==================== mult_arbiter
Figure 1. Met3 routing (mult_arbiter).
(8 px per um)
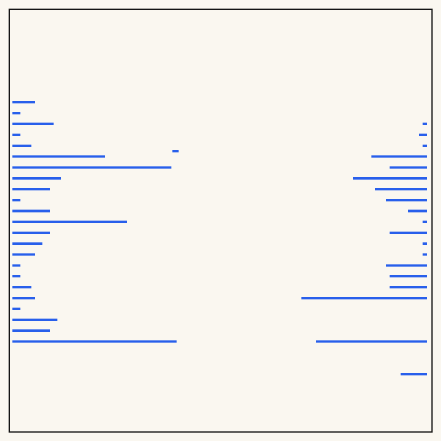

**src/rtl/mult_arbiter.sv**
```systemverilog
// -----------------------------------------------------------------------------
// mult_arbiter
//
// Round-robin arbiter and sequencer that shares one WIDTH x WIDTH shift-add
// multiplier (controller + datapath) between two requesters. It captures the
// winner's operands, pulses the multiplier start, waits for its done, returns
// the registered product to the owner and frees the resource.
//
// Optional feature: define MULT_ARB_TIMEOUT_EN to bound the WAIT state to
// TIMEOUT cycles. A timed-out job answers with p=0 and err=1. Without the
// macro WAIT waits indefinitely and err is tied to 0.
//
// Ports:
//   clk             system clock, all state on the rising edge
//   rst             asynchronous active-low reset
//   req0, req1      request levels from requester 0 / 1
//   a0, b0, a1, b1  operands, stable while the matching req is high
//   gnt0, gnt1      one-cycle grant pulse (operands already captured)
//   done0, done1    one-cycle completion pulse to the owner
//   p               product, valid with doneN, held until the next response
//   err             timeout flag, valid with doneN
//   mul_a, mul_b    registered operands to the multiplier
//   mul_start       one-cycle start pulse to the multiplier controller
//   mul_done        multiplier finished
//   mul_p           multiplier result, valid when mul_done=1
// -----------------------------------------------------------------------------
module mult_arbiter #(
  parameter int WIDTH   = 4,
  parameter int TIMEOUT = 16
) (
  input  logic               clk,
  input  logic               rst,
  input  logic               req0,
  input  logic               req1,
  input  logic [WIDTH-1:0]   a0,
  input  logic [WIDTH-1:0]   b0,
  input  logic [WIDTH-1:0]   a1,
  input  logic [WIDTH-1:0]   b1,
  output logic               gnt0,
  output logic               gnt1,
  output logic               done0,
  output logic               done1,
  output logic [2*WIDTH-1:0] p,
  output logic               err,
  output logic [WIDTH-1:0]   mul_a,
  output logic [WIDTH-1:0]   mul_b,
  output logic               mul_start,
  input  logic               mul_done,
  input  logic [2*WIDTH-1:0] mul_p
);

  typedef enum logic [1:0] {
    S_IDLE  = 2'd0,
    S_START = 2'd1,
    S_WAIT  = 2'd2,
    S_RESP  = 2'd3
  } state_t;

  state_t             r_state;
  state_t             w_state_next;
  logic               r_last;
  logic               r_owner;
  logic [2*WIDTH-1:0] r_p;
  logic [WIDTH-1:0]   r_mul_a;
  logic [WIDTH-1:0]   r_mul_b;
  logic               w_any_req;
  logic               w_winner;
  logic               w_timeout;

  assign w_any_req = req0 | req1;
  // On a tie the requester that was not served last wins.
  assign w_winner  = (req0 & req1) ? ~r_last : req1;

`ifdef MULT_ARB_TIMEOUT_EN
  localparam int CNT_W = $clog2(TIMEOUT + 1);

  logic [CNT_W-1:0] r_cnt;
  logic             r_err;

  // The counter reads TIMEOUT-1 on the edge that ends the TIMEOUT-th WAIT
  // cycle, i.e. the edge on which it would reach TIMEOUT.
  assign w_timeout = (r_state == S_WAIT) && (r_cnt == CNT_W'(TIMEOUT - 1));

  always_ff @(posedge clk or negedge rst) begin
    if (!rst) begin
      r_cnt <= '0;
    end else if (r_state == S_START) begin
      r_cnt <= '0;                       // cleared on the WAIT entry edge
    end else if (r_state == S_WAIT) begin
      r_cnt <= r_cnt + CNT_W'(1);
    end
  end

  assign err = r_err;
`else
  logic w_unused_timeout;

  assign w_timeout        = 1'b0;
  assign w_unused_timeout = ^TIMEOUT;
  assign err              = 1'b0;
`endif

  // NOTE: every variable driven here gets a default first, so no path through
  // the case leaves it unassigned and no latch is inferred.
  always_comb begin
    w_state_next = r_state;
    case (r_state)
      S_IDLE:  if (w_any_req) w_state_next = S_START;
      S_START: w_state_next = S_WAIT;
      S_WAIT:  if (mul_done || w_timeout) w_state_next = S_RESP;
      S_RESP:  w_state_next = S_IDLE;
      default: w_state_next = S_IDLE;
    endcase
  end

  // NOTE: sequential state uses non-blocking assignments so every register
  // samples the pre-edge values, independent of statement order.
  always_ff @(posedge clk or negedge rst) begin
    if (!rst) begin
      r_state <= S_IDLE;
      r_last  <= 1'b1;                   // requester 0 wins the first tie
      r_owner <= 1'b0;
      r_p     <= '0;
      r_mul_a <= '0;
      r_mul_b <= '0;
`ifdef MULT_ARB_TIMEOUT_EN
      r_err   <= 1'b0;
`endif
    end else begin
      r_state <= w_state_next;
      case (r_state)
        S_IDLE: begin
          if (w_any_req) begin
            r_owner <= w_winner;
            r_mul_a <= w_winner ? a1 : a0;
            r_mul_b <= w_winner ? b1 : b0;
          end
        end
        S_WAIT: begin
          // A done on the timeout edge still delivers the real result.
          if (mul_done) begin
            r_p   <= mul_p;
`ifdef MULT_ARB_TIMEOUT_EN
            r_err <= 1'b0;
          end else if (w_timeout) begin
            r_p   <= '0;
            r_err <= 1'b1;
`endif
          end
        end
        S_RESP:  r_last <= r_owner;
        default: ;
      endcase
    end
  end

  // Moore outputs: decoded from registered state only.
  assign mul_start = (r_state == S_START);
  assign gnt0      = mul_start & ~r_owner;
  assign gnt1      = mul_start &  r_owner;
  assign done0     = (r_state == S_RESP) & ~r_owner;
  assign done1     = (r_state == S_RESP) &  r_owner;
  assign p         = r_p;
  assign mul_a     = r_mul_a;
  assign mul_b     = r_mul_b;

endmodule

```
**config.mk**
```make
export PLATFORM = sky130hd
export DESIGN_NAME = mult_arbiter
export DESIGN_NICKNAME = d
export VERILOG_FILES = /design/src/rtl/mult_arbiter.sv
export SDC_FILE = /design/constraint.sdc
export NUM_CORES = 1
export LEC_CHECK = 0
export CORE_MARGIN = 2
export CORE_UTILIZATION = 41
export DETAILED_ROUTE_END_ITERATION = 10
export GPL_TIMING_DRIVEN = 0
export MAX_ROUTING_LAYER = met4
export PLACE_DENSITY = 0.83
export SYNTH_ARGS = -nofsm -noshare
export SYNTH_HDL_FRONTEND = slang
export SYNTH_SLANG_ARGS = --single-unit
```
**constraint.sdc**
```tcl
create_clock -name clk -period 2.5 [get_ports clk]
set_clock_uncertainty 0.1 [all_clocks]
set_input_delay 0.25 -clock clk [delete_from_list [all_inputs] [get_ports clk]]
set_output_delay 0.25 -clock clk [all_outputs]
set_load 0.03 [all_outputs]
```
==================== result_drain_buffer
[src/rtl/sa_pkg.sv]
// rtl/sa_pkg.sv - shared constants and types for the systolic-array result drain path
package sa_pkg;
  localparam int DATA_W     = 16;
  localparam int ADDR_W     = 8;
  localparam int TILE_DIM   = 4;
  localparam int TILE_ELEMS = TILE_DIM * TILE_DIM;

  typedef enum logic {IDLE, DRAIN} drain_state_e;
  typedef logic [3:0] elem_idx_t;
endpackage

[src/rtl/result_tile_bank.sv]
// rtl/result_tile_bank.sv - 2-entry tile store: whole-tile write, single-element read
module result_tile_bank
  import sa_pkg::*;
(
  input  logic                         clk,
  input  logic                         we_i,
  input  logic                         wsel_i,
  input  logic [TILE_ELEMS*DATA_W-1:0] wtile_i,
  input  logic [ADDR_W-1:0]            wbase_i,
  input  logic                         rsel_i,
  input  elem_idx_t                    ridx_i,
  output logic [DATA_W-1:0]            rdata_o,
  output logic [ADDR_W-1:0]            rbase_o
);
  logic [TILE_ELEMS*DATA_W-1:0] tile_q [2];
  logic [ADDR_W-1:0]            base_q [2];

  // Payload needs no reset: occupancy is tracked by the pointers/count in the top level.
  always_ff @(posedge clk) begin
    if (we_i) begin
      tile_q[wsel_i] <= wtile_i;
      base_q[wsel_i] <= wbase_i;
    end
  end

  assign rdata_o = tile_q[rsel_i][ridx_i*DATA_W +: DATA_W];
  assign rbase_o = base_q[rsel_i];
endmodule

[src/rtl/result_drain_buffer.sv]
// rtl/result_drain_buffer.sv - 2-deep tile buffer draining 4x4 result tiles as a word stream
// DRAIN_RELU_EN: when defined, negative output words are clamped to 0 at the write port.
module result_drain_buffer
  import sa_pkg::*;
(
  input  logic                         clk,
  input  logic                         rst,
  input  logic                         capture_i,
  input  logic [ADDR_W-1:0]            base_i,
  input  logic [TILE_ELEMS*DATA_W-1:0] tile_i,
  input  logic                         done_i,
  input  logic                         clear_i,
  output logic                         wr_valid_o,
  input  logic                         wr_ready_i,
  output logic [ADDR_W-1:0]            wr_addr_o,
  output logic [DATA_W-1:0]            wr_data_o,
  output logic                         busy_o,
  output logic                         overflow_o,
  output logic                         all_done_o
);
  drain_state_e state_q;
  elem_idx_t    idx_q;
  logic         wr_ptr_q, rd_ptr_q;
  logic [1:0]   count_q, count_d, cnt_after_free;
  logic         valid_q, overflow_q, pend_done_q;
  logic         accept, last, cap_ok;
  logic [DATA_W-1:0] elem;
  logic [ADDR_W-1:0] base;

  result_tile_bank u_bank (
    .clk     (clk),
    .we_i    (cap_ok & ~clear_i),
    .wsel_i  (wr_ptr_q),
    .wtile_i (tile_i),
    .wbase_i (base_i),
    .rsel_i  (rd_ptr_q),
    .ridx_i  (idx_q),
    .rdata_o (elem),
    .rbase_o (base)
  );

  // A bank freed by the final accept is reusable by a capture in the same cycle.
  always_comb begin
    accept         = valid_q & wr_ready_i;
    last           = accept & (idx_q == elem_idx_t'(TILE_ELEMS - 1));
    cnt_after_free = count_q - {1'b0, last};
    cap_ok         = capture_i & (cnt_after_free != 2'd2);
    count_d        = cnt_after_free + {1'b0, cap_ok};
  end

  always_ff @(posedge clk or negedge rst) begin
    if (!rst) begin
      state_q     <= IDLE;
      idx_q       <= '0;
      wr_ptr_q    <= 1'b0;
      rd_ptr_q    <= 1'b0;
      count_q     <= '0;
      valid_q     <= 1'b0;
      overflow_q  <= 1'b0;
      pend_done_q <= 1'b0;
    end else if (clear_i) begin
      state_q     <= IDLE;
      idx_q       <= '0;
      wr_ptr_q    <= 1'b0;
      rd_ptr_q    <= 1'b0;
      count_q     <= '0;
      valid_q     <= 1'b0;
      overflow_q  <= 1'b0;
      pend_done_q <= 1'b0;
    end else begin
      count_q <= count_d;
      if (cap_ok) wr_ptr_q <= ~wr_ptr_q;
      if (last) rd_ptr_q <= ~rd_ptr_q;
      if (capture_i && !cap_ok) overflow_q <= 1'b1;
      if (done_i) pend_done_q <= 1'b1;
      else if (cap_ok) pend_done_q <= 1'b0;
      case (state_q)
        IDLE: begin
          if (count_q != 2'd0) begin
            state_q <= DRAIN;
            valid_q <= 1'b1;
            idx_q   <= '0;
          end
        end
        DRAIN: begin
          if (accept) begin
            if (last) begin
              idx_q <= '0;
              if (count_d == 2'd0) begin
                state_q <= IDLE;
                valid_q <= 1'b0;
              end
            end else begin
              idx_q <= idx_q + 1'b1;
            end
          end
        end
        default: begin
          state_q <= IDLE;
          valid_q <= 1'b0;
        end
      endcase
    end
  end

  always_comb begin
    wr_addr_o = '0;
    wr_data_o = '0;
    if (valid_q) begin
      wr_addr_o = base + ADDR_W'(idx_q);
`ifdef DRAIN_RELU_EN
      wr_data_o = elem[DATA_W-1] ? '0 : elem;
`else
      wr_data_o = elem;
`endif
    end
  end

  assign wr_valid_o = valid_q;
  assign busy_o     = (count_q != 2'd0);
  assign overflow_o = overflow_q;
  assign all_done_o = pend_done_q & (count_q == 2'd0) & ~valid_q;
endmodule

[config.mk]
export PLATFORM = sky130hd
export DESIGN_NAME = result_drain_buffer
export DESIGN_NICKNAME = d
export VERILOG_FILES = /design/src/rtl/sa_pkg.sv /design/src/rtl/result_tile_bank.sv /design/src/rtl/result_drain_buffer.sv
export SDC_FILE = /design/constraint.sdc
export NUM_CORES = 1
export LEC_CHECK = 0
export ABC_AREA = 1
export ABC_CLOCK_PERIOD_IN_PS = 14850
export CAP_MARGIN = 30
export CORE_AREA = 2 2 252 254
export DETAILED_ROUTE_END_ITERATION = 6
export DIE_AREA = 0 0 254 256
export HOLD_SLACK_MARGIN = 0.08
export PLACE_DENSITY_LB_ADDON = 0.2
export RECOVER_POWER = 25
export SLEW_MARGIN = 20
export SYNTH_ARGS = -nofsm -noshare
export SYNTH_HDL_FRONTEND = slang
export SYNTH_HIERARCHICAL = 1
export SYNTH_SLANG_ARGS = --single-unit
[constraint.sdc]
create_clock -name clk -period 14.85 [get_ports clk]
set_input_delay 3.7125 -clock clk [delete_from_list [all_inputs] [get_ports clk]]
set_output_delay 3.7125 -clock clk [all_outputs]
set_load 0.1 [all_outputs]
==================== strela_exec_ctrl_flat
**config.mk**
```make
export PLATFORM = sky130hd
export DESIGN_NAME = strela_exec_ctrl_flat
export DESIGN_NICKNAME = d
export VERILOG_FILES = /design/src/rtl/strela_pkg.sv /design/src/rtl/strela_exec_ctrl_if.sv /design/src/rtl/strela_done_tracker.sv /design/src/rtl/strela_exec_ctrl.sv /design/src/flat_wrapper.sv
export SDC_FILE = /design/constraint.sdc
export NUM_CORES = 1
export LEC_CHECK = 0
export CAP_MARGIN = 20
export CORE_UTILIZATION = 40
export DETAILED_ROUTE_END_ITERATION = 16
export PLACE_DENSITY_LB_ADDON = 0.05
export SLEW_MARGIN = 20
export SYNTH_ARGS = -nofsm -noshare
export SYNTH_HDL_FRONTEND = slang
export SYNTH_SLANG_ARGS = --single-unit
```
**constraint.sdc**
```tcl
create_clock -name clk_i -period 4.24 [get_ports clk_i]
set_input_delay 0.848 -clock clk_i [delete_from_list [all_inputs] [get_ports clk_i]]
set_output_delay 0.848 -clock clk_i [all_outputs]
set_load 0.02 [all_outputs]
```
**src/rtl/strela_pkg.sv**
```systemverilog
// Shared definitions for the STRELA execution controller.
// Holds the controller FSM state encoding and the default sizing constants.
package strela_pkg;

    localparam int DEF_INPUT_NODES_NUM  = 4;
    localparam int DEF_OUTPUT_NODES_NUM = 4;
    localparam int DEF_TIMEOUT_W        = 24;
    localparam int SIZE_W               = 16;
    localparam int PERF_W               = 32;

    // IDLE is encoded as zero so a cleared state register means "not running".
    typedef enum logic [2:0] {
        ST_IDLE   = 3'd0,
        ST_LOAD   = 3'd1,
        ST_LAUNCH = 3'd2,
        ST_WAIT   = 3'd3,
        ST_FINISH = 3'd4
    } exec_state_e;

endpackage

```
**src/rtl/strela_exec_ctrl_if.sv**
```systemverilog
// Control/status bundle between the CSR block, the streamer datapath and the
// execution controller.
// Handshake: there is no backpressure anywhere. execute_i, abort_i, the done
// pulses, cfg_load_o, the start pulses and done_irq_o are single-cycle pulses
// that are acted on in the cycle they are high; sizes and timeout_cycles_i are
// levels; busy_o, done_o, timeout_o and aborted_o are levels.
interface strela_exec_ctrl_if #(
    parameter int IN_N = strela_pkg::DEF_INPUT_NODES_NUM,
    parameter int OUT_N = strela_pkg::DEF_OUTPUT_NODES_NUM,
    parameter int TW = strela_pkg::DEF_TIMEOUT_W
);
    import strela_pkg::*;

    logic                              execute_i;
    logic                              abort_i;
    logic [IN_N-1:0][SIZE_W-1:0]       in_size_i;
    logic [OUT_N-1:0][SIZE_W-1:0]      out_size_i;
    logic [TW-1:0]                     timeout_cycles_i;
    logic [IN_N-1:0]                   in_done_i;
    logic [OUT_N-1:0]                  out_done_i;
    logic                              cfg_load_o;
    logic [IN_N-1:0]                   in_start_o;
    logic [OUT_N-1:0]                  out_start_o;
    logic                              busy_o;
    logic                              done_o;
    logic                              done_irq_o;
    logic                              timeout_o;
    logic                              aborted_o;

    // Controller side.
    modport slave (
        input  execute_i, abort_i, in_size_i, out_size_i, timeout_cycles_i,
               in_done_i, out_done_i,
        output cfg_load_o, in_start_o, out_start_o, busy_o, done_o,
               done_irq_o, timeout_o, aborted_o
    );

    // CSR / datapath side.
    modport master (
        output execute_i, abort_i, in_size_i, out_size_i, timeout_cycles_i,
               in_done_i, out_done_i,
        input  cfg_load_o, in_start_o, out_start_o, busy_o, done_o,
               done_irq_o, timeout_o, aborted_o
    );

endinterface

```
**src/rtl/strela_done_tracker.sv**
```systemverilog
// Sticky completion tracker for one group of streamer channels.
// Latches the enable mask (nonzero size) on load_i, collects done pulses of
// enabled channels while capture_i is high, and reports when every enabled
// channel has finished, counting pulses arriving in the current cycle.
module strela_done_tracker
    import strela_pkg::*;
#(
    parameter int N = 4
) (
    input  logic                    clk_i,
    input  logic                    rst_i,
    input  logic                    clear_i,
    input  logic                    load_i,
    input  logic                    capture_i,
    input  logic [N-1:0][SIZE_W-1:0] size_i,
    input  logic [N-1:0]            done_i,
    output logic [N-1:0]            mask_o,
    output logic                    all_done_o
);

    logic [N-1:0] mask_q, mask_d;
    logic [N-1:0] sticky_q, sticky_d;

    // Next mask and sticky bits; done pulses of disabled channels are masked off.
    always_comb begin
        mask_d   = mask_q;
        sticky_d = sticky_q;
        if (load_i) begin
            for (int i = 0; i < N; i++) begin
                mask_d[i] = (size_i[i] != '0);
            end
        end
        if (clear_i) begin
            sticky_d = '0;
        end else if (capture_i) begin
            sticky_d = sticky_q | (done_i & mask_q);
        end
    end

    // Mask and sticky registers.
    always_ff @(posedge clk_i) begin
        if (rst_i) begin
            mask_q   <= '0;
            sticky_q <= '0;
        end else begin
            mask_q   <= mask_d;
            sticky_q <= sticky_d;
        end
    end

    assign mask_o     = mask_q;
    assign all_done_o = ((sticky_q | (done_i & mask_q)) == mask_q);

endmodule

```
**src/rtl/strela_exec_ctrl.sv**
```systemverilog
// STRELA execution controller: sequences configuration load, channel launch,
// completion wait with watchdog, and finish/abort reporting.
// Optional macro STRELA_EXEC_PERF_CNT_EN adds cycle_count_o, the number of
// cycles spent from LAUNCH through FINISH of the most recent run.
module strela_exec_ctrl
    import strela_pkg::*;
#(
    parameter int INPUT_NODES_NUM  = DEF_INPUT_NODES_NUM,
    parameter int OUTPUT_NODES_NUM = DEF_OUTPUT_NODES_NUM,
    parameter int TIMEOUT_W        = DEF_TIMEOUT_W
) (
    input  logic                 clk_i,
    input  logic                 rst_i,
    strela_exec_ctrl_if.slave    bus,
    output exec_state_e          state_o
`ifdef STRELA_EXEC_PERF_CNT_EN
    ,
    output logic [PERF_W-1:0]    cycle_count_o
`endif
);

    exec_state_e            state_q, state_d;
    logic                   done_q, done_d;
    logic                   timeout_q, timeout_d;
    logic                   aborted_q, aborted_d;
    logic [TIMEOUT_W-1:0]   wd_q, wd_d;
    logic                   accept;
    logic                   capture;
    logic [INPUT_NODES_NUM-1:0]  in_mask;
    logic [OUTPUT_NODES_NUM-1:0] out_mask;
    logic                   in_all_done, out_all_done;

    assign capture = (state_q == ST_LAUNCH) || (state_q == ST_WAIT);

    strela_done_tracker #(.N(INPUT_NODES_NUM)) u_in_trk (
        .clk_i      (clk_i),
        .rst_i      (rst_i),
        .clear_i    (accept),
        .load_i     (state_q == ST_LOAD),
        .capture_i  (capture),
        .size_i     (bus.in_size_i),
        .done_i     (bus.in_done_i),
        .mask_o     (in_mask),
        .all_done_o (in_all_done)
    );

    strela_done_tracker #(.N(OUTPUT_NODES_NUM)) u_out_trk (
        .clk_i      (clk_i),
        .rst_i      (rst_i),
        .clear_i    (accept),
        .load_i     (state_q == ST_LOAD),
        .capture_i  (capture),
        .size_i     (bus.out_size_i),
        .done_i     (bus.out_done_i),
        .mask_o     (out_mask),
        .all_done_o (out_all_done)
    );

    // Next-state logic; abort in any running state overrides the normal flow.
    always_comb begin
        state_d   = state_q;
        done_d    = done_q;
        timeout_d = timeout_q;
        aborted_d = aborted_q;
        wd_d      = wd_q;
        accept    = 1'b0;
        case (state_q)
            ST_IDLE: begin
                if (bus.execute_i && !bus.abort_i) begin
                    accept    = 1'b1;
                    state_d   = ST_LOAD;
                    done_d    = 1'b0;
                    timeout_d = 1'b0;
                    aborted_d = 1'b0;
                end
            end
            ST_LOAD: state_d = ST_LAUNCH;
            ST_LAUNCH: begin
                wd_d = '0;
                if (in_mask == '0 && out_mask == '0) begin
                    state_d = ST_FINISH;
                    done_d  = 1'b1;
                end else begin
                    state_d = ST_WAIT;
                end
            end
            ST_WAIT: begin
                wd_d = wd_q + TIMEOUT_W'(1);
                // Completion is checked first so it wins a tie with the watchdog.
                if (in_all_done && out_all_done) begin
                    state_d = ST_FINISH;
                    done_d  = 1'b1;
                end else if (bus.timeout_cycles_i != '0 && wd_d == bus.timeout_cycles_i) begin
                    state_d   = ST_FINISH;
                    done_d    = 1'b1;
                    timeout_d = 1'b1;
                end
            end
            ST_FINISH: state_d = ST_IDLE;
            default:   state_d = ST_IDLE;
        endcase
        if (state_q != ST_IDLE && bus.abort_i) begin
            state_d   = ST_IDLE;
            done_d    = 1'b0;
            timeout_d = 1'b0;
            aborted_d = 1'b1;
        end
    end

    // State and status registers.
    always_ff @(posedge clk_i) begin
        if (rst_i) begin
            state_q   <= ST_IDLE;
            done_q    <= 1'b0;
            timeout_q <= 1'b0;
            aborted_q <= 1'b0;
            wd_q      <= '0;
        end else begin
            state_q   <= state_d;
            done_q    <= done_d;
            timeout_q <= timeout_d;
            aborted_q <= aborted_d;
            wd_q      <= wd_d;
        end
    end

    assign state_o         = state_q;
    assign bus.cfg_load_o  = (state_q == ST_LOAD);
    assign bus.in_start_o  = (state_q == ST_LAUNCH) ? in_mask : '0;
    assign bus.out_start_o = (state_q == ST_LAUNCH) ? out_mask : '0;
    assign bus.busy_o      = (state_q != ST_IDLE);
    assign bus.done_irq_o  = (state_q == ST_FINISH) && !bus.abort_i;
    assign bus.done_o      = done_q;
    assign bus.timeout_o   = timeout_q;
    assign bus.aborted_o   = aborted_q;

`ifdef STRELA_EXEC_PERF_CNT_EN
    logic [PERF_W-1:0] perf_q, perf_d;

    // Run-length counter: cleared on LOAD, saturating count while running, held in IDLE.
    always_comb begin
        perf_d = perf_q;
        if (state_q == ST_LOAD) begin
            perf_d = '0;
        end else if (capture || state_q == ST_FINISH) begin
            if (perf_q != '1) begin
                perf_d = perf_q + 32'd1;
            end
        end
    end

    // Run-length counter register.
    always_ff @(posedge clk_i) begin
        if (rst_i) begin
            perf_q <= '0;
        end else begin
            perf_q <= perf_d;
        end
    end

    assign cycle_count_o = perf_q;
`endif

endmodule

```
**src/flat_wrapper.sv**
```systemverilog
// flat-port wrapper written by rule: the top's interface ports become plain ports
module strela_exec_ctrl_flat import strela_pkg::*;
#(
    parameter int INPUT_NODES_NUM  = DEF_INPUT_NODES_NUM,
    parameter int OUTPUT_NODES_NUM = DEF_OUTPUT_NODES_NUM,
    parameter int TIMEOUT_W        = DEF_TIMEOUT_W
)
  (clk_i, rst_i, state_o, bus_execute_i, bus_abort_i, bus_in_size_i, bus_out_size_i, bus_timeout_cycles_i, bus_in_done_i, bus_out_done_i, bus_cfg_load_o, bus_in_start_o, bus_out_start_o, bus_busy_o, bus_done_o, bus_done_irq_o, bus_timeout_o, bus_aborted_o);
  strela_exec_ctrl_if #(.IN_N(4), .OUT_N(4), .TW(24)) bus_i ();
  input  logic clk_i;
  input  logic rst_i;
  output exec_state_e state_o;
  input wire logic [$bits(bus_i.execute_i)-1:0] bus_execute_i;
  input wire logic [$bits(bus_i.abort_i)-1:0] bus_abort_i;
  input wire logic [$bits(bus_i.in_size_i)-1:0] bus_in_size_i;
  input wire logic [$bits(bus_i.out_size_i)-1:0] bus_out_size_i;
  input wire logic [$bits(bus_i.timeout_cycles_i)-1:0] bus_timeout_cycles_i;
  input wire logic [$bits(bus_i.in_done_i)-1:0] bus_in_done_i;
  input wire logic [$bits(bus_i.out_done_i)-1:0] bus_out_done_i;
  output wire logic [$bits(bus_i.cfg_load_o)-1:0] bus_cfg_load_o;
  output wire logic [$bits(bus_i.in_start_o)-1:0] bus_in_start_o;
  output wire logic [$bits(bus_i.out_start_o)-1:0] bus_out_start_o;
  output wire logic [$bits(bus_i.busy_o)-1:0] bus_busy_o;
  output wire logic [$bits(bus_i.done_o)-1:0] bus_done_o;
  output wire logic [$bits(bus_i.done_irq_o)-1:0] bus_done_irq_o;
  output wire logic [$bits(bus_i.timeout_o)-1:0] bus_timeout_o;
  output wire logic [$bits(bus_i.aborted_o)-1:0] bus_aborted_o;
  assign bus_i.execute_i = bus_execute_i;
  assign bus_i.abort_i = bus_abort_i;
  assign bus_i.in_size_i = bus_in_size_i;
  assign bus_i.out_size_i = bus_out_size_i;
  assign bus_i.timeout_cycles_i = bus_timeout_cycles_i;
  assign bus_i.in_done_i = bus_in_done_i;
  assign bus_i.out_done_i = bus_out_done_i;
  assign bus_cfg_load_o = bus_i.cfg_load_o;
  assign bus_in_start_o = bus_i.in_start_o;
  assign bus_out_start_o = bus_i.out_start_o;
  assign bus_busy_o = bus_i.busy_o;
  assign bus_done_o = bus_i.done_o;
  assign bus_done_irq_o = bus_i.done_irq_o;
  assign bus_timeout_o = bus_i.timeout_o;
  assign bus_aborted_o = bus_i.aborted_o;
  strela_exec_ctrl #(.INPUT_NODES_NUM(INPUT_NODES_NUM), .OUTPUT_NODES_NUM(OUTPUT_NODES_NUM), .TIMEOUT_W(TIMEOUT_W)) u_core (.clk_i(clk_i), .rst_i(rst_i), .bus(bus_i), .state_o(state_o));
endmodule
```
==================== dram_bus_arbiter
===== src/rtl/dram_arb_pkg.sv =====
// Shared types for the two-master DRAM bus arbiter: state encoding,
// default fairness limit and the bundled 68k-style bus fields.
package dram_arb_pkg;

  typedef enum logic [2:0] {
    ST_IDLE        = 3'd0,
    ST_CPU_ACCESS  = 3'd1,
    ST_CPU_RELEASE = 3'd2,
    ST_DMA_ACCESS  = 3'd3,
    ST_DMA_RELEASE = 3'd4
  } arb_state_e;

  localparam int DEF_DMA_STARVE_LIMIT = 4;

  typedef struct packed {
    logic [31:0] address;
    logic [15:0] data_in;
    logic        uds_l;
    logic        lds_l;
    logic        we_l;
    logic        as_l;
    logic        dram_select_l;
  } dram_bus_t;

  // Bus with every strobe negated; address/data come from the held copy so
  // the controller inputs do not toggle between owners.
  function automatic dram_bus_t parked_bus(input logic [31:0] addr,
                                           input logic [15:0] data);
    dram_bus_t b;
    b.address       = addr;
    b.data_in       = data;
    b.uds_l         = 1'b1;
    b.lds_l         = 1'b1;
    b.we_l          = 1'b1;
    b.as_l          = 1'b1;
    b.dram_select_l = 1'b1;
    return b;
  endfunction

endpackage


===== src/rtl/dram_arb_starve_counter.sv =====
// Saturating count of CPU wins taken while the DMA was also waiting.
module dram_arb_starve_counter
  import dram_arb_pkg::*;
#(
  parameter int LIMIT = DEF_DMA_STARVE_LIMIT,
  parameter int CNT_W = 3
) (
  input  logic Clock,
  input  logic Reset_L,
  input  logic inc_i,
  input  logic clr_i,
  output logic at_limit_o
);

  localparam logic [CNT_W-1:0] LIMIT_C = CNT_W'(LIMIT);

  logic [CNT_W-1:0] cnt_q, cnt_d;

  // Clear wins over increment; the count parks at LIMIT instead of wrapping.
  always_comb begin
    cnt_d = cnt_q;
    if (clr_i) begin
      cnt_d = '0;
    end else if (inc_i && (cnt_q != LIMIT_C)) begin
      cnt_d = cnt_q + 1'b1;
    end
  end

  // Count register with synchronous reset.
  always_ff @(posedge Clock) begin
    if (!Reset_L) cnt_q <= '0;
    else          cnt_q <= cnt_d;
  end

  assign at_limit_o = (cnt_q == LIMIT_C);

endmodule


===== src/rtl/dram_bus_arbiter.sv =====
// Two-master (68k CPU / word DMA) arbiter in front of the SDRAM controller.
//
// state          | meaning
// ---------------+-----------------------------------------------------
// ST_IDLE        | no owner, strobes high, arbitrate on this edge
// ST_CPU_ACCESS  | CPU drives the controller, Dtack passed back to CPU
// ST_CPU_RELEASE | one forced AS_L-high cycle after CPU ownership
// ST_DMA_ACCESS  | DMA word access in flight, waiting for Dram_Dtack_L
// ST_DMA_RELEASE | Dma_Ack_H pulse, AS_L high before the next owner
module dram_bus_arbiter
  import dram_arb_pkg::*;
#(
  parameter int DMA_STARVE_LIMIT = DEF_DMA_STARVE_LIMIT,
  parameter int CNT_W            = 3
) (
  input  logic        Clock,
  input  logic        Reset_L,
  input  logic [31:0] Cpu_Address,
  input  logic [15:0] Cpu_DataIn,
  input  logic        Cpu_UDS_L,
  input  logic        Cpu_LDS_L,
  input  logic        Cpu_WE_L,
  input  logic        Cpu_AS_L,
  input  logic        Cpu_DramSelect_L,
  output logic        Cpu_Dtack_L,
  input  logic        Dma_Req_H,
  input  logic [31:0] Dma_Address,
  input  logic [15:0] Dma_DataIn,
  input  logic        Dma_WE_L,
  output logic        Dma_Ack_H,
  output logic [15:0] Dma_DataOut,
  output logic [31:0] Dram_Address,
  output logic [15:0] Dram_DataIn,
  output logic        Dram_UDS_L,
  output logic        Dram_LDS_L,
  output logic        Dram_WE_L,
  output logic        Dram_AS_L,
  output logic        Dram_DramSelect_L,
  input  logic [15:0] Dram_DataOut,
  input  logic        Dram_Dtack_L,
  output logic [2:0]  ArbState
);

  arb_state_e  state_q, state_d;
  logic [31:0] hold_addr_q;
  logic [15:0] hold_data_q;
  logic [15:0] dma_data_q;
  logic        ack_q;

  logic        cpu_req, dma_req;
  logic        cnt_inc, cnt_clr, at_limit;
  logic        dma_done;
  dram_bus_t   cpu_bus, dma_bus, bus;

  // An AS_L cycle outside the DRAM window is some other device's access.
  assign cpu_req  = !Cpu_AS_L && !Cpu_DramSelect_L;
  assign dma_req  = Dma_Req_H;
  assign dma_done = (state_q == ST_DMA_ACCESS) && !Dram_Dtack_L;

  dram_arb_starve_counter #(
    .LIMIT (DMA_STARVE_LIMIT),
    .CNT_W (CNT_W)
  ) u_starve (
    .Clock      (Clock),
    .Reset_L    (Reset_L),
    .inc_i      (cnt_inc),
    .clr_i      (cnt_clr),
    .at_limit_o (at_limit)
  );

  // Next-state and fairness bookkeeping; CPU wins ties until the limit.
  always_comb begin
    state_d = state_q;
    cnt_inc = 1'b0;
    cnt_clr = 1'b0;
    case (state_q)
      ST_IDLE: begin
        if (cpu_req && (!dma_req || !at_limit)) begin
          state_d = ST_CPU_ACCESS;
          cnt_inc = dma_req;
        end else if (dma_req) begin
          state_d = ST_DMA_ACCESS;
          cnt_clr = 1'b1;
        end
      end
      ST_CPU_ACCESS:  if (Cpu_AS_L) state_d = ST_CPU_RELEASE;
      ST_CPU_RELEASE: state_d = ST_IDLE;
      ST_DMA_ACCESS:  if (!Dram_Dtack_L) state_d = ST_DMA_RELEASE;
      ST_DMA_RELEASE: state_d = ST_IDLE;
      default:        state_d = ST_IDLE;
    endcase
  end

  // Owner bus mux; the DMA always moves a full word as a DRAM access.
  always_comb begin
    cpu_bus = '{address: Cpu_Address, data_in: Cpu_DataIn, uds_l: Cpu_UDS_L,
                lds_l: Cpu_LDS_L, we_l: Cpu_WE_L, as_l: Cpu_AS_L,
                dram_select_l: Cpu_DramSelect_L};
    dma_bus = '{address: Dma_Address, data_in: Dma_DataIn, uds_l: 1'b0,
                lds_l: 1'b0, we_l: Dma_WE_L, as_l: 1'b0, dram_select_l: 1'b0};
    bus         = parked_bus(hold_addr_q, hold_data_q);
    Cpu_Dtack_L = 1'b1;
    case (state_q)
      ST_CPU_ACCESS: begin
        bus         = cpu_bus;
        Cpu_Dtack_L = Dram_Dtack_L;
      end
      ST_DMA_ACCESS: bus = dma_bus;
      default: ;
    endcase
  end

  // State, held address/data of the last owner, and DMA read-back/ack.
  always_ff @(posedge Clock) begin
    if (!Reset_L) begin
      state_q     <= ST_IDLE;
      hold_addr_q <= '0;
      hold_data_q <= '0;
      dma_data_q  <= '0;
      ack_q       <= 1'b0;
    end else begin
      state_q <= state_d;
      if ((state_q == ST_CPU_ACCESS) || (state_q == ST_DMA_ACCESS)) begin
        hold_addr_q <= bus.address;
        hold_data_q <= bus.data_in;
      end
      if (dma_done) dma_data_q <= Dram_DataOut;
      ack_q <= dma_done;
    end
  end

  assign Dram_Address      = bus.address;
  assign Dram_DataIn       = bus.data_in;
  assign Dram_UDS_L        = bus.uds_l;
  assign Dram_LDS_L        = bus.lds_l;
  assign Dram_WE_L         = bus.we_l;
  assign Dram_AS_L         = bus.as_l;
  assign Dram_DramSelect_L = bus.dram_select_l;
  assign Dma_Ack_H         = ack_q;
  assign Dma_DataOut       = dma_data_q;
  assign ArbState          = state_q;

endmodule


===== config.mk =====
export PLATFORM = sky130hd
export DESIGN_NAME = dram_bus_arbiter
export DESIGN_NICKNAME = d
export VERILOG_FILES = /design/src/rtl/dram_arb_pkg.sv /design/src/rtl/dram_arb_starve_counter.sv /design/src/rtl/dram_bus_arbiter.sv
export SDC_FILE = /design/constraint.sdc
export NUM_CORES = 1
export LEC_CHECK = 0
export ABC_AREA = 1
export CAP_MARGIN = 20
export CORE_MARGIN = 1
export CORE_UTILIZATION = 34
export DETAILED_ROUTE_END_ITERATION = 10
export GPL_ROUTABILITY_DRIVEN = 0
export MAX_ROUTING_LAYER = met4
export PLACE_DENSITY = 0.77
export SLEW_MARGIN = 20
export SYNTH_ARGS = -nofsm -noshare
export SYNTH_HDL_FRONTEND = slang
export SYNTH_SLANG_ARGS = --single-unit

===== constraint.sdc =====
create_clock -name Clock -period 1.7 [get_ports Clock]
set_clock_uncertainty 0.15 [all_clocks]
set_input_delay 0.425 -clock Clock [delete_from_list [all_inputs] [get_ports Clock]]
set_output_delay 0.425 -clock Clock [all_outputs]
set_load 0.01 [all_outputs]

Figure 2. Wiring by layer (dram_bus_arbiter).
(4 px per um) Two of the layers only.
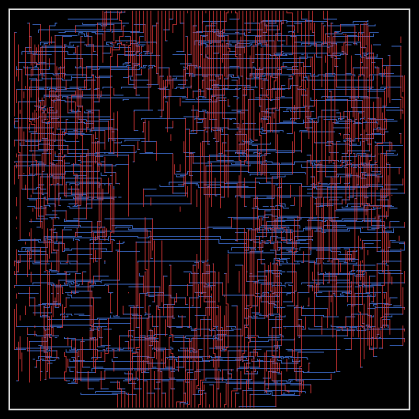
Key: blue = met1 [wire length 5340 um]; red = met2 [wire length 7210 um]

==> CHANGELOG.md, dram_bus_arbiter <==
### Implementation results

* Die Wd at 99.7 um
* Dominant kind of cell: non-clock buffers
* CP top delay family: buffers and inverters
* Setup violations, final at approximately 79
* Post-synth EDFFs at 0
* DP HPWL at 8000 um
* Die area at 9930 um^2
* Worst r2r dst: hold_data_q[8]
* Largest Register: hold_addr_q
* Buffers outside the clock class at 323
* Max_cap viols at 0
* Failing checks: setup timing
* Largest net degree at the start of global routing at 30
* F_max at 438 MHz
* Worst slew pin tran at 0.302 ns
* R2r startpoint: ArbState[0]
* Critical path class: reg2out
* Cts bufs inserted at 9
* Final WS setup at -0.583 ns
* Hold_sp: Dma_DataOut[6]
* Most common logic cell in the routed design: nand2_1
* Hold endpoint: Dma_DataOut[6]
* Final cell count without fillers at 939
* Status: complete, but fails checks
* Setup_tns at -29.86 ns
* Share of cells above drive strength 1 at 41.1%
## dram_bus_arbiter: layer usage
layer / track usage (%) / wire (um) / vias up
li1: - / - / 2176
met1: 28.9 / 5340 / 2037
met2: 52.3 / 7200 / 197
met3: 5.90 / 837 / 47
met4: 12.7 / 480 / 0
met5: - / 0 / -
## dram_bus_arbiter: kinds of logic after synthesis
| family | share of synthesized area (%) |
|---|---|
| AOI/OAI and AO/OA | 11.6 |
| xor gates and xnor gates | 0.270 |
| adders and majority gates | 0.771 |
| buffers and inverters | 8.72 |
| DFF | 43.8 |
| and+or+nand+nor | 34.8 |
## dram_bus_arbiter: power groups by stage
| stage | Clock, uW | Sequential, uW | Combinational, uW |
|---|---|---|---|
| CTS | 1480 | 1940 | 3080 |
| global placement | 0 | 1940 | 2440 |
| floorplan | 0 | 1950 | 1020 |
| detailed placement | 0 | 1950 | 2490 |
| global route | 1550 | 1970 | 3540 |
| finish | 1460 | 1950 | 3310 |
## dram_bus_arbiter: repair_timing
action                     in CTS  in global routing
hold endpoints to repair        0                  0
setup endpoints to repair      74                 86
hold buffers                    0                  0
buffers inserted               42                  9
pin swaps                       4                  9
gates cloned                   10                  0
gates resized                 378                 70
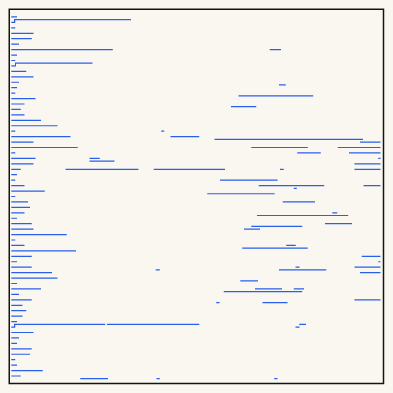
Figure 3: strela_exec_ctrl_flat, met3 routing.
(4 px per um)
The layer carries 764 um of wire. The longest straight run is 36.8 um. The layer holds 6.5% of the routed length. The wires run mostly horizontal. 109 nets have wire on it.

==> CHANGELOG.md, strela_exec_ctrl_flat <==
### Implementation results

* Status: completed
* Synth unique cells at 56
* Max Clock Skew at 0.0159 ns
* Post-synth EDFFs at 0
* Multi-input gates at 371
* Xor/xnor share at approximately 8.7%
* Reg2Reg Setup Slack at 0.86 ns
* Drt total wl at 11800 um
* Clock sinks at 46
* Critical path class: reg2reg
* Clock power share at 36.2%
* Fraction of area in multi-input gates at 41.3%
* Post-CTS Setup Bufs at 0
* Vias at 4175
* Placed Area at 5150 um^2
* Global-route wire length before repair at 18800 um
* Largest net degree at the start of global routing at 35
* Setup_tns at 0 ns
* Number of synthesized register bits at 46
* Register fraction of the total cell area at 17.4%
* Drt initial violations at around 180
* Main logic family: simple AND/OR/NAND/NOR gates
* Vias in the first global route at slightly above 4000
* Switching part of the total at approximately 23%
* Cts bufs inserted at 5
* DRC at 0
* Number of flip-flops in the largest register at 24
* Initial antenna violation count at 0
==> strela_exec_ctrl_flat: cell usage after synthesis, types with 2 or more instances <==
cell      instances  area (um^2)
nand3_1          15         75.1
nand2_1          38          143
a31oi_1           8         50.1
clkbuf_1         21         78.8
o21a_1            2         15.0
o311ai_0          3         26.3
mux2_2            2         22.5
a211oi_1          5         37.5
and3_1            9         56.3
or3_1             4         25.0
nor3_1           27          135
nor3b_1           2         15.0
a221oi_1          3         26.3
inv_1            14         52.6
a21o_1            3         22.5
nor2b_1           3         18.8
dfxtp_1          46          921
buf_1             2         7.51
o21ai_0          16         80.1
o211ai_1          3         22.5
a22oi_1           4         30.0
nor2_1           55          206
and2_1            2         12.5
nand4_1          19          119
xor2_1           11         96.3
o22ai_1           2         12.5
xnor2_1          22          193
a21oi_1          34          170
nand2b_1          3         18.8
buf_2             2         10.0
or4_1             3         22.5
or4_4             2         22.5
and4_1            2         17.5
nor4_1           50          313
buf_4             7         52.6
==> strela_exec_ctrl_flat: tightest hold or removal path: cells and delay by family (launching register included) <==
family | cells | cell delay (ns)
AND-OR/OR-AND | 1 | 0.04
flip-flops | 1 | 0.34
AND/OR/NAND/NOR | 1 | 0.07
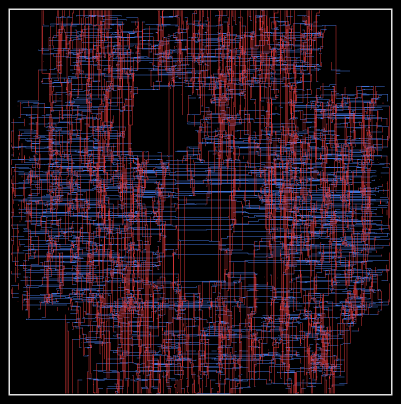
Figure 4: result_drain_buffer, wiring by layer.
(1.5 px per um) Two of the layers only.
Key: blue = met1 [wire length 26.7 mm]; red = met2 [wire length 31.4 mm]

==> CHANGELOG.md, result_drain_buffer <==
### Implementation results

* Dominant kind of cell: registers
* H-tree Lvls at 2
* Hold Slack at 0.513 ns
* Status: completed
* Global route total overflow at 0
* Max Clock Skew at 0.0269 ns
* Cell count after synthesis at 1934
* Logic power comb at between 1000 and 1500 uW
* Post-CTS Setup Bufs at 0
* Top Ports at 298
* Antenna Nets Post-Route at 0
* Core region area at about 62000 um^2
* Global-route wire length before repair at 93200 um
* Final WS setup at 5.82 ns
* Placed Area at 25900 um^2
* Vias in the first global route at around 15000
* Cell-internal power at 2860 uW
* Xor/xnor share at 0.119%
* Cell mode on critical path: nand2_1
* Highest metal used: met5
* Cell area leaders: edfxtp_1 (72%), nand2_1 (13%), nand3_1 (8.9%)
* Total power at 4260 uW
* DRC at 0
* DR WL met2 at 31400 um
* Tool warnings at 32
* WL met1 at 26700 um
[result_drain_buffer: final timing paths]
check,start,endpoint,slack (ns)
min,overflow_o,overflow_o,0.51
max,rd_ptr_q,wr_data_o[2],5.82
max in group asynchronous,rst,rd_ptr_q,10.94
max reg2reg,wr_valid_o,u_bank/tile_q[0][202],9.93
min reg2reg,overflow_o,overflow_o,0.51
min in group asynchronous,rst,overflow_o,3.48
[result_drain_buffer: registers in the layout, indices dropped and copies added (netlist names)]
signal	cells
count_q	2
idx_q	4
overflow_o	1
pend_done_q	1
rd_ptr_q	1
state_q	1
u_bank/base_q	16
u_bank/tile_q	512
wr_ptr_q	1
wr_valid_o	1
[result_drain_buffer: cell usage after synthesis]
master    instances
a21oi_1          11
buf_1             9
buf_2            81
buf_4             5
buf_6             1
clkbuf_1         15
dfrtp_1          12
edfxtp_1        528
fa_1              1
ha_1              6
inv_1            37
inv_2             7
nand2_1         793
nand2_2           1
nand3_1         392
nand4_1           2
nor2_1           14
nor3_1            4
o21a_1            1
o21ai_0           2
o21ai_1           5
o22ai_4           1
or2_1             2
or2_4             1
xor2_1            3
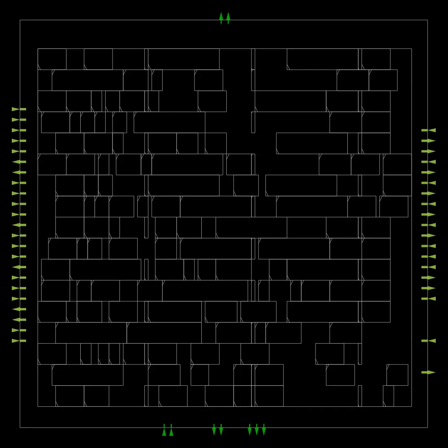
Figure 5: mult_arbiter, cell placement.
row count: 17
final cell count without fillers: 166
core region area: 2230 um^2

About Figure 1:
The layer carries 203 um of wire. The longest straight run is 20.2 um. The wires run mostly horizontal. 42 nets have wire on it.

==> CHANGELOG.md, mult_arbiter <==
### Implementation results

* Drt initial violations at 12
* Synth unique cells at 20
* Router iterations before antenna repair at 4
* F_max at 467 MHz
* CTS Hold Bufs at 0
* Syn_area_per_cell at 11.4 um^2
* CTS tree: done
* Clock-pin slew on the worst setup and hold paths at between 0.1 and 0.15 ns
* Setup violations, final at 0
* Cell area after synthesis at 971 um^2
* Async SR Flop Fraction at 100%
* CP required at 2.15 ns
* Setup_tns at 0 ns
* Dpl ws at 0.691 ns
* Buffers outside the clock class at 51
* Cell count after synthesis at ~85
* Top cells by count: dfrtp_1 (19), a21oi_2 (9), mux2_2 (9), nand2_1 (9), nor2_1 (9)
* Fraction of area in multi-input gates at 28.8%
* Status: completed
[mult_arbiter: power breakdown]
group | switching (uW) | internal [uW]
logic | 637 | 538
clock network | 96.9 | 162
registers | 99.2 | 496
[mult_arbiter: worst reg2reg max path: stages (launching register included)]
cell and delay, ns:
dfrtp_1 0.43, inv_1 0.08, ha_1 0.23, nor2b_1 0.15, a21oi_2 0.15, mux2_1 0.34
[mult_arbiter: sequential cells by signal, indices dropped and copies added, names as in the netlist]
register and flops:
r_state 2, p 8, mul_b 4, r_last 1
r_owner 1, mul_a 4
[mult_arbiter: layer usage]
layer | GRT usage (%) | share of wire (%) | vias up
met3 | 5.43 | 9.7 | 2
met2 | 29.6 | 46 | 42
met4 | 7.69 | 1.1 | 0
met1 | 17.6 | 43 | 361
li1 | - | - | 392
met5 | - | 0 | -
[mult_arbiter: cell families (layout without fill, tap and decap cells)]
| kind of cell | after synthesis | in the layout | share of synthesized area, % |
|---|---|---|---|
| compound gates | 23 | 23 | 18.7 |
| simple gates | 23 | 23 | 10.2 |
| flops | 20 | 20 | 51.7 |
| mux | 10 | 10 | 11.6 |
| fa+ha+maj | 4 | 4 | 5.15 |
| buf+inv | 4 | 57 | 2.32 |
| other cells | 1 | 1 | 0.386 |

==> gallery <==
Placed cells, one colour a class.
(a)
(3 px per um)
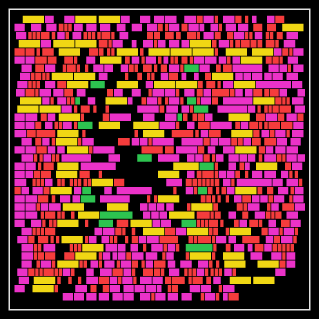
(b)
(6 px per um)
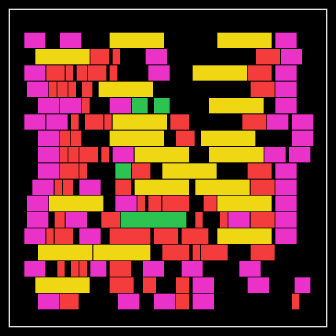
(c)
(3 px per um)
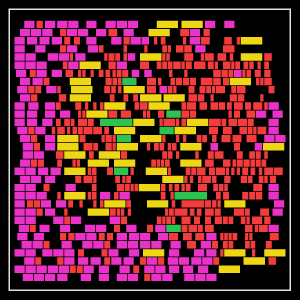
(d)
(1 px per um)
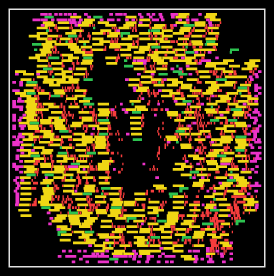
Of these, smallest die: (b)
Of these, fewest sequential cells: (b)
(a) -> dram_bus_arbiter
(b) -> mult_arbiter
(d) -> result_drain_buffer
(c) -> strela_exec_ctrl_flat


==================== dm_row_scheduler
Figure 6. Wiring by layer (dm_row_scheduler).
(3 px per um) Two of the layers only.
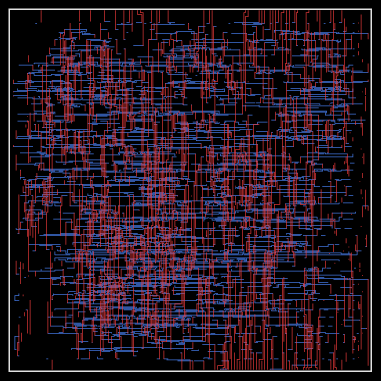

===== config.mk =====
export PLATFORM = sky130hd
export DESIGN_NAME = dm_row_scheduler
export DESIGN_NICKNAME = d
export VERILOG_FILES = /design/src/rtl/dm_row_scheduler.sv
export SDC_FILE = /design/constraint.sdc
export NUM_CORES = 1
export LEC_CHECK = 0
export CAP_MARGIN = 0
export CORE_MARGIN = 1.5
export CORE_UTILIZATION = 54
export CTS_CLUSTER_SIZE = 20
export DETAILED_ROUTE_END_ITERATION = 16
export GPL_ROUTABILITY_DRIVEN = 0
export GPL_TIMING_DRIVEN = 0
export PLACE_DENSITY_LB_ADDON = 0.1
export SLEW_MARGIN = 20
export SYNTH_ARGS = -nofsm -noshare
export SYNTH_HDL_FRONTEND = slang
export SYNTH_SLANG_ARGS = --single-unit

===== constraint.sdc =====
create_clock -name clkb -period 6.45 [get_ports clkb]
set_input_delay 1.29 -clock clkb [delete_from_list [all_inputs] [get_ports clkb]]
set_output_delay 1.29 -clock clkb [all_outputs]
set_load 0.02 [all_outputs]

===== src/rtl/dm_row_scheduler.sv =====
// rtl/dm_row_scheduler.sv - frame sequencer for the disparity engine and its 7-row line buffers
//
// Streams reference/search pixel pairs into two circular BRAM line buffers
// (row r lives in slot r%ROWS) on BRAM port A. Starts the engine with go and
// holds it with busy until the 7x7 window rows for comp_row are resident.
// Counts engine done pulses to retire rows, free slots and end the frame.
//
// Optional feature macro: DM_SCHED_STATS_EN (adds stall_cycles/starve_rows).
//
// Ports:
//   clkb, reset                   clock, synchronous active-high reset
//   start                         pulse, begins a frame from IDLE
//   pix_valid/pix_ready           source handshake for pix_ref/pix_srch (12b)
//   ena_*/wea_*/addra_*/dina_*    BRAM port-A write (registered, 1 cycle after transfer)
//   go                            one-cycle engine start pulse
//   busy                          engine hold (level)
//   done                          engine per-pixel completion pulse
//   fifo_full                     output FIFO full, forces busy
//   comp_row                      row currently computed by the engine
//   frame_done                    one-cycle pulse when the last row retires
//   stall_cycles/starve_rows      (DM_SCHED_STATS_EN only) RUN stall counters
module dm_row_scheduler #(
    parameter int HRES      = 640,
    parameter int VRES      = 480,
    parameter int ROWS      = 7,
    parameter int COL_FIRST = 63,
    parameter int COL_LAST  = HRES - 3
) (
    input  logic        clkb,
    input  logic        reset,
    input  logic        start,
    input  logic        pix_valid,
    output logic        pix_ready,
    input  logic [11:0] pix_ref,
    input  logic [11:0] pix_srch,
    output logic        ena_ref,
    output logic        ena_srch,
    output logic [3:0]  wea_ref,
    output logic [3:0]  wea_srch,
    output logic [31:0] addra_ref,
    output logic [31:0] addra_srch,
    output logic [31:0] dina_ref,
    output logic [31:0] dina_srch,
    output logic        go,
    output logic        busy,
    input  logic        done,
    input  logic        fifo_full,
    output logic [11:0] comp_row,
    output logic        frame_done
`ifdef DM_SCHED_STATS_EN
    ,
    output logic [31:0] stall_cycles,
    output logic [15:0] starve_rows
`endif
);

    localparam logic [11:0] COL_MAX   = 12'(HRES - 1);
    localparam logic [11:0] VRES_W    = 12'(VRES);
    localparam logic [11:0] LAST_ROW  = 12'(VRES - 4);
    localparam logic [11:0] PIX_LAST  = 12'(COL_LAST - COL_FIRST);
    localparam logic [3:0]  ROWS_W    = 4'(ROWS);
    localparam logic [31:0] STRIDE    = 32'(HRES);
    localparam logic [31:0] BASE_LAST = 32'((ROWS - 1) * HRES);

    typedef enum logic [1:0] {S_IDLE, S_FILL, S_RUN, S_FLUSH} state_t;

    state_t      state, state_nxt;
    logic [11:0] in_row, in_col, pix_cnt;
    logic [3:0]  slots_used;
    logic [31:0] wr_base;          // (in_row % ROWS) * HRES, tracked incrementally
    logic        wr_en;
    logic [31:0] wr_addr, din_ref_q, din_srch_q;
    logic        xfer, row_end, retire, row_ready, last_row;

    assign xfer      = pix_valid & pix_ready;
    assign row_end   = xfer & (in_col == COL_MAX);
    assign retire    = (state == S_RUN) & done & (pix_cnt == PIX_LAST);
    assign last_row  = (comp_row == LAST_ROW);
    // Window for comp_row needs rows comp_row-3..comp_row+3 fully written.
    assign row_ready = (in_row >= comp_row + 12'd4) | (in_row == VRES_W);

    assign ena_ref    = wr_en;
    assign ena_srch   = wr_en;
    assign wea_ref    = {4{wr_en}};
    assign wea_srch   = {4{wr_en}};
    assign addra_ref  = wr_addr;
    assign addra_srch = wr_addr;
    assign dina_ref   = din_ref_q;
    assign dina_srch  = din_srch_q;

    always_ff @(posedge clkb) begin
        if (reset) begin
            state <= S_IDLE;
        end else begin
            state <= state_nxt;
        end
    end

    always_comb begin
        state_nxt = state;
        pix_ready = 1'b0;
        busy      = 1'b1;
        case (state)
            S_IDLE: begin
                if (start) state_nxt = S_FILL;
            end
            S_FILL: begin
                pix_ready = (slots_used < ROWS_W) & (in_row < VRES_W);
                if (slots_used == ROWS_W) state_nxt = S_RUN;
            end
            S_RUN: begin
                pix_ready = (slots_used < ROWS_W) & (in_row < VRES_W);
                busy      = ~row_ready | fifo_full;
                if (retire && last_row) state_nxt = S_FLUSH;
            end
            S_FLUSH: begin
                state_nxt = S_IDLE;
            end
            default: state_nxt = S_IDLE;
        endcase
    end

    always_ff @(posedge clkb) begin
        if (reset) begin
            go         <= 1'b0;
            frame_done <= 1'b0;
            wr_en      <= 1'b0;
            wr_addr    <= 32'd0;
            din_ref_q  <= 32'd0;
            din_srch_q <= 32'd0;
            in_row     <= 12'd0;
            in_col     <= 12'd0;
            slots_used <= 4'd0;
            pix_cnt    <= 12'd0;
            comp_row   <= 12'd3;
            wr_base    <= 32'd0;
        end else begin
            go         <= (state == S_FILL) && (slots_used == ROWS_W);
            frame_done <= (state == S_FLUSH);
            wr_en      <= xfer;
            if (xfer) begin
                wr_addr    <= wr_base + {20'd0, in_col};
                din_ref_q  <= {20'd0, pix_ref};
                din_srch_q <= {20'd0, pix_srch};
            end
            if (state == S_FLUSH) begin
                in_row     <= 12'd0;
                in_col     <= 12'd0;
                slots_used <= 4'd0;
                pix_cnt    <= 12'd0;
                comp_row   <= 12'd3;
                wr_base    <= 32'd0;
            end else begin
                if (xfer) begin
                    if (in_col == COL_MAX) begin
                        in_col  <= 12'd0;
                        in_row  <= in_row + 12'd1;
                        wr_base <= (wr_base == BASE_LAST) ? 32'd0 : wr_base + STRIDE;
                    end else begin
                        in_col <= in_col + 12'd1;
                    end
                end
                // A row landing and a row retiring in the same cycle cancel out.
                case ({row_end, retire})
                    2'b10:   slots_used <= slots_used + 4'd1;
                    2'b01:   slots_used <= slots_used - 4'd1;
                    default: ;
                endcase
                // done is counted even while busy: the engine may finish an in-flight pixel.
                if (state == S_RUN && done) begin
                    if (pix_cnt == PIX_LAST) begin
                        pix_cnt  <= 12'd0;
                        comp_row <= comp_row + 12'd1;
                    end else begin
                        pix_cnt <= pix_cnt + 12'd1;
                    end
                end
            end
        end
    end

`ifdef DM_SCHED_STATS_EN
    always_ff @(posedge clkb) begin
        if (reset) begin
            stall_cycles <= 32'd0;
            starve_rows  <= 16'd0;
        end else if (state == S_IDLE && start) begin
            stall_cycles <= 32'd0;
            starve_rows  <= 16'd0;
        end else if (state == S_RUN && busy) begin
            stall_cycles <= stall_cycles + 32'd1;
            if (!row_ready) starve_rows <= starve_rows + 16'd1;
        end
    end
`endif

endmodule


==================== serial_adder
<file path="config.mk">
export PLATFORM = sky130hd
export DESIGN_NAME = serial_adder
export DESIGN_NICKNAME = d
export VERILOG_FILES = /design/src/rtl/serial_adder.sv
export SDC_FILE = /design/constraint.sdc
export NUM_CORES = 1
export LEC_CHECK = 0
export ABC_AREA = 1
export CAP_MARGIN = 20
export CORE_MARGIN = 4
export CORE_UTILIZATION = 25
export CTS_CLUSTER_DIAMETER = 60
export DETAILED_ROUTE_END_ITERATION = 8
export DONT_BUFFER_PORTS = 1
export GPL_TIMING_DRIVEN = 0
export MAX_ROUTING_LAYER = met4
export PLACE_DENSITY_LB_ADDON = 0.1
export SLEW_MARGIN = 20
export SYNTH_ARGS = -nofsm -noshare
export SYNTH_HDL_FRONTEND = slang
export SYNTH_SLANG_ARGS = --single-unit
</file>
<file path="constraint.sdc">
create_clock -name clk -period 1.56 [get_ports clk]
set_clock_uncertainty 0.1 [all_clocks]
set_input_delay 0.312 -clock clk [delete_from_list [all_inputs] [get_ports clk]]
set_output_delay 0.312 -clock clk [all_outputs]
set_load 0.01 [all_outputs]
</file>
<file path="src/rtl/serial_adder.sv">
// rtl/serial_adder.sv - bit-serial WIDTH-bit adder, LSB first; SERIAL_ADDER_SUB_EN adds a sub port for a - b
module serial_adder #(
    parameter int WIDTH = 8
) (
    input  logic             clk,
    input  logic             rst,
    input  logic             start,
    input  logic [WIDTH-1:0] a,
    input  logic [WIDTH-1:0] b,
    input  logic             cin,
`ifdef SERIAL_ADDER_SUB_EN
    input  logic             sub,
`endif
    output logic             busy,
    output logic             done,
    output logic [WIDTH-1:0] sum,
    output logic             cout
);

    localparam int CW = $clog2(WIDTH);

    typedef enum logic [1:0] {
        IDLE  = 2'd0,
        SHIFT = 2'd1,
        DONE  = 2'd2
    } state_t;

    state_t           state;
    state_t           state_nxt;
    logic [WIDTH-1:0] ra;
    logic [WIDTH-1:0] rb;
    logic             c;
    logic [CW-1:0]    cnt;
    logic             accept;
    logic             last;
    logic             s;
    logic [WIDTH-1:0] b_load;
    logic             c_load;

    // Subtraction is a + ~b + 1, so the serial slice itself never changes.
`ifdef SERIAL_ADDER_SUB_EN
    assign b_load = sub ? ~b : b;
    assign c_load = sub ? 1'b1 : cin;
`else
    assign b_load = b;
    assign c_load = cin;
`endif

    assign accept = start && ((state == IDLE) || (state == DONE));
    assign last   = (cnt == CW'(WIDTH - 1));
    assign s      = ra[0] ^ rb[0] ^ c;
    assign cout   = c;

    always_ff @(posedge clk) begin
        if (rst) begin
            state <= IDLE;
        end else begin
            state <= state_nxt;
        end
    end

    always_comb begin
        state_nxt = IDLE;
        case (state)
            IDLE:    state_nxt = start ? SHIFT : IDLE;
            SHIFT:   state_nxt = last ? DONE : SHIFT;
            DONE:    state_nxt = start ? SHIFT : IDLE;
            default: state_nxt = IDLE;
        endcase
    end

    always_comb begin
        busy = 1'b0;
        done = 1'b0;
        case (state)
            SHIFT:   busy = 1'b1;
            DONE:    done = 1'b1;
            default: begin
                busy = 1'b0;
                done = 1'b0;
            end
        endcase
    end

    // Sum bits enter at the MSB and walk down, so after WIDTH shifts bit 0 sits at sum[0].
    always_ff @(posedge clk) begin
        if (rst) begin
            ra  <= '0;
            rb  <= '0;
            c   <= 1'b0;
            cnt <= '0;
            sum <= '0;
        end else if (accept) begin
            ra  <= a;
            rb  <= b_load;
            c   <= c_load;
            cnt <= '0;
        end else if (state == SHIFT) begin
            ra  <= ra >> 1;
            rb  <= rb >> 1;
            c   <= (ra[0] & rb[0]) | (c & (ra[0] ^ rb[0]));
            sum <= {s, sum[WIDTH-1:1]};
            cnt <= cnt + CW'(1);
        end
    end

endmodule

</file>
==================== uart_vector_rx
`src/rtl/uart_vector_rx.sv`:
```
// 8N1 serial receiver that assembles big-endian byte pairs into 16-bit words and
// publishes every N_NUMS words as one parallel vector with a single-cycle strobe.
module uart_vector_rx #(
    parameter int CLKS_PER_BIT = 108,
    parameter int N_NUMS       = 5
) (
    input  logic                     clk,
    input  logic                     reset,
    input  logic                     rx,
    input  logic                     new_vector_incoming,
    output logic [N_NUMS-1:0][15:0]  rx_nums,
    output logic                     rx_available,
    output logic                     frame_error,
    output logic                     busy
);
    localparam int CW = $clog2(CLKS_PER_BIT);
    localparam int IW = (N_NUMS > 1) ? $clog2(N_NUMS) : 1;

    typedef enum logic [1:0] {IDLE, START, DATA, STOP} state_e;

    state_e                   state_q;
    logic                     rx_meta_q, rx_s_q, armed_q;
    logic [CW-1:0]            cnt_q;
    logic [2:0]               bit_q;
    logic [7:0]               shift_q;
    logic                     phase_q;
    logic [7:0]               hi_q;
    logic [IW-1:0]            idx_q;
    logic [N_NUMS-1:0][15:0]  shadow_q;
    logic [N_NUMS-1:0][15:0]  rx_nums_q;
    logic [N_NUMS-1:0][15:0]  vec_d;
    logic                     avail_q, ferr_q;
    logic                     cnt_done, byte_ok, byte_bad;

    assign cnt_done = (cnt_q == '0);
    assign byte_ok  = (state_q == STOP) && cnt_done &&  rx_s_q;
    assign byte_bad = (state_q == STOP) && cnt_done && !rx_s_q;

    always_ff @(posedge clk or negedge reset) begin
        if (!reset) begin
            rx_meta_q <= 1'b1;
            rx_s_q    <= 1'b1;
        end else begin
            rx_meta_q <= rx;
            rx_s_q    <= rx_meta_q;
        end
    end

    // armed_q keeps a held-low line (break) from being re-read as a new start bit
    always_ff @(posedge clk or negedge reset) begin
        if (!reset) begin
            state_q <= IDLE;
            armed_q <= 1'b1;
            cnt_q   <= '0;
            bit_q   <= '0;
            shift_q <= '0;
        end else begin
            case (state_q)
                IDLE: begin
                    if (rx_s_q) begin
                        armed_q <= 1'b1;
                    end else if (armed_q) begin
                        state_q <= START;
                        cnt_q   <= CW'(CLKS_PER_BIT / 2 - 1);
                    end
                end
                START: begin
                    if (!cnt_done) begin
                        cnt_q <= cnt_q - CW'(1);
                    end else if (rx_s_q) begin
                        state_q <= IDLE;
                    end else begin
                        state_q <= DATA;
                        cnt_q   <= CW'(CLKS_PER_BIT - 1);
                        bit_q   <= '0;
                    end
                end
                DATA: begin
                    if (!cnt_done) begin
                        cnt_q <= cnt_q - CW'(1);
                    end else begin
                        shift_q[bit_q] <= rx_s_q;
                        cnt_q          <= CW'(CLKS_PER_BIT - 1);
                        if (bit_q == 3'd7) state_q <= STOP;
                        else               bit_q   <= bit_q + 3'd1;
                    end
                end
                STOP: begin
                    if (!cnt_done) begin
                        cnt_q <= cnt_q - CW'(1);
                    end else begin
                        state_q <= IDLE;
                        armed_q <= rx_s_q;
                    end
                end
                default: state_q <= IDLE;
            endcase
        end
    end

    // Completed vector: the shadow buffer with the word finishing right now merged in
    always_comb begin
        vec_d        = shadow_q;
        vec_d[idx_q] = {hi_q, shift_q};
    end

    always_ff @(posedge clk or negedge reset) begin
        if (!reset) begin
            phase_q   <= 1'b0;
            hi_q      <= '0;
            idx_q     <= '0;
            shadow_q  <= '0;
            rx_nums_q <= '0;
            avail_q   <= 1'b0;
            ferr_q    <= 1'b0;
        end else begin
            avail_q <= 1'b0;
            ferr_q  <= byte_bad;
            if (new_vector_incoming || byte_bad) begin
                idx_q   <= '0;
                phase_q <= 1'b0;
            end else if (byte_ok) begin
                if (!phase_q) begin
                    hi_q    <= shift_q;
                    phase_q <= 1'b1;
                end else begin
                    phase_q         <= 1'b0;
                    shadow_q[idx_q] <= {hi_q, shift_q};
                    if (idx_q == IW'(N_NUMS - 1)) begin
                        idx_q     <= '0;
                        rx_nums_q <= vec_d;
                        avail_q   <= 1'b1;
                    end else begin
                        idx_q <= idx_q + IW'(1);
                    end
                end
            end
        end
    end

    assign rx_nums      = rx_nums_q;
    assign rx_available = avail_q;
    assign frame_error  = ferr_q;
    assign busy         = (state_q != IDLE);
endmodule

```
`config.mk`:
```
export PLATFORM = sky130hd
export DESIGN_NAME = uart_vector_rx
export DESIGN_NICKNAME = d
export VERILOG_FILES = /design/src/rtl/uart_vector_rx.sv
export SDC_FILE = /design/constraint.sdc
export NUM_CORES = 1
export LEC_CHECK = 0
export CORE_MARGIN = 2
export CORE_UTILIZATION = 25
export CTS_CLUSTER_DIAMETER = 200
export DETAILED_ROUTE_END_ITERATION = 8
export GPL_TIMING_DRIVEN = 0
export PLACE_DENSITY = 0.45
export SETUP_SLACK_MARGIN = 0.15
export SYNTH_ARGS = -nofsm -noshare
export SYNTH_HDL_FRONTEND = slang
export SYNTH_SLANG_ARGS = --single-unit
export TNS_END_PERCENT = 50
```
`constraint.sdc`:
```
create_clock -name clk -period 2.7 [get_ports clk]
set_clock_uncertainty 0.15 [all_clocks]
set_input_delay 0.54 -clock clk [delete_from_list [all_inputs] [get_ports clk]]
set_output_delay 0.54 -clock clk [all_outputs]
set_load 0.01 [all_outputs]
```

## Gallery

Met3 routing.
Plate I
(3 px per um)
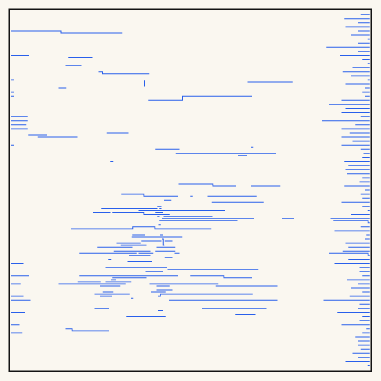
Plate II
(2 px per um)
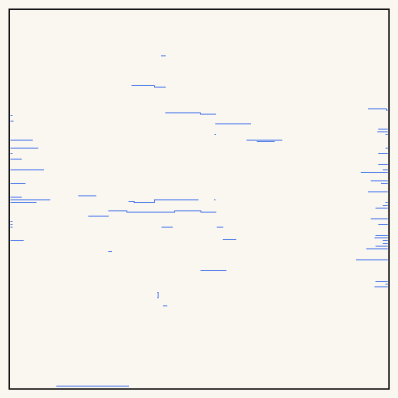
Plate III
(4 px per um)
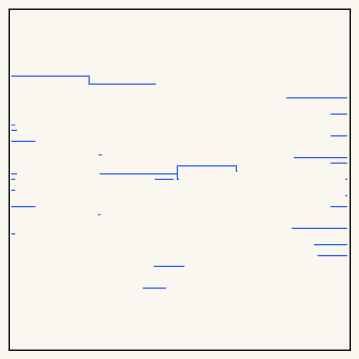
- Plate III = serial_adder
- Plate II = uart_vector_rx
- Plate I = dm_row_scheduler
- largest die: Plate II
- smallest die: Plate III

Key to Plate II:
50 nets have wire on it. The layer holds 2.4% of the routed length.

Figure 7. Sequential cells grouped by signal name (dm_row_scheduler).
(4 px per um) Other sequential cells in the stronger grey, the rest of the logic in the fainter grey.
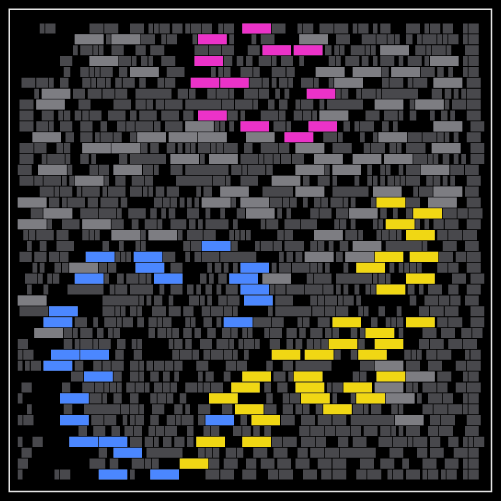
Key: blue = `wr_base` [sequential cells 25]; magenta = `pix_cnt` [sequential cells 12, where top middle]; yellow = `addra_ref` [sequential cells 32]
Another 69 sequential cells are not coloured.

## Picture notes: Figure 6
Key: blue = met1 [wire length 8360 um]; red = met2 [wire length 8290 um]

==> CHANGELOG.md, dm_row_scheduler <==
### Implementation results

* CTS tree: done
* Row count at 42
* Setup violations, final at 0
* Cell count after synthesis at 909
* Worst r2r dst: slots_used[3]
* Global route total overflow at 0
* Gate Area at 3920 um^2
* Inverters at 20
* Status: completed
* Worst-Skew Late Latency at 0.43 ns
* Top Ports at roughly 180
* Placed Area at between 9000 and 10000 um^2
* Slowest cell on crit path: clkdlybuf4s50_1
* Total power at about 2800 uW
* Hold Slack at between 0.4 and 0.5 ns
* Largest net degree at the start of global routing at 17
* Antenna Nets Post-Route at 0
* Final cell count without fillers at 1298
* Crit-path cells: ha_1 > and2_1 > nand3_1 > xor2_1 > ha_1 > nor2b_1 > o21ai_0 > a21oi_1 > a211oi_1 > clkdlybuf4s50_1
-- dm_row_scheduler: where the power goes --
| group | switching, uW | leakage [uW] | internal (uW) |
|---|---|---|---|
| Sequential | 54.0 | 0.00112 | 927 |
| Clock | 384 | 0.000286 | 591 |
| Combinational | 468 | 0.00230 | 347 |
| Total | 906 | 0.00370 | 1870 |
-- dm_row_scheduler: layer usage --
metal	global-route usage, %	wire, um
met2	39.3	8290
met1	35.7	8360
met5	0	0
met4	7.74	274
met3	5.57	1530
-- dm_row_scheduler: placed cells by master (no fill, tap or decap), types with 6 or more instances in the layout --
cell / instances
and3_1: 6
a21o_1: 7
conb_1: 40
nand4_1: 35
nor4_1: 17
inv_1: 18
clkbuf_1: 40
a21oi_1: 70
buf_4: 81
xor2_1: 37
dfxtp_1: 138
nor2_1: 81
clkdlybuf4s50_1: 142
xnor2_1: 43
nor3_1: 28
nor2_2: 10
nand3_1: 36
a211oi_1: 9
clkbuf_16: 17
and2_1: 6
ha_1: 33
nand2_1: 117
o21ai_0: 21
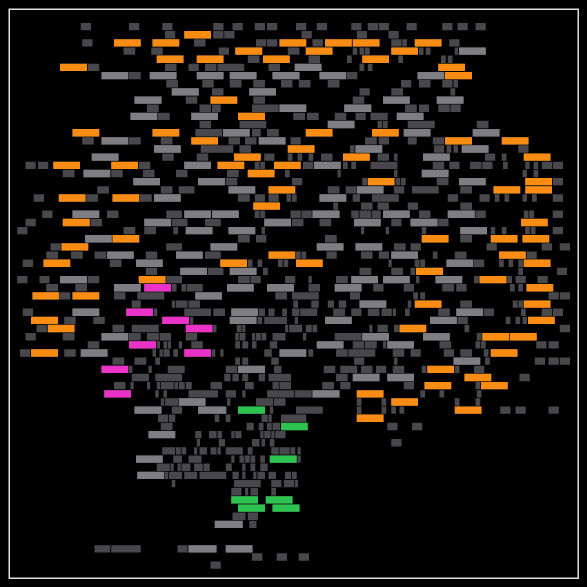
Figure 8: uart_vector_rx, sequential cells grouped by signal name.
(3 px per um) Other sequential cells in the stronger grey, the rest of the logic in the fainter grey.
Key: green = `cnt_q` [sequential cells 7, where bottom middle]; magenta = `shift_q` [sequential cells 8, where left middle]; orange = `rx_nums` [sequential cells 80]

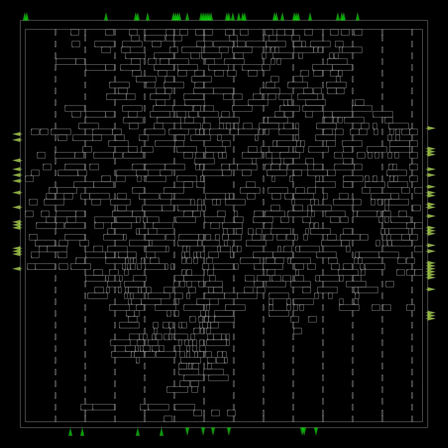
Figure 9: uart_vector_rx, cell placement.
final cell count without fillers: 1228
Seq cells: 197

==> CHANGELOG.md, uart_vector_rx <==
### Implementation results

* Peak supply drop at 0.000429 V
* Status: complete, but fails checks
* DP HPWL at between 10000 and 15000 um
* Layout non-clock buf frac at 11.6%
* Worst min-delay path class: in2async
* Inverters at 11
* Final hold viol count at 1
* Slew Limit Fails at 0
* Slowest cell on crit path: clkdlybuf4s50_1
* Register fraction of the total cell area at between 40% and 50%
* ClkCell Share at 5.86%
* Die area at 35800 um^2
* Synth Warn # at 0
* Hold Slack at -0.000671 ns
* Met3 Wirelength at 521 um
* Most common logic cell in the routed design: dfrtp_1
* Max power group: registers
* Crit path capture: shadow_q[22]
* Failing checks: hold timing
* GRT busiest layer: met2
* Worst r2r dst: shadow_q[12]
* Dominant flop cell: dfrtp_1
## uart_vector_rx: metrics by stage
step	total power [uW]	cells	util [%]	setup TNS, ns
final	6790	1228	32.0	0
after global routing	7120	1228	32.0	0
after detailed placement	4060	1191	29.9	-16.92
after CTS	6860	1224	31.9	0
after floorplan	3780	655	-	0
after global placement	4070	1189	29.7	-1594.42
## uart_vector_rx: flip-flops by register name, summed over array words and instances (netlist names), named ones only
signal / count
cnt_q: 7
idx_q: 3
rx_available: 1
bit_q: 3
rx_s_q: 1
shadow_q: 80
shift_q: 8
armed_q: 1
state_q: 1
frame_error: 1
rx_meta_q: 1
phase_q: 1
hi_q: 8
rx_nums: 80
## uart_vector_rx: Yosys cell counts (7+ instances only)
cell,instances,area share (%)
mux2_4,8,1.4
buf_1,7,0.31
clkbuf_1,20,0.88
a21oi_1,11,0.64
nor2_1,20,0.88
mux2i_1,50,5.8
nand2_1,10,0.44
ha_1,10,1.5
mux2_2,119,16
dfrtp_1,194,57
o21ai_0,98,5.7
inv_1,10,0.44
buf_6,8,1.1
buf_2,10,0.58
nand4_1,7,0.51
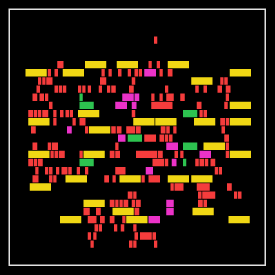
Figure 10: serial_adder, placed cells, one colour a class.
(3 px per um)
Key: yellow = flops [cells 30, share of their area 38%]; magenta = other buffers and delay cells [cells 14, share of their area 7.4%]; red = all other logic [cells 162, share of their area 50%]; green = clock drivers and dummy loads [cells 7, share of their area 4.8%]

==> CHANGELOG.md, serial_adder <==
### Implementation results

* Setup violations, final at 0
* Clock-pin slew on the worst setup and hold paths at about 0.060 ns
* Post-CTS Setup Bufs at 0
* Crit path DAT at roughly 1.1 ns
* Reg2Reg Setup Slack at 0.27 ns
* Die outline height at 84.9 um
* Port bufs at 0
* Core region area at 5610 um^2
* Top cells by count: nand2_1 (37), nor2_1 (33), dfxtp_1 (30), inv_1 (30), o21ai_0 (18)
* Stages on the worst setup path at 4
* CTS tree: done
* Initial antenna violation count at 0
* Router iterations before antenna repair at 4
* Number of synthesized register bits at 30
* Dpl cells at roughly 280
* Worst r2r path cells at 3
* Vias at 1166
* Largest area contributor in the netlist: dfxtp_1
* Combinational power share at 17.2%
* Routability congestion estimate at 0.679
* Peak supply drop at 0.000386 V
* H-tree Lvls at 2
* Status: completed
==> serial_adder: cell type report <==
| cell class | count | area (um^2) |
|---|---|---|
| fill | 656 | 3940 |
| inverter | 33 | 131 |
| buffer | 11 | 95.1 |
| timing repair buffer | 3 | 22.5 |
| sequential | 30 | 601 |
| tap | 72 | 90.1 |
| clock buffer | 7 | 76.3 |
| multi-input combinational | 129 | 653 |
==> serial_adder: through the flow <==
stage	cell area (um^2)	hold slack [ns]	worst slack [ns]	util, %
floorplan	1480	0.344	0.348	-
global placement	1570	0.362	0.253	27.9
detailed placement	1570	0.364	0.251	27.9
CTS	1640	0.0802	0.0142	29.3
global route	1670	0.0984	0.0131	29.8
finish	1670	0.0854	0.0894	29.8
==> serial_adder: metal layers <==
metal	global-route usage [%]	routed length, um	vias up
met3	3.50	184	5
li1	-	-	633
met4	3.45	38	0
met1	13.1	1670	498
met2	14.8	1430	30
met5	-	0	-
==> serial_adder: cell families after synthesis <==
group / after synthesis / synth area share, %
xor+xnor: 1 / 0.593
buf+inv: 44 / 15.1
fa+ha+maj: 3 / 3.05
compound gates: 27 / 9.66
flops: 30 / 40.7
simple gates: 98 / 30.9

==================== arbitro_escritura_banco
Figure 11. Cell placement (arbitro_escritura_banco).
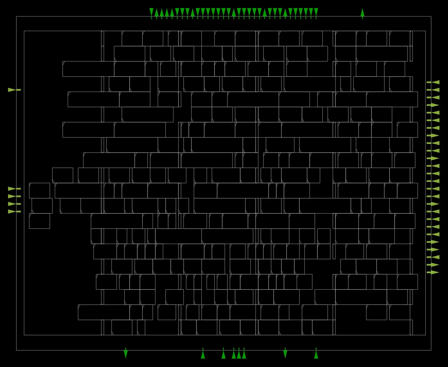

<file path="src/rtl/arbitro_escritura_banco.sv">
// arbitro_escritura_banco: round-robin write-port arbiter with locked bursts for the register bank.
// Define PRIORIDAD_FIJA_EN for fixed lowest-index priority instead of round-robin.
module arbitro_escritura_banco #(
  parameter int NREQ = 4,
  parameter int DATA_W = 8,
  parameter int ADDR_W = 3,
  parameter int MAX_BURST = 4,
  localparam int IW = NREQ > 1 ? $clog2(NREQ) : 1,
  localparam int CW = $clog2(MAX_BURST + 1)
) (
  input  logic                     clk,
  input  logic                     rst_n,
  input  logic [NREQ-1:0]          req,
  input  logic [NREQ-1:0]          lock,
  input  logic [NREQ*ADDR_W-1:0]   addr_in,
  input  logic [NREQ*DATA_W-1:0]   data_in,
  output logic [NREQ-1:0]          ack,
  output logic [ADDR_W-1:0]        w_addr,
  output logic                     en_addr,
  output logic [DATA_W-1:0]        w_data,
  output logic [IW-1:0]            grant_id,
  output logic                     busy
);
  typedef enum logic {ARB, LOCKED} state_t;
  state_t state, state_n;
  logic [IW-1:0] ptr, owner, sel, nxt;
  logic [CW-1:0] cnt, cnt_inc;
  logic found, accept, go_lock, rel;
  int idx;
  always_comb begin
    sel = owner;
    found = 1'b0;
    idx = 0;
    if (state == ARB)
      for (int k = 0; k < NREQ; k++) begin
        idx = (int'(ptr) + k) % NREQ;
        if (!found && req[idx]) begin
          found = 1'b1;
          sel = IW'(idx);
        end
      end
    ack = '0;
    ack[sel] = rst_n & (state == LOCKED ? req[sel] : found);
    accept = |(req & ack);
    nxt = sel == IW'(NREQ - 1) ? '0 : sel + 1'b1;
    cnt_inc = cnt + 1'b1;
    go_lock = state == ARB && accept && lock[sel] && MAX_BURST > 1;
    // Owner dropping req ends the burst even without a write that cycle
    rel = state == LOCKED && (!req[owner] || (accept && (!lock[owner] || cnt_inc == CW'(MAX_BURST))));
    state_n = go_lock ? LOCKED : rel ? ARB : state;
  end
  assign busy = state == LOCKED;
  always_ff @(posedge clk or negedge rst_n)
    if (!rst_n) begin
      state <= ARB;
      owner <= '0;
      cnt <= '0;
      en_addr <= 1'b0;
      w_addr <= '0;
      w_data <= '0;
      grant_id <= '0;
    end else begin
      state <= state_n;
      en_addr <= accept;
      if (accept) begin
        w_addr <= addr_in[sel*ADDR_W +: ADDR_W];
        w_data <= data_in[sel*DATA_W +: DATA_W];
        grant_id <= sel;
      end
      if (go_lock) begin
        owner <= sel;
        cnt <= CW'(1);
      end else if (state == LOCKED && accept) cnt <= cnt_inc;
    end
`ifdef PRIORIDAD_FIJA_EN
  assign ptr = '0;
`else
  always_ff @(posedge clk or negedge rst_n)
    if (!rst_n) ptr <= '0;
    else if ((state == ARB && accept) || rel) ptr <= nxt;
`endif
endmodule

</file>
<file path="config.mk">
export PLATFORM = sky130hd
export DESIGN_NAME = arbitro_escritura_banco
export DESIGN_NICKNAME = d
export VERILOG_FILES = /design/src/rtl/arbitro_escritura_banco.sv
export SDC_FILE = /design/constraint.sdc
export NUM_CORES = 1
export LEC_CHECK = 0
export CORE_ASPECT_RATIO = 0.8
export CORE_UTILIZATION = 45
export CTS_BUF_LIST = sky130_fd_sc_hd__clkbuf_2 sky130_fd_sc_hd__clkbuf_4 sky130_fd_sc_hd__clkbuf_8
export DETAILED_ROUTE_END_ITERATION = 8
export GPL_TIMING_DRIVEN = 0
export PLACE_DENSITY = 0.93
export SYNTH_ARGS = -nofsm -noshare
export SYNTH_HDL_FRONTEND = slang
export SYNTH_SLANG_ARGS = --single-unit
</file>
<file path="constraint.sdc">
create_clock -name clk -period 4.7 [get_ports clk]
set_input_delay 0.94 -clock clk [delete_from_list [all_inputs] [get_ports clk]]
set_output_delay 0.94 -clock clk [all_outputs]
set_load 0.02 [all_outputs]
</file>
==================== execute_cycle_mc_flat
[src/rtl/execute_cycle_mc_if.sv]
// EX-stage bus: operand-fetch inputs, stall/branch feedback to upstream, and the EX/MEM register.
interface execute_cycle_mc_if #(
    parameter int unsigned XLEN = 32
);
    logic            valid_E;
    logic [XLEN-1:0] pc_E;
    logic [XLEN-1:0] op1_E;
    logic [XLEN-1:0] op2_E;
    logic [XLEN-1:0] rd2_E;
    logic [XLEN-1:0] branch_target_E;
    logic [31:0]     instruction_E;
    logic [10:0]     ctrl_E;
    logic [4:0]      alusignals_E;
    logic [15:0]     regs_E;

    logic            stall_E;
    logic            isBranchTaken;
    logic [XLEN-1:0] branchPC;

    logic            valid_M;
    logic [XLEN-1:0] pc_M;
    logic [XLEN-1:0] alu_result_M;
    logic [XLEN-1:0] rd2_M;
    logic [31:0]     instruction_M;
    logic [10:0]     ctrl_M;
    logic [4:0]      alusignals_M;
    logic [15:0]     regs_M;

    modport slave (
        input  valid_E, pc_E, op1_E, op2_E, rd2_E, branch_target_E,
               instruction_E, ctrl_E, alusignals_E, regs_E,
        output stall_E, isBranchTaken, branchPC,
               valid_M, pc_M, alu_result_M, rd2_M, instruction_M,
               ctrl_M, alusignals_M, regs_M
    );

    modport master (
        output valid_E, pc_E, op1_E, op2_E, rd2_E, branch_target_E,
               instruction_E, ctrl_E, alusignals_E, regs_E,
        input  stall_E, isBranchTaken, branchPC,
               valid_M, pc_M, alu_result_M, rd2_M, instruction_M,
               ctrl_M, alusignals_M, regs_M
    );
endinterface

[src/rtl/execute_cycle_mc.sv]
// SimpleRISC execute stage: single-cycle ALU, iterative signed div/mod with upstream stall,
// E/GT flag register, branch resolution and the EX/MEM pipeline register.
module execute_cycle_mc #(
    parameter int unsigned DIV_CYCLES = 32,
    parameter int unsigned XLEN       = 32
) (
    input  logic              clk,
    input  logic              rst,
    execute_cycle_mc_if.slave bus
);

    localparam logic [1:0] IDLE = 2'd0;
    localparam logic [1:0] BUSY = 2'd1;
    localparam logic [1:0] DONE = 2'd2;

    localparam logic [4:0] OP_ADD = 5'd0;
    localparam logic [4:0] OP_SUB = 5'd1;
    localparam logic [4:0] OP_MUL = 5'd2;
    localparam logic [4:0] OP_DIV = 5'd3;
    localparam logic [4:0] OP_MOD = 5'd4;
    localparam logic [4:0] OP_CMP = 5'd5;
    localparam logic [4:0] OP_AND = 5'd6;
    localparam logic [4:0] OP_OR  = 5'd7;
    localparam logic [4:0] OP_NOT = 5'd8;
    localparam logic [4:0] OP_MOV = 5'd9;
    localparam logic [4:0] OP_LSL = 5'd10;
    localparam logic [4:0] OP_LSR = 5'd11;
    localparam logic [4:0] OP_ASR = 5'd12;

    localparam int unsigned B_RET = 10;
    localparam int unsigned B_BEQ = 6;
    localparam int unsigned B_BGT = 5;
    localparam int unsigned B_UBR = 4;

    localparam int unsigned CW = $clog2(DIV_CYCLES + 1);
    localparam int unsigned SW = $clog2(XLEN);
    localparam logic [CW-1:0] LAST_STEP = CW'(DIV_CYCLES - 1);

    logic [1:0]      state;
    logic            flag_e;
    logic            flag_gt;

    // Divider datapath: quo starts as |dividend| and fills with quotient bits from the LSB.
    logic [CW-1:0]   count;
    logic [XLEN-1:0] quo;
    logic [XLEN-1:0] rem;
    logic [XLEN-1:0] dsr;
    logic            is_mod;
    logic            neg_q;
    logic            neg_r;
    logic            div_zero;

    logic            is_divop;
    logic            stall;
    logic            capture;
    logic            br_cond;
    logic [SW-1:0]   shamt;
    logic [XLEN-1:0] abs1;
    logic [XLEN-1:0] abs2;
    logic [XLEN-1:0] alu_res;
    logic [XLEN-1:0] q_fix;
    logic [XLEN-1:0] r_fix;
    logic [XLEN-1:0] result;
    logic [XLEN:0]   rem_sh;
    logic [XLEN:0]   diff;

    always_comb begin
        is_divop = (bus.alusignals_E == OP_DIV) || (bus.alusignals_E == OP_MOD);
        stall    = ~rst & (((state == IDLE) & bus.valid_E & is_divop) | (state == BUSY));
        capture  = ((state == IDLE) & bus.valid_E & ~is_divop) | (state == DONE);
        br_cond  = bus.ctrl_E[B_UBR] | (bus.ctrl_E[B_BEQ] & flag_e) | (bus.ctrl_E[B_BGT] & flag_gt);
    end

    assign bus.stall_E       = stall;
    assign bus.isBranchTaken = ~rst & bus.valid_E & ~stall & br_cond;
    assign bus.branchPC      = rst ? '0 : (bus.ctrl_E[B_RET] ? bus.op1_E : bus.branch_target_E);

    always_comb begin
        shamt   = bus.op2_E[SW-1:0];
        alu_res = '0;
        case (bus.alusignals_E)
            OP_ADD: alu_res = bus.op1_E + bus.op2_E;
            OP_SUB: alu_res = bus.op1_E - bus.op2_E;
            OP_MUL: alu_res = bus.op1_E * bus.op2_E;
            OP_AND: alu_res = bus.op1_E & bus.op2_E;
            OP_OR:  alu_res = bus.op1_E | bus.op2_E;
            OP_NOT: alu_res = ~bus.op2_E;
            OP_MOV: alu_res = bus.op2_E;
            OP_LSL: alu_res = bus.op1_E << shamt;
            OP_LSR: alu_res = bus.op1_E >> shamt;
            OP_ASR: alu_res = $signed(bus.op1_E) >>> shamt;
            default: alu_res = '0;
        endcase
    end

    always_comb begin
        abs1   = bus.op1_E[XLEN-1] ? -bus.op1_E : bus.op1_E;
        abs2   = bus.op2_E[XLEN-1] ? -bus.op2_E : bus.op2_E;
        rem_sh = {rem, quo[XLEN-1]};
        diff   = rem_sh - {1'b0, dsr};
        // A zero divisor leaves |dividend| in rem, so only the quotient needs forcing.
        q_fix  = div_zero ? '1 : (neg_q ? -quo : quo);
        r_fix  = neg_r ? -rem : rem;
        result = (state == DONE) ? (is_mod ? r_fix : q_fix) : alu_res;
    end

    always_ff @(posedge clk or posedge rst) begin
        if (rst) begin
            state    <= IDLE;
            count    <= '0;
            quo      <= '0;
            rem      <= '0;
            dsr      <= '0;
            is_mod   <= 1'b0;
            neg_q    <= 1'b0;
            neg_r    <= 1'b0;
            div_zero <= 1'b0;
        end else begin
            case (state)
                IDLE: begin
                    if (bus.valid_E && is_divop) begin
                        state    <= BUSY;
                        count    <= '0;
                        quo      <= abs1;
                        rem      <= '0;
                        dsr      <= abs2;
                        is_mod   <= (bus.alusignals_E == OP_MOD);
                        neg_q    <= bus.op1_E[XLEN-1] ^ bus.op2_E[XLEN-1];
                        neg_r    <= bus.op1_E[XLEN-1];
                        div_zero <= (bus.op2_E == '0);
                    end
                end
                BUSY: begin
                    rem   <= diff[XLEN] ? rem_sh[XLEN-1:0] : diff[XLEN-1:0];
                    quo   <= {quo[XLEN-2:0], ~diff[XLEN]};
                    count <= count + CW'(1);
                    if (count == LAST_STEP) begin
                        state <= DONE;
                    end
                end
                DONE:    state <= IDLE;
                default: state <= IDLE;
            endcase
        end
    end

    always_ff @(posedge clk or posedge rst) begin
        if (rst) begin
            flag_e  <= 1'b0;
            flag_gt <= 1'b0;
        end else if ((state == IDLE) && bus.valid_E && (bus.alusignals_E == OP_CMP)) begin
            flag_e  <= (bus.op1_E == bus.op2_E);
            flag_gt <= ($signed(bus.op1_E) > $signed(bus.op2_E));
        end
    end

    always_ff @(posedge clk or posedge rst) begin
        if (rst) begin
            bus.valid_M       <= 1'b0;
            bus.pc_M          <= '0;
            bus.alu_result_M  <= '0;
            bus.rd2_M         <= '0;
            bus.instruction_M <= '0;
            bus.ctrl_M        <= '0;
            bus.alusignals_M  <= '0;
            bus.regs_M        <= '0;
        end else if (capture) begin
            bus.valid_M       <= 1'b1;
            bus.pc_M          <= bus.pc_E;
            bus.alu_result_M  <= result;
            bus.rd2_M         <= bus.rd2_E;
            bus.instruction_M <= bus.instruction_E;
            bus.ctrl_M        <= bus.ctrl_E;
            bus.alusignals_M  <= bus.alusignals_E;
            bus.regs_M        <= bus.regs_E;
        end else begin
            bus.valid_M       <= 1'b0;
            bus.pc_M          <= '0;
            bus.alu_result_M  <= '0;
            bus.rd2_M         <= '0;
            bus.instruction_M <= '0;
            bus.ctrl_M        <= '0;
            bus.alusignals_M  <= '0;
            bus.regs_M        <= '0;
        end
    end

endmodule

[src/flat_wrapper.sv]
// flat-port wrapper written by rule: the top's interface ports become plain ports
module execute_cycle_mc_flat 
#(
    parameter int unsigned DIV_CYCLES = 32,
    parameter int unsigned XLEN       = 32
)
  (clk, rst, bus_valid_E, bus_pc_E, bus_op1_E, bus_op2_E, bus_rd2_E, bus_branch_target_E, bus_instruction_E, bus_ctrl_E, bus_alusignals_E, bus_regs_E, bus_stall_E, bus_isBranchTaken, bus_branchPC, bus_valid_M, bus_pc_M, bus_alu_result_M, bus_rd2_M, bus_instruction_M, bus_ctrl_M, bus_alusignals_M, bus_regs_M);
  execute_cycle_mc_if #(.XLEN(XLEN)) bus_i ();
  input  logic clk;
  input  logic rst;
  input wire logic [$bits(bus_i.valid_E)-1:0] bus_valid_E;
  input wire logic [$bits(bus_i.pc_E)-1:0] bus_pc_E;
  input wire logic [$bits(bus_i.op1_E)-1:0] bus_op1_E;
  input wire logic [$bits(bus_i.op2_E)-1:0] bus_op2_E;
  input wire logic [$bits(bus_i.rd2_E)-1:0] bus_rd2_E;
  input wire logic [$bits(bus_i.branch_target_E)-1:0] bus_branch_target_E;
  input wire logic [$bits(bus_i.instruction_E)-1:0] bus_instruction_E;
  input wire logic [$bits(bus_i.ctrl_E)-1:0] bus_ctrl_E;
  input wire logic [$bits(bus_i.alusignals_E)-1:0] bus_alusignals_E;
  input wire logic [$bits(bus_i.regs_E)-1:0] bus_regs_E;
  output wire logic [$bits(bus_i.stall_E)-1:0] bus_stall_E;
  output wire logic [$bits(bus_i.isBranchTaken)-1:0] bus_isBranchTaken;
  output wire logic [$bits(bus_i.branchPC)-1:0] bus_branchPC;
  output wire logic [$bits(bus_i.valid_M)-1:0] bus_valid_M;
  output wire logic [$bits(bus_i.pc_M)-1:0] bus_pc_M;
  output wire logic [$bits(bus_i.alu_result_M)-1:0] bus_alu_result_M;
  output wire logic [$bits(bus_i.rd2_M)-1:0] bus_rd2_M;
  output wire logic [$bits(bus_i.instruction_M)-1:0] bus_instruction_M;
  output wire logic [$bits(bus_i.ctrl_M)-1:0] bus_ctrl_M;
  output wire logic [$bits(bus_i.alusignals_M)-1:0] bus_alusignals_M;
  output wire logic [$bits(bus_i.regs_M)-1:0] bus_regs_M;
  assign bus_i.valid_E = bus_valid_E;
  assign bus_i.pc_E = bus_pc_E;
  assign bus_i.op1_E = bus_op1_E;
  assign bus_i.op2_E = bus_op2_E;
  assign bus_i.rd2_E = bus_rd2_E;
  assign bus_i.branch_target_E = bus_branch_target_E;
  assign bus_i.instruction_E = bus_instruction_E;
  assign bus_i.ctrl_E = bus_ctrl_E;
  assign bus_i.alusignals_E = bus_alusignals_E;
  assign bus_i.regs_E = bus_regs_E;
  assign bus_stall_E = bus_i.stall_E;
  assign bus_isBranchTaken = bus_i.isBranchTaken;
  assign bus_branchPC = bus_i.branchPC;
  assign bus_valid_M = bus_i.valid_M;
  assign bus_pc_M = bus_i.pc_M;
  assign bus_alu_result_M = bus_i.alu_result_M;
  assign bus_rd2_M = bus_i.rd2_M;
  assign bus_instruction_M = bus_i.instruction_M;
  assign bus_ctrl_M = bus_i.ctrl_M;
  assign bus_alusignals_M = bus_i.alusignals_M;
  assign bus_regs_M = bus_i.regs_M;
  execute_cycle_mc #(.DIV_CYCLES(DIV_CYCLES), .XLEN(XLEN)) u_core (.clk(clk), .rst(rst), .bus(bus_i));
endmodule
[config.mk]
export PLATFORM = sky130hd
export DESIGN_NAME = execute_cycle_mc_flat
export DESIGN_NICKNAME = d
export VERILOG_FILES = /design/src/rtl/execute_cycle_mc_if.sv /design/src/rtl/execute_cycle_mc.sv /design/src/flat_wrapper.sv
export SDC_FILE = /design/constraint.sdc
export NUM_CORES = 2
export LEC_CHECK = 0
export CAP_MARGIN = 20
export CORE_UTILIZATION = 45
export CTS_CLUSTER_DIAMETER = 120
export CTS_CLUSTER_SIZE = 28
export DETAILED_ROUTE_END_ITERATION = 8
export PLACE_DENSITY = 0.66
export SYNTH_ARGS = -nofsm -noshare
export SYNTH_HDL_FRONTEND = slang
export SYNTH_SLANG_ARGS = --single-unit
export TNS_END_PERCENT = 50
[constraint.sdc]
create_clock -name clk -period 12.94 [get_ports clk]
set_clock_uncertainty 0.1 [all_clocks]
set_input_delay 3.235 -clock clk [delete_from_list [all_inputs] [get_ports clk]]
set_output_delay 3.235 -clock clk [all_outputs]
set_load 0.02 [all_outputs]
==================== counter8
$ cat config.mk
export PLATFORM = sky130hd
export DESIGN_NAME = counter8
export DESIGN_NICKNAME = d
export VERILOG_FILES = /design/src/rtl/counter8.sv
export SDC_FILE = /design/constraint.sdc
export NUM_CORES = 1
export LEC_CHECK = 0
export CORE_AREA = 2 2 39 41
export DETAILED_ROUTE_END_ITERATION = 6
export DIE_AREA = 0 0 41 43
export HOLD_SLACK_MARGIN = 0.12
export MAX_ROUTING_LAYER = met4
export SYNTH_ARGS = -nofsm -noshare
export SYNTH_HDL_FRONTEND = slang
export SYNTH_SLANG_ARGS = --single-unit
export TNS_END_PERCENT = 100
$ cat constraint.sdc
create_clock -name CLK -period 1.8 [get_ports CLK]
set_input_delay 0.27 -clock CLK [delete_from_list [all_inputs] [get_ports CLK]]
set_output_delay 0.27 -clock CLK [all_outputs]
set_load 0.02 [all_outputs]
$ cat src/rtl/counter8.sv
// counter8: free-running 3-bit up-counter with a seven-segment decoder of the count
module counter8 #(
  parameter bit SEG_ACTIVE_LOW = 1'b1
) (
  input  logic       CLK,
  input  logic       rst_n,
  output logic [2:0] oQ,
  output logic [6:0] oDisplay
);
  logic [6:0] seg;
  always_ff @(posedge CLK or negedge rst_n)
    if (!rst_n) oQ <= '0;
    else        oQ <= oQ + 3'd1;
  always_comb begin
    seg = 7'h7F;
    case (oQ)
      3'd0: seg = 7'h40;
      3'd1: seg = 7'h79;
      3'd2: seg = 7'h24;
      3'd3: seg = 7'h30;
      3'd4: seg = 7'h19;
      3'd5: seg = 7'h12;
      3'd6: seg = 7'h02;
      3'd7: seg = 7'h78;
      default: seg = 7'h7F;
    endcase
  end
  assign oDisplay = SEG_ACTIVE_LOW ? seg : ~seg;
endmodule

==================== cpu_ctrl_fsm
--- config.mk ---
export PLATFORM = sky130hd
export DESIGN_NAME = cpu_ctrl_fsm
export DESIGN_NICKNAME = d
export VERILOG_FILES = /design/src/rtl/mycpu_pkg.sv /design/src/rtl/cpu_ctrl_fsm_decode.sv /design/src/rtl/cpu_ctrl_fsm.sv
export SDC_FILE = /design/constraint.sdc
export NUM_CORES = 1
export LEC_CHECK = 0
export ABC_AREA = 1
export CORE_UTILIZATION = 35
export DETAILED_ROUTE_END_ITERATION = 8
export GPL_TIMING_DRIVEN = 1
export PLACE_DENSITY = 0.62
export SYNTH_ARGS = -nofsm -noshare
export SYNTH_HDL_FRONTEND = slang
export SYNTH_SLANG_ARGS = --single-unit
--- constraint.sdc ---
create_clock -name clk -period 2.4 [get_ports clk]
set_clock_uncertainty 0.15 [all_clocks]
set_input_delay 0.24 -clock clk [delete_from_list [all_inputs] [get_ports clk]]
set_output_delay 0.24 -clock clk [all_outputs]
set_load 0.03 [all_outputs]
--- src/rtl/mycpu_pkg.sv ---
// Shared types and constants for the 16-bit CPU control path.
// Holds opcode, ALU-op, writeback-select and controller-state encodings.
package mycpu_pkg;

  localparam int OPC_MSB = 15;
  localparam int OPC_LSB = 12;

  typedef enum logic [3:0] {
    OPC_NOP  = 4'h0,
    OPC_ADD  = 4'h1,
    OPC_SUB  = 4'h2,
    OPC_AND  = 4'h3,
    OPC_OR   = 4'h4,
    OPC_XOR  = 4'h5,
    OPC_LDI  = 4'h6,
    OPC_LD   = 4'h7,
    OPC_ST   = 4'h8,
    OPC_JMP  = 4'h9,
    OPC_HALT = 4'hF
  } opcode_t;

  // ALU encoding is opcode-1 for the five arithmetic/logic opcodes.
  typedef enum logic [2:0] {
    ALU_ADD = 3'd0,
    ALU_SUB = 3'd1,
    ALU_AND = 3'd2,
    ALU_OR  = 3'd3,
    ALU_XOR = 3'd4
  } alu_op_t;

  typedef enum logic [1:0] {
    WB_ALU  = 2'b00,
    WB_MEM  = 2'b01,
    WB_IMM  = 2'b10,
    WB_ZERO = 2'b11
  } wb_sel_t;

  typedef enum logic [2:0] {
    ST_FETCH  = 3'd0,
    ST_DECODE = 3'd1,
    ST_EXEC   = 3'd2,
    ST_MEM    = 3'd3,
    ST_WB     = 3'd4,
    ST_HALT   = 3'd5
  } ctrl_state_t;

  function automatic logic is_illegal_opc(input logic [3:0] opc);
    return (opc >= 4'hA) && (opc <= 4'hE);
  endfunction

endpackage

--- src/rtl/cpu_ctrl_fsm_decode.sv ---
// Combinational opcode decoder for the CPU control unit.
// wb_sel is WB_ZERO for every opcode that does not write the register file.
module cpu_ctrl_decode
  import mycpu_pkg::*;
(
  input  logic [3:0] opcode,
  output alu_op_t    alu_op,
  output wb_sel_t    wb_sel,
  output logic       is_mem,
  output logic       is_store,
  output logic       is_jmp,
  output logic       is_halt,
  output logic       illegal
);

  always_comb begin
    alu_op   = ALU_ADD;
    wb_sel   = WB_ZERO;
    is_mem   = 1'b0;
    is_store = 1'b0;
    is_jmp   = 1'b0;
    is_halt  = 1'b0;
    illegal  = 1'b0;
    case (opcode)
      OPC_ADD: begin alu_op = ALU_ADD; wb_sel = WB_ALU; end
      OPC_SUB: begin alu_op = ALU_SUB; wb_sel = WB_ALU; end
      OPC_AND: begin alu_op = ALU_AND; wb_sel = WB_ALU; end
      OPC_OR:  begin alu_op = ALU_OR;  wb_sel = WB_ALU; end
      OPC_XOR: begin alu_op = ALU_XOR; wb_sel = WB_ALU; end
      OPC_LDI: wb_sel = WB_IMM;
      OPC_LD: begin
        is_mem = 1'b1;
        wb_sel = WB_MEM;
      end
      OPC_ST: begin
        is_mem   = 1'b1;
        is_store = 1'b1;
      end
      OPC_JMP:  is_jmp  = 1'b1;
      OPC_HALT: is_halt = 1'b1;
      OPC_NOP:  ;
      default:  illegal = is_illegal_opc(opcode);
    endcase
  end

endmodule

--- src/rtl/cpu_ctrl_fsm.sv ---
// Multi-cycle control FSM of the 16-bit CPU: fetch/decode/exec/mem/wb/halt.
// Optional memory-wait timeout is compiled in with CPU_CTRL_TIMEOUT_EN.
module cpu_ctrl_fsm #(
  parameter int MEM_TIMEOUT = 15,
  parameter int CNT_W       = 16
) (
  input  logic             clk,
  input  logic             rst,
  input  logic [15:0]      instr_in,
  input  logic             mem_ready_in,
  output logic             mem_req_out,
  output logic             mem_we_out,
  output logic             ir_load_out,
  output logic             pc_inc_out,
  output logic             pc_load_out,
  output logic [2:0]       alu_op_out,
  output logic [1:0]       wb_sel_out,
  output logic             rf_we_out,
  output logic             halt_out,
  output logic             err_out,
  output logic [CNT_W-1:0] instr_cnt_out
);
  import mycpu_pkg::*;

  if (MEM_TIMEOUT < 1 || MEM_TIMEOUT > 255) begin : g_bad_timeout
    $error("MEM_TIMEOUT must be in 1..255");
  end

  localparam logic [2:0] S_FETCH  = ST_FETCH;
  localparam logic [2:0] S_DECODE = ST_DECODE;
  localparam logic [2:0] S_EXEC   = ST_EXEC;
  localparam logic [2:0] S_MEM    = ST_MEM;
  localparam logic [2:0] S_WB     = ST_WB;
  localparam logic [2:0] S_HALT   = ST_HALT;

  logic [2:0]       state;
  logic [2:0]       state_nxt;
  logic [3:0]       opcode;
  logic             err_q;
  logic [CNT_W-1:0] cnt_q;

  alu_op_t d_alu_op;
  wb_sel_t d_wb_sel;
  logic    d_is_mem;
  logic    d_is_store;
  logic    d_is_jmp;
  logic    d_is_halt;
  logic    d_illegal;

  logic active;
  logic in_fetch;
  logic in_exec;
  logic in_mem;
  logic in_wb;
  logic in_halt;
  logic mem_phase;
  logic timeout_hit;
  logic retire;
  logic err_set;

  logic unused_instr_bits;
  assign unused_instr_bits = ^instr_in[OPC_LSB-1:0];

  cpu_ctrl_decode u_decode (
    .opcode   (opcode),
    .alu_op   (d_alu_op),
    .wb_sel   (d_wb_sel),
    .is_mem   (d_is_mem),
    .is_store (d_is_store),
    .is_jmp   (d_is_jmp),
    .is_halt  (d_is_halt),
    .illegal  (d_illegal)
  );

  // Every strobe is gated by reset so an asserted rst silences the unit at once.
  assign active    = ~rst;
  assign in_fetch  = (state == S_FETCH);
  assign in_exec   = (state == S_EXEC);
  assign in_mem    = (state == S_MEM);
  assign in_wb     = (state == S_WB);
  assign in_halt   = (state == S_HALT);
  assign mem_phase = in_fetch | in_mem;

`ifdef CPU_CTRL_TIMEOUT_EN
  logic [7:0] wait_cnt;

  // Counter restarts whenever the memory phase is left, so each FETCH/MEM entry begins at 0.
  always_ff @(posedge clk) begin
    if (rst || !mem_phase || mem_ready_in) begin
      wait_cnt <= 8'd0;
    end else begin
      wait_cnt <= wait_cnt + 8'd1;
    end
  end

  assign timeout_hit = mem_phase && !mem_ready_in && (wait_cnt == 8'(MEM_TIMEOUT - 1));
`else
  assign timeout_hit = 1'b0;
`endif

  always_comb begin
    state_nxt = state;
    case (state)
      S_FETCH: begin
        if (mem_ready_in)     state_nxt = S_DECODE;
        else if (timeout_hit) state_nxt = S_HALT;
      end
      S_DECODE: state_nxt = S_EXEC;
      S_EXEC: begin
        if (d_is_halt)              state_nxt = S_HALT;
        else if (d_is_mem)          state_nxt = S_MEM;
        else if (d_wb_sel != WB_ZERO) state_nxt = S_WB;
        else                        state_nxt = S_FETCH;
      end
      S_MEM: begin
        if (mem_ready_in)     state_nxt = d_is_store ? S_FETCH : S_WB;
        else if (timeout_hit) state_nxt = S_HALT;
      end
      S_WB:    state_nxt = S_FETCH;
      S_HALT:  state_nxt = S_HALT;
      default: state_nxt = S_FETCH;
    endcase
  end

  // An instruction retires on the edge that leaves its last state.
  assign retire  = in_wb
                 | (in_exec && !d_is_mem && (d_wb_sel == WB_ZERO))
                 | (in_mem && mem_ready_in && d_is_store);
  assign err_set = (in_exec && d_illegal) | timeout_hit;

  always_ff @(posedge clk) begin
    if (rst) begin
      state  <= S_FETCH;
      opcode <= 4'h0;
      err_q  <= 1'b0;
      cnt_q  <= '0;
    end else begin
      state <= state_nxt;
      if (ir_load_out) opcode <= instr_in[OPC_MSB:OPC_LSB];
      if (err_set)     err_q  <= 1'b1;
      if (retire)      cnt_q  <= cnt_q + CNT_W'(1);
    end
  end

  assign mem_req_out   = active && mem_phase && !timeout_hit;
  assign mem_we_out    = active && in_mem && d_is_store;
  assign ir_load_out   = active && in_fetch && mem_ready_in;
  assign pc_inc_out    = active && in_fetch && mem_ready_in;
  assign pc_load_out   = active && in_exec && d_is_jmp;
  assign alu_op_out    = (active && (in_exec || in_wb)) ? d_alu_op : ALU_ADD;
  assign wb_sel_out    = (active && in_wb) ? d_wb_sel : WB_ALU;
  assign rf_we_out     = active && in_wb;
  assign halt_out      = active && in_halt;
  assign err_out       = active && err_q;
  assign instr_cnt_out = active ? cnt_q : '0;

endmodule

==> gallery <==
Cell placement.
shot_01.png
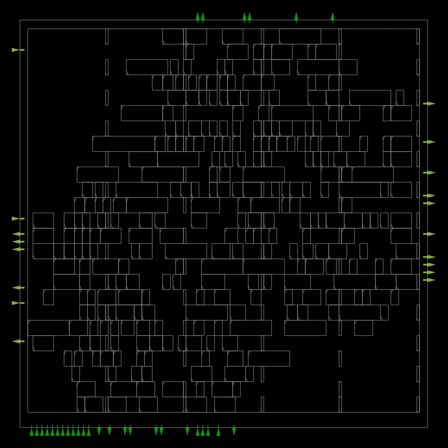
shot_02.png
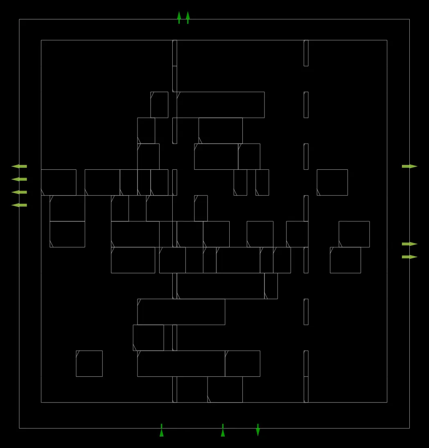
shot_03.png
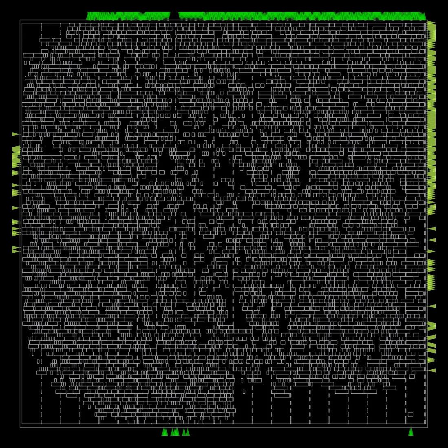
cpu_ctrl_fsm is shot_01.png.
execute_cycle_mc_flat is shot_03.png.
counter8 is shot_02.png.

Figure 12. Met3 routing (arbitro_escritura_banco).
(4 px per um)
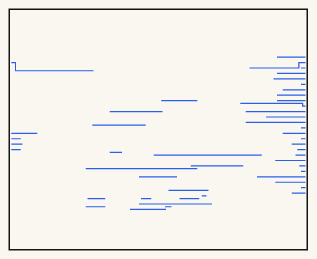
The wires run mostly horizontal. 44 nets have wire on it. The layer holds 6.7% of the routed length. The longest straight run is 27.6 um.

## Picture notes: Figure 11
register fraction of the total cell area: 20.3%
Tap Count: 55
core region area: 3900 um^2

==> CHANGELOG.md, arbitro_escritura_banco <==
### Implementation results

* Max_cap viols at 0
* Critical path class: in2out
* Net Count, Synth at 256
* Top Ports at 73
* Vias in the first global route at 1731
* Final WS setup at about 0.14 ns
* Biggest regs: w_data: 8 flops, cnt: 3 flops, w_addr: 3 flops
* Clk. pwr at 116 uW
* Status: completed
* Port bufs at 71
* Gate Area at 1210 um^2
* Global-route usage over all layers at between 20% and 30%
* Worst r2r path cells at 15
* CP top delay family: buffers and inverters
* Aoi share at a little over a fifth
* Yosys stat chip area at 1870 um^2
* Cycle use final at roughly 97%
* Switching part of the total at between 40 and 50%
-- arbitro_escritura_banco: worst max-delay path by stage --
stage	to	slack [ns]
2_1_floorplan	ack[0]	0.96
3_3_place_gp	ack[0]	-0.31
3_5_place_dp	ack[2]	-0.43
4_1_cts	ack[1]	0.02
5_1_grt	ack[2]	0.009
6_report	ack[2]	0.14
-- arbitro_escritura_banco: Yosys cell counts (all sizes together) (2+ instances only) --
master	instances	area (um^2)
nor2b	17	106
ha	6	75.1
inv	7	26.3
a32oi	2	17.5
a211oi	12	90.1
o21ai	6	30.0
a21o	3	22.5
a22oi	2	15.0
nand3	4	20.0
and2	5	31.3
nand4	2	12.5
nand2	8	30.0
mux2i	18	193
clkbuf	4	16.3
buf	12	81.3
mux2	17	225
nor2	10	37.5
a21oi	17	96.4
dfrtp	22	551
a31oi	2	12.5
o211ai	3	32.5
-- arbitro_escritura_banco: metal layers --
layer	share of wire, %	vias to the layer above	wire (um)	global-route usage [%]
met5	0	-	0	0
met4	0.24	0	13	3.57
met3	6.7	2	363	5.23
met2	51	66	2740	42.9
met1	42	892	2300	33.1
li1	-	864	-	-
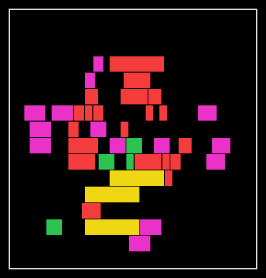
Figure 13: counter8, placed cells, one colour a class.
(6 px per um)
Key: red = all other logic [cells 20, share of their area 42%]; green = clock drivers and dummy loads [cells 4, share of their area 6.9%]; magenta = other buffers and delay cells [cells 14, share of their area 31%]; yellow = flops [cells 3, share of their area 20%]

==> CHANGELOG.md, counter8 <==
### Implementation results

* RSZ-0062 raised after global routing: false
* Max_cap viols at 0
* CP max FO at 3
* Crit path DAT at roughly 1.5 ns
* Final cell count without fillers at between 50 and 60
* Synth top cell by count: ha_1
* Hold Slack at 0.220 ns
* Top cell type's share of synthesized area at 32.3%
* Drt initial violations at 0
* DP HPWL at 373 um
* Slew Limit Fails at 0
* Slowest cell on crit path: dfrtp_1
* Aoi share at 8.60%
* Status: completed
* Cell area leaders: dfrtp_1 (32%), ha_1 (27%), a21oi_1 (6.5%)
* Max Clock Skew at about 0.0011 ns
* Diodes inserted at 0
* PD cells at 467 nW/um^2
* Synth unique cells at 13
[counter8: layer usage]
| metal | up-vias | global-route usage, % | share of wire, % |
|---|---|---|---|
| li1 | 108 | - | - |
| met3 | 0 | 3.14 | 8.7 |
| met1 | 89 | 9.39 | 42 |
| met2 | 9 | 9.06 | 49 |
| met5 | - | - | 0 |
| met4 | 0 | 6.00 | 0 |
[counter8: power by group]
part / internal (uW) / switching (uW) / total [uW]
Clock: 82.9 / 32.6 / 116
Combinational: 1.93 / 1.13 / 3.06
Sequential: 67.9 / 0 / 67.9
Total: 153 / 33.7 / 186
[counter8: path summary, 6_finish.rpt]
check	endpoint	slack, ns
hold / removal	oQ[0]	0.22
setup / recovery	oDisplay[6]	0.08
hold reg to reg	oQ[0]	0.55
max in group asynchronous	oQ[1]	1.44
min in group CLK	oQ[0]	0.55
setup reg to reg	oQ[2]	0.72
[counter8: layout make-up]
cell class	instances	area [um^2]
clock buffer	4	26.3
fill	153	985
inverter	3	11.3
multi-input combinational	17	148
sequential	3	75.1
tap	16	20.0
timing repair buffer	14	119
[counter8: timing repair]
action	4_1_cts	5_1_grt
endpoints found under the setup margin	7	4
pin swaps	0	0
hold endpoints to repair	0	0
resized	7	7
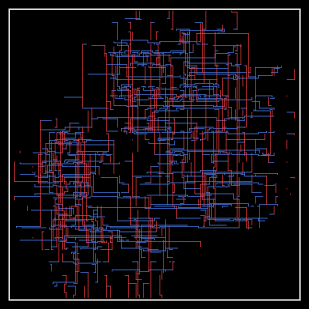
Figure 14: cpu_ctrl_fsm, wiring by layer.
(4 px per um) Two of the layers only.
Key: blue = met1 [wire length 1970 um]; red = met2 [wire length 1770 um]

==> CHANGELOG.md, cpu_ctrl_fsm <==
### Implementation results

* Row count at 25
* P_leak at approximately 0.00081 uW
* Status: completed
* Slowest cell on crit path: clkdlybuf4s50_1
* Met2 GRT Util at 26.9%
* Clock root buffer master: clkbuf_8
* Global route total overflow at 0
* Drt initial violations at around 110
* Synth-to-Final Area Change at 26.3%
* Top cell type's share of synthesized area at 27.8%
* Mux share at 0%
* WL met1 at 1970 um
* Nets at 324
* Diodes inserted at 0
* Net Count, Synth at 291
-- cpu_ctrl_fsm: cell type report --
cell class	instances	area [um^2]	area share (%)
sequential	24	480	22.0
multi-input combinational	206	1070	48.8
clock inverter	1	30.0	1.37
timing repair buffer	38	367	16.8
tap	67	83.8	3.84
inverter	31	116	5.33
clock buffer	3	41.3	1.89
-- cpu_ctrl_fsm: synth_stat cells --
master    instances
buf_6             1
clkbuf_1          3
xor2_1            7
nand2_4           2
a21oi_1          13
buf_12            1
nor2_2            4
buf_4             2
o31ai_1           3
nor4_1            1
nand2_2          11
nand4_1           9
nor2_1           47
o21ai_0           7
nand2_1          53
a21oi_2          12
inv_1            29
and3_1            1
ha_1              1
a31oi_1           1
dfxtp_1          24
nor2_4            2
inv_2             2
buf_2             3
nor3_1            4
nand3_1          26
nand3_2           1
a31o_2            1
-- cpu_ctrl_fsm: repair_timing --
| item | 4_1_cts | 5_1_grt |
|---|---|---|
| gates cloned | 0 | 0 |
| hold buffers | 0 | 0 |
| gates resized | 5 | 2 |
| pin swaps | 0 | 0 |
| endpoints found under the setup margin | 5 | 2 |
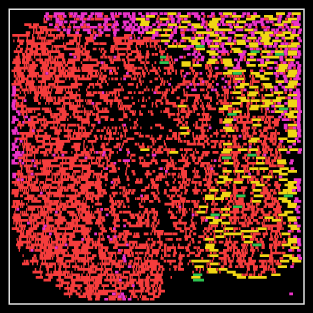
Figure 15: execute_cycle_mc_flat, placed cells, one colour a class.
(1 px per um)
Key: magenta = other buffers and delay cells [cells 563, share of their area 12%]; yellow = flops [cells 271, share of their area 16%]; green = clock drivers and dummy loads [cells 17, share of their area 0.99%]; red = all other logic [cells 3985, share of their area 71%]

==> CHANGELOG.md, execute_cycle_mc_flat <==
### Implementation results

* Setup violations, final at 0
* Routability congestion estimate at 1.09
* Tap Count at 1134
* DR WL met2 at around 76000 um
* Seq. pwr at 1170 uW
* Syn_area_per_cell at 8.36 um^2
* Crit path capture: u_core.bus.alu_result_M[27]
* Port bufs at 421
* Buffers outside the clock class at about 560
* Dpl cells at 5951
* Hold endpoint: u_core.dsr[23]
* PD cells at 331 nW/um^2
* CP Launch Point: bus_op2_E[6]
* Status: completed
* Seq cells at 271
* Sequential cell area at 6780 um^2
* Cell-internal power at 6250 uW
* Yosys stat cell total at 4568
* Final hold viol count at 0
* Sequential Power Share at 8.0%
* Multi-input gates at about 3500
-- execute_cycle_mc_flat: cell families (layout without fill, tap and decap cells) --
| group | Yosys count | in the layout | synth area share (%) |
|---|---|---|---|
| buf+inv | 840 | 1108 | 8.28 |
| mux | 134 | 134 | 5.20 |
| xor+xnor | 240 | 240 | 5.50 |
| compound gates | 940 | 940 | 16.0 |
| simple gates | 1475 | 1475 | 17.3 |
| fa+ha+maj | 668 | 668 | 30.0 |
| other cells | 0 | 3 | 0 |
| flops | 271 | 271 | 17.8 |
-- execute_cycle_mc_flat: cells in the mapped netlist (all sizes together), types with 11 or more instances --
cell     instances
ha             257
a31oi           34
clkinv          18
mux4            51
nor2           617
nand4           19
nand2b          35
nand2          399
nor4            16
xnor2          152
or4             19
a22oi           42
a221o           24
o21a            14
and2           144
o221ai          16
a21oi          209
xor2            88
nor2b           21
a2111oi         11
a221oi          32
fa             411
mux2i           78
o22ai           24
or3             32
dfrtp          271
nor3            59
and3            13
buf             57
o211ai          19
o21ai          271
inv            510
o31ai           53
o41ai           22
a21o            33
clkbuf         255
o21bai          17
a211oi          33
nand3           72


==> screenshots <==
Sequential cells grouped by signal name.
picture 1
(12 px per um) Other sequential cells in the stronger grey, the rest of the logic in the fainter grey.
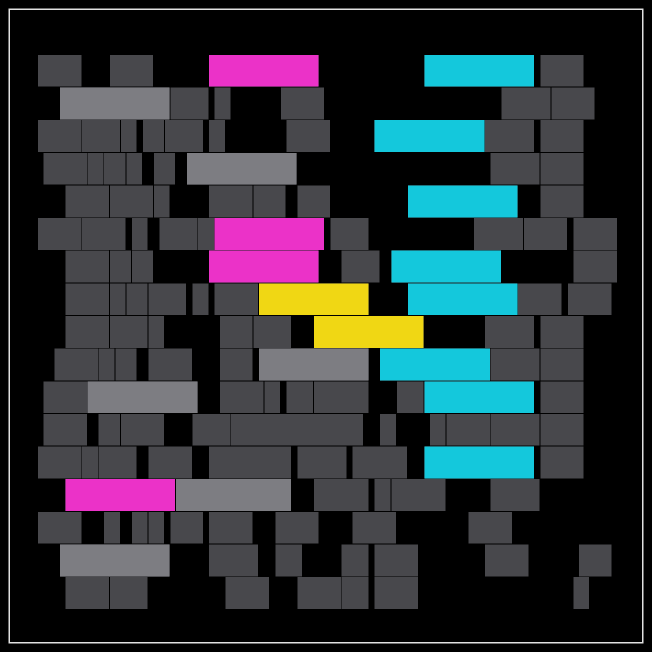
picture 2
(8 px per um) Other sequential cells in the stronger grey, the rest of the logic in the fainter grey.
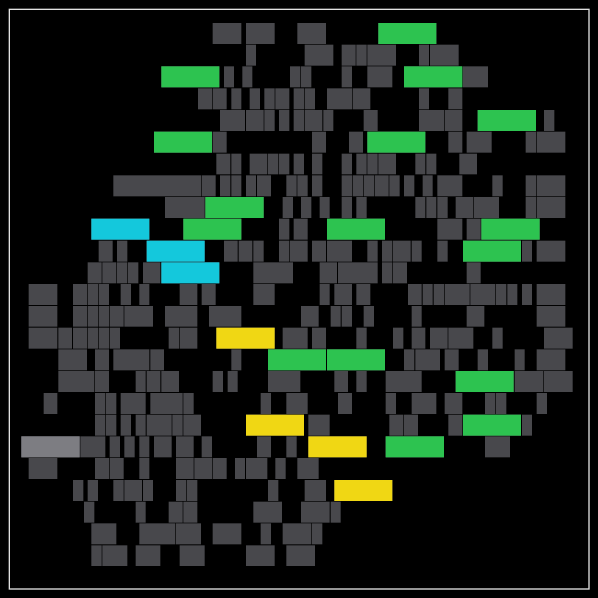
picture 3
(8 px per um) Other sequential cells in the stronger grey, the rest of the logic in the fainter grey.
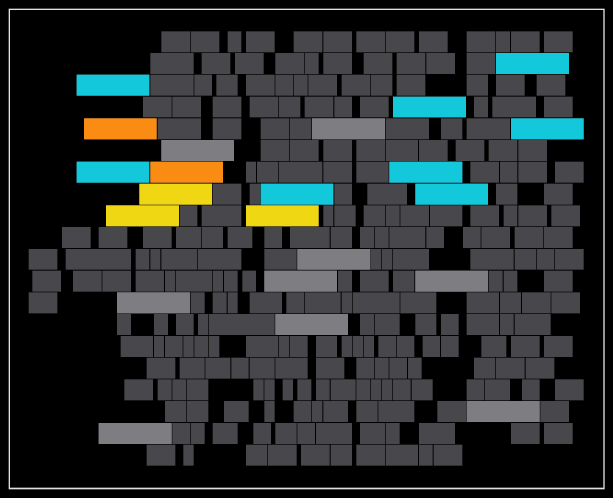
picture 4
(6 px per um) Other sequential cells in the stronger grey, the rest of the logic in the fainter grey.
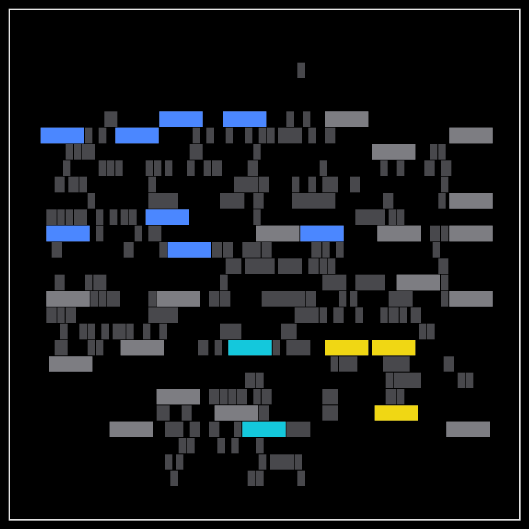
picture 5
(6 px per um) Other sequential cells in the stronger grey, the rest of the logic in the fainter grey.
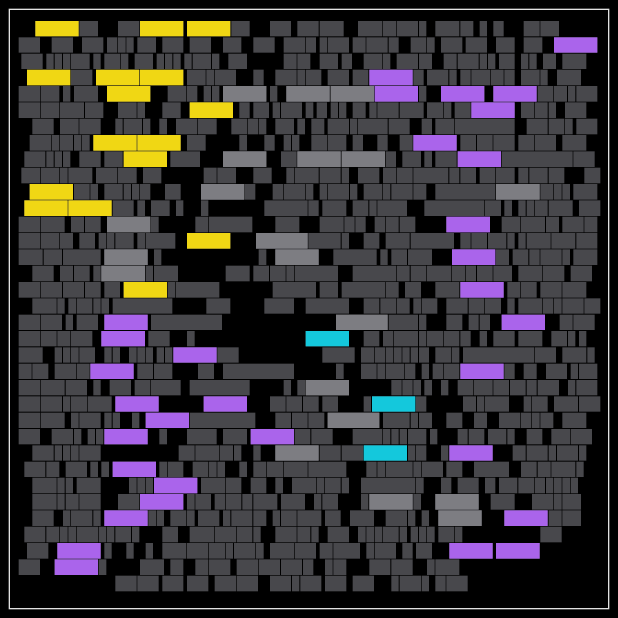
picture 6
(6 px per um) Other sequential cells in the stronger grey, the rest of the logic in the fainter grey.
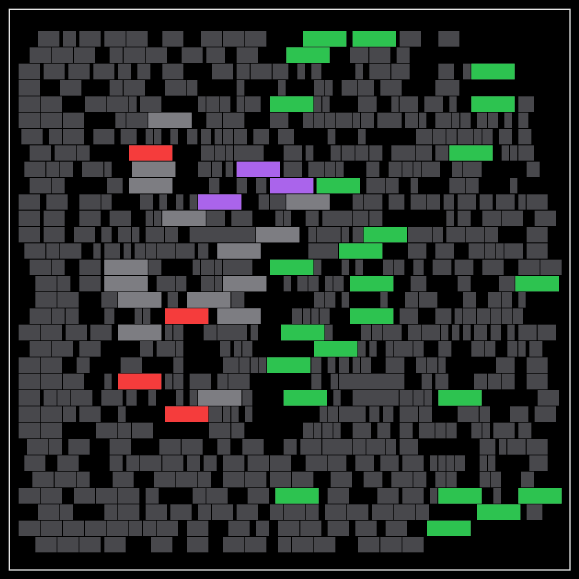
strela_exec_ctrl_flat: picture 6
cpu_ctrl_fsm: picture 2
mult_arbiter: picture 1
arbitro_escritura_banco: picture 3
serial_adder: picture 4
dram_bus_arbiter: picture 5


==> gallery <==
Wiring by layer.
image #1
(4 px per um) Two of the layers only.
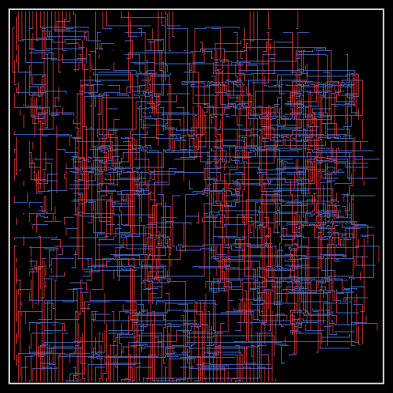
image #2
(1 px per um) Two of the layers only.
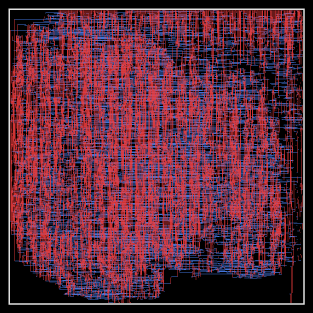
image #3
(4 px per um) Two of the layers only.
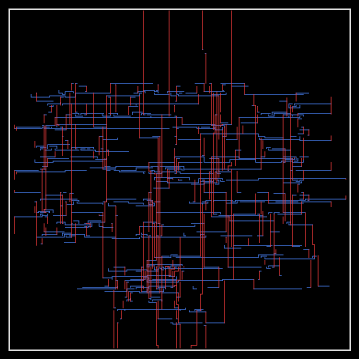
image #4
(8 px per um) Two of the layers only.
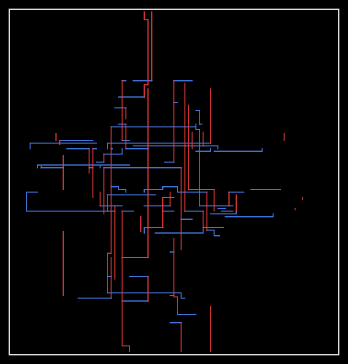
image #5
(4 px per um) Two of the layers only.
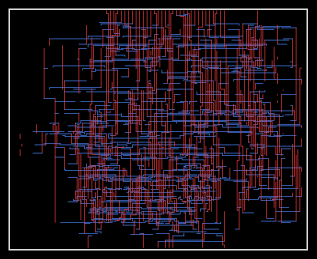
image #6
(2 px per um) Two of the layers only.
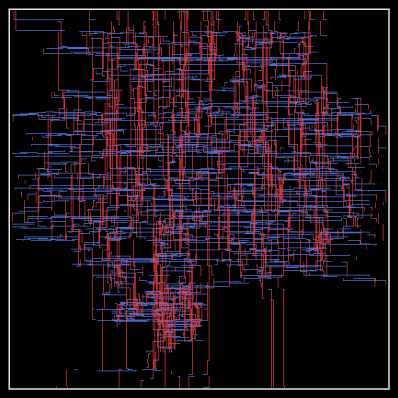
For serial_adder, see image #3.
For execute_cycle_mc_flat, see image #2.
For counter8, see image #4.
For uart_vector_rx, see image #6.
For arbitro_escritura_banco, see image #5.
For strela_exec_ctrl_flat, see image #1.
- most wire: image #2
- least wire: image #4

Power and IR drop assume default switching activity.
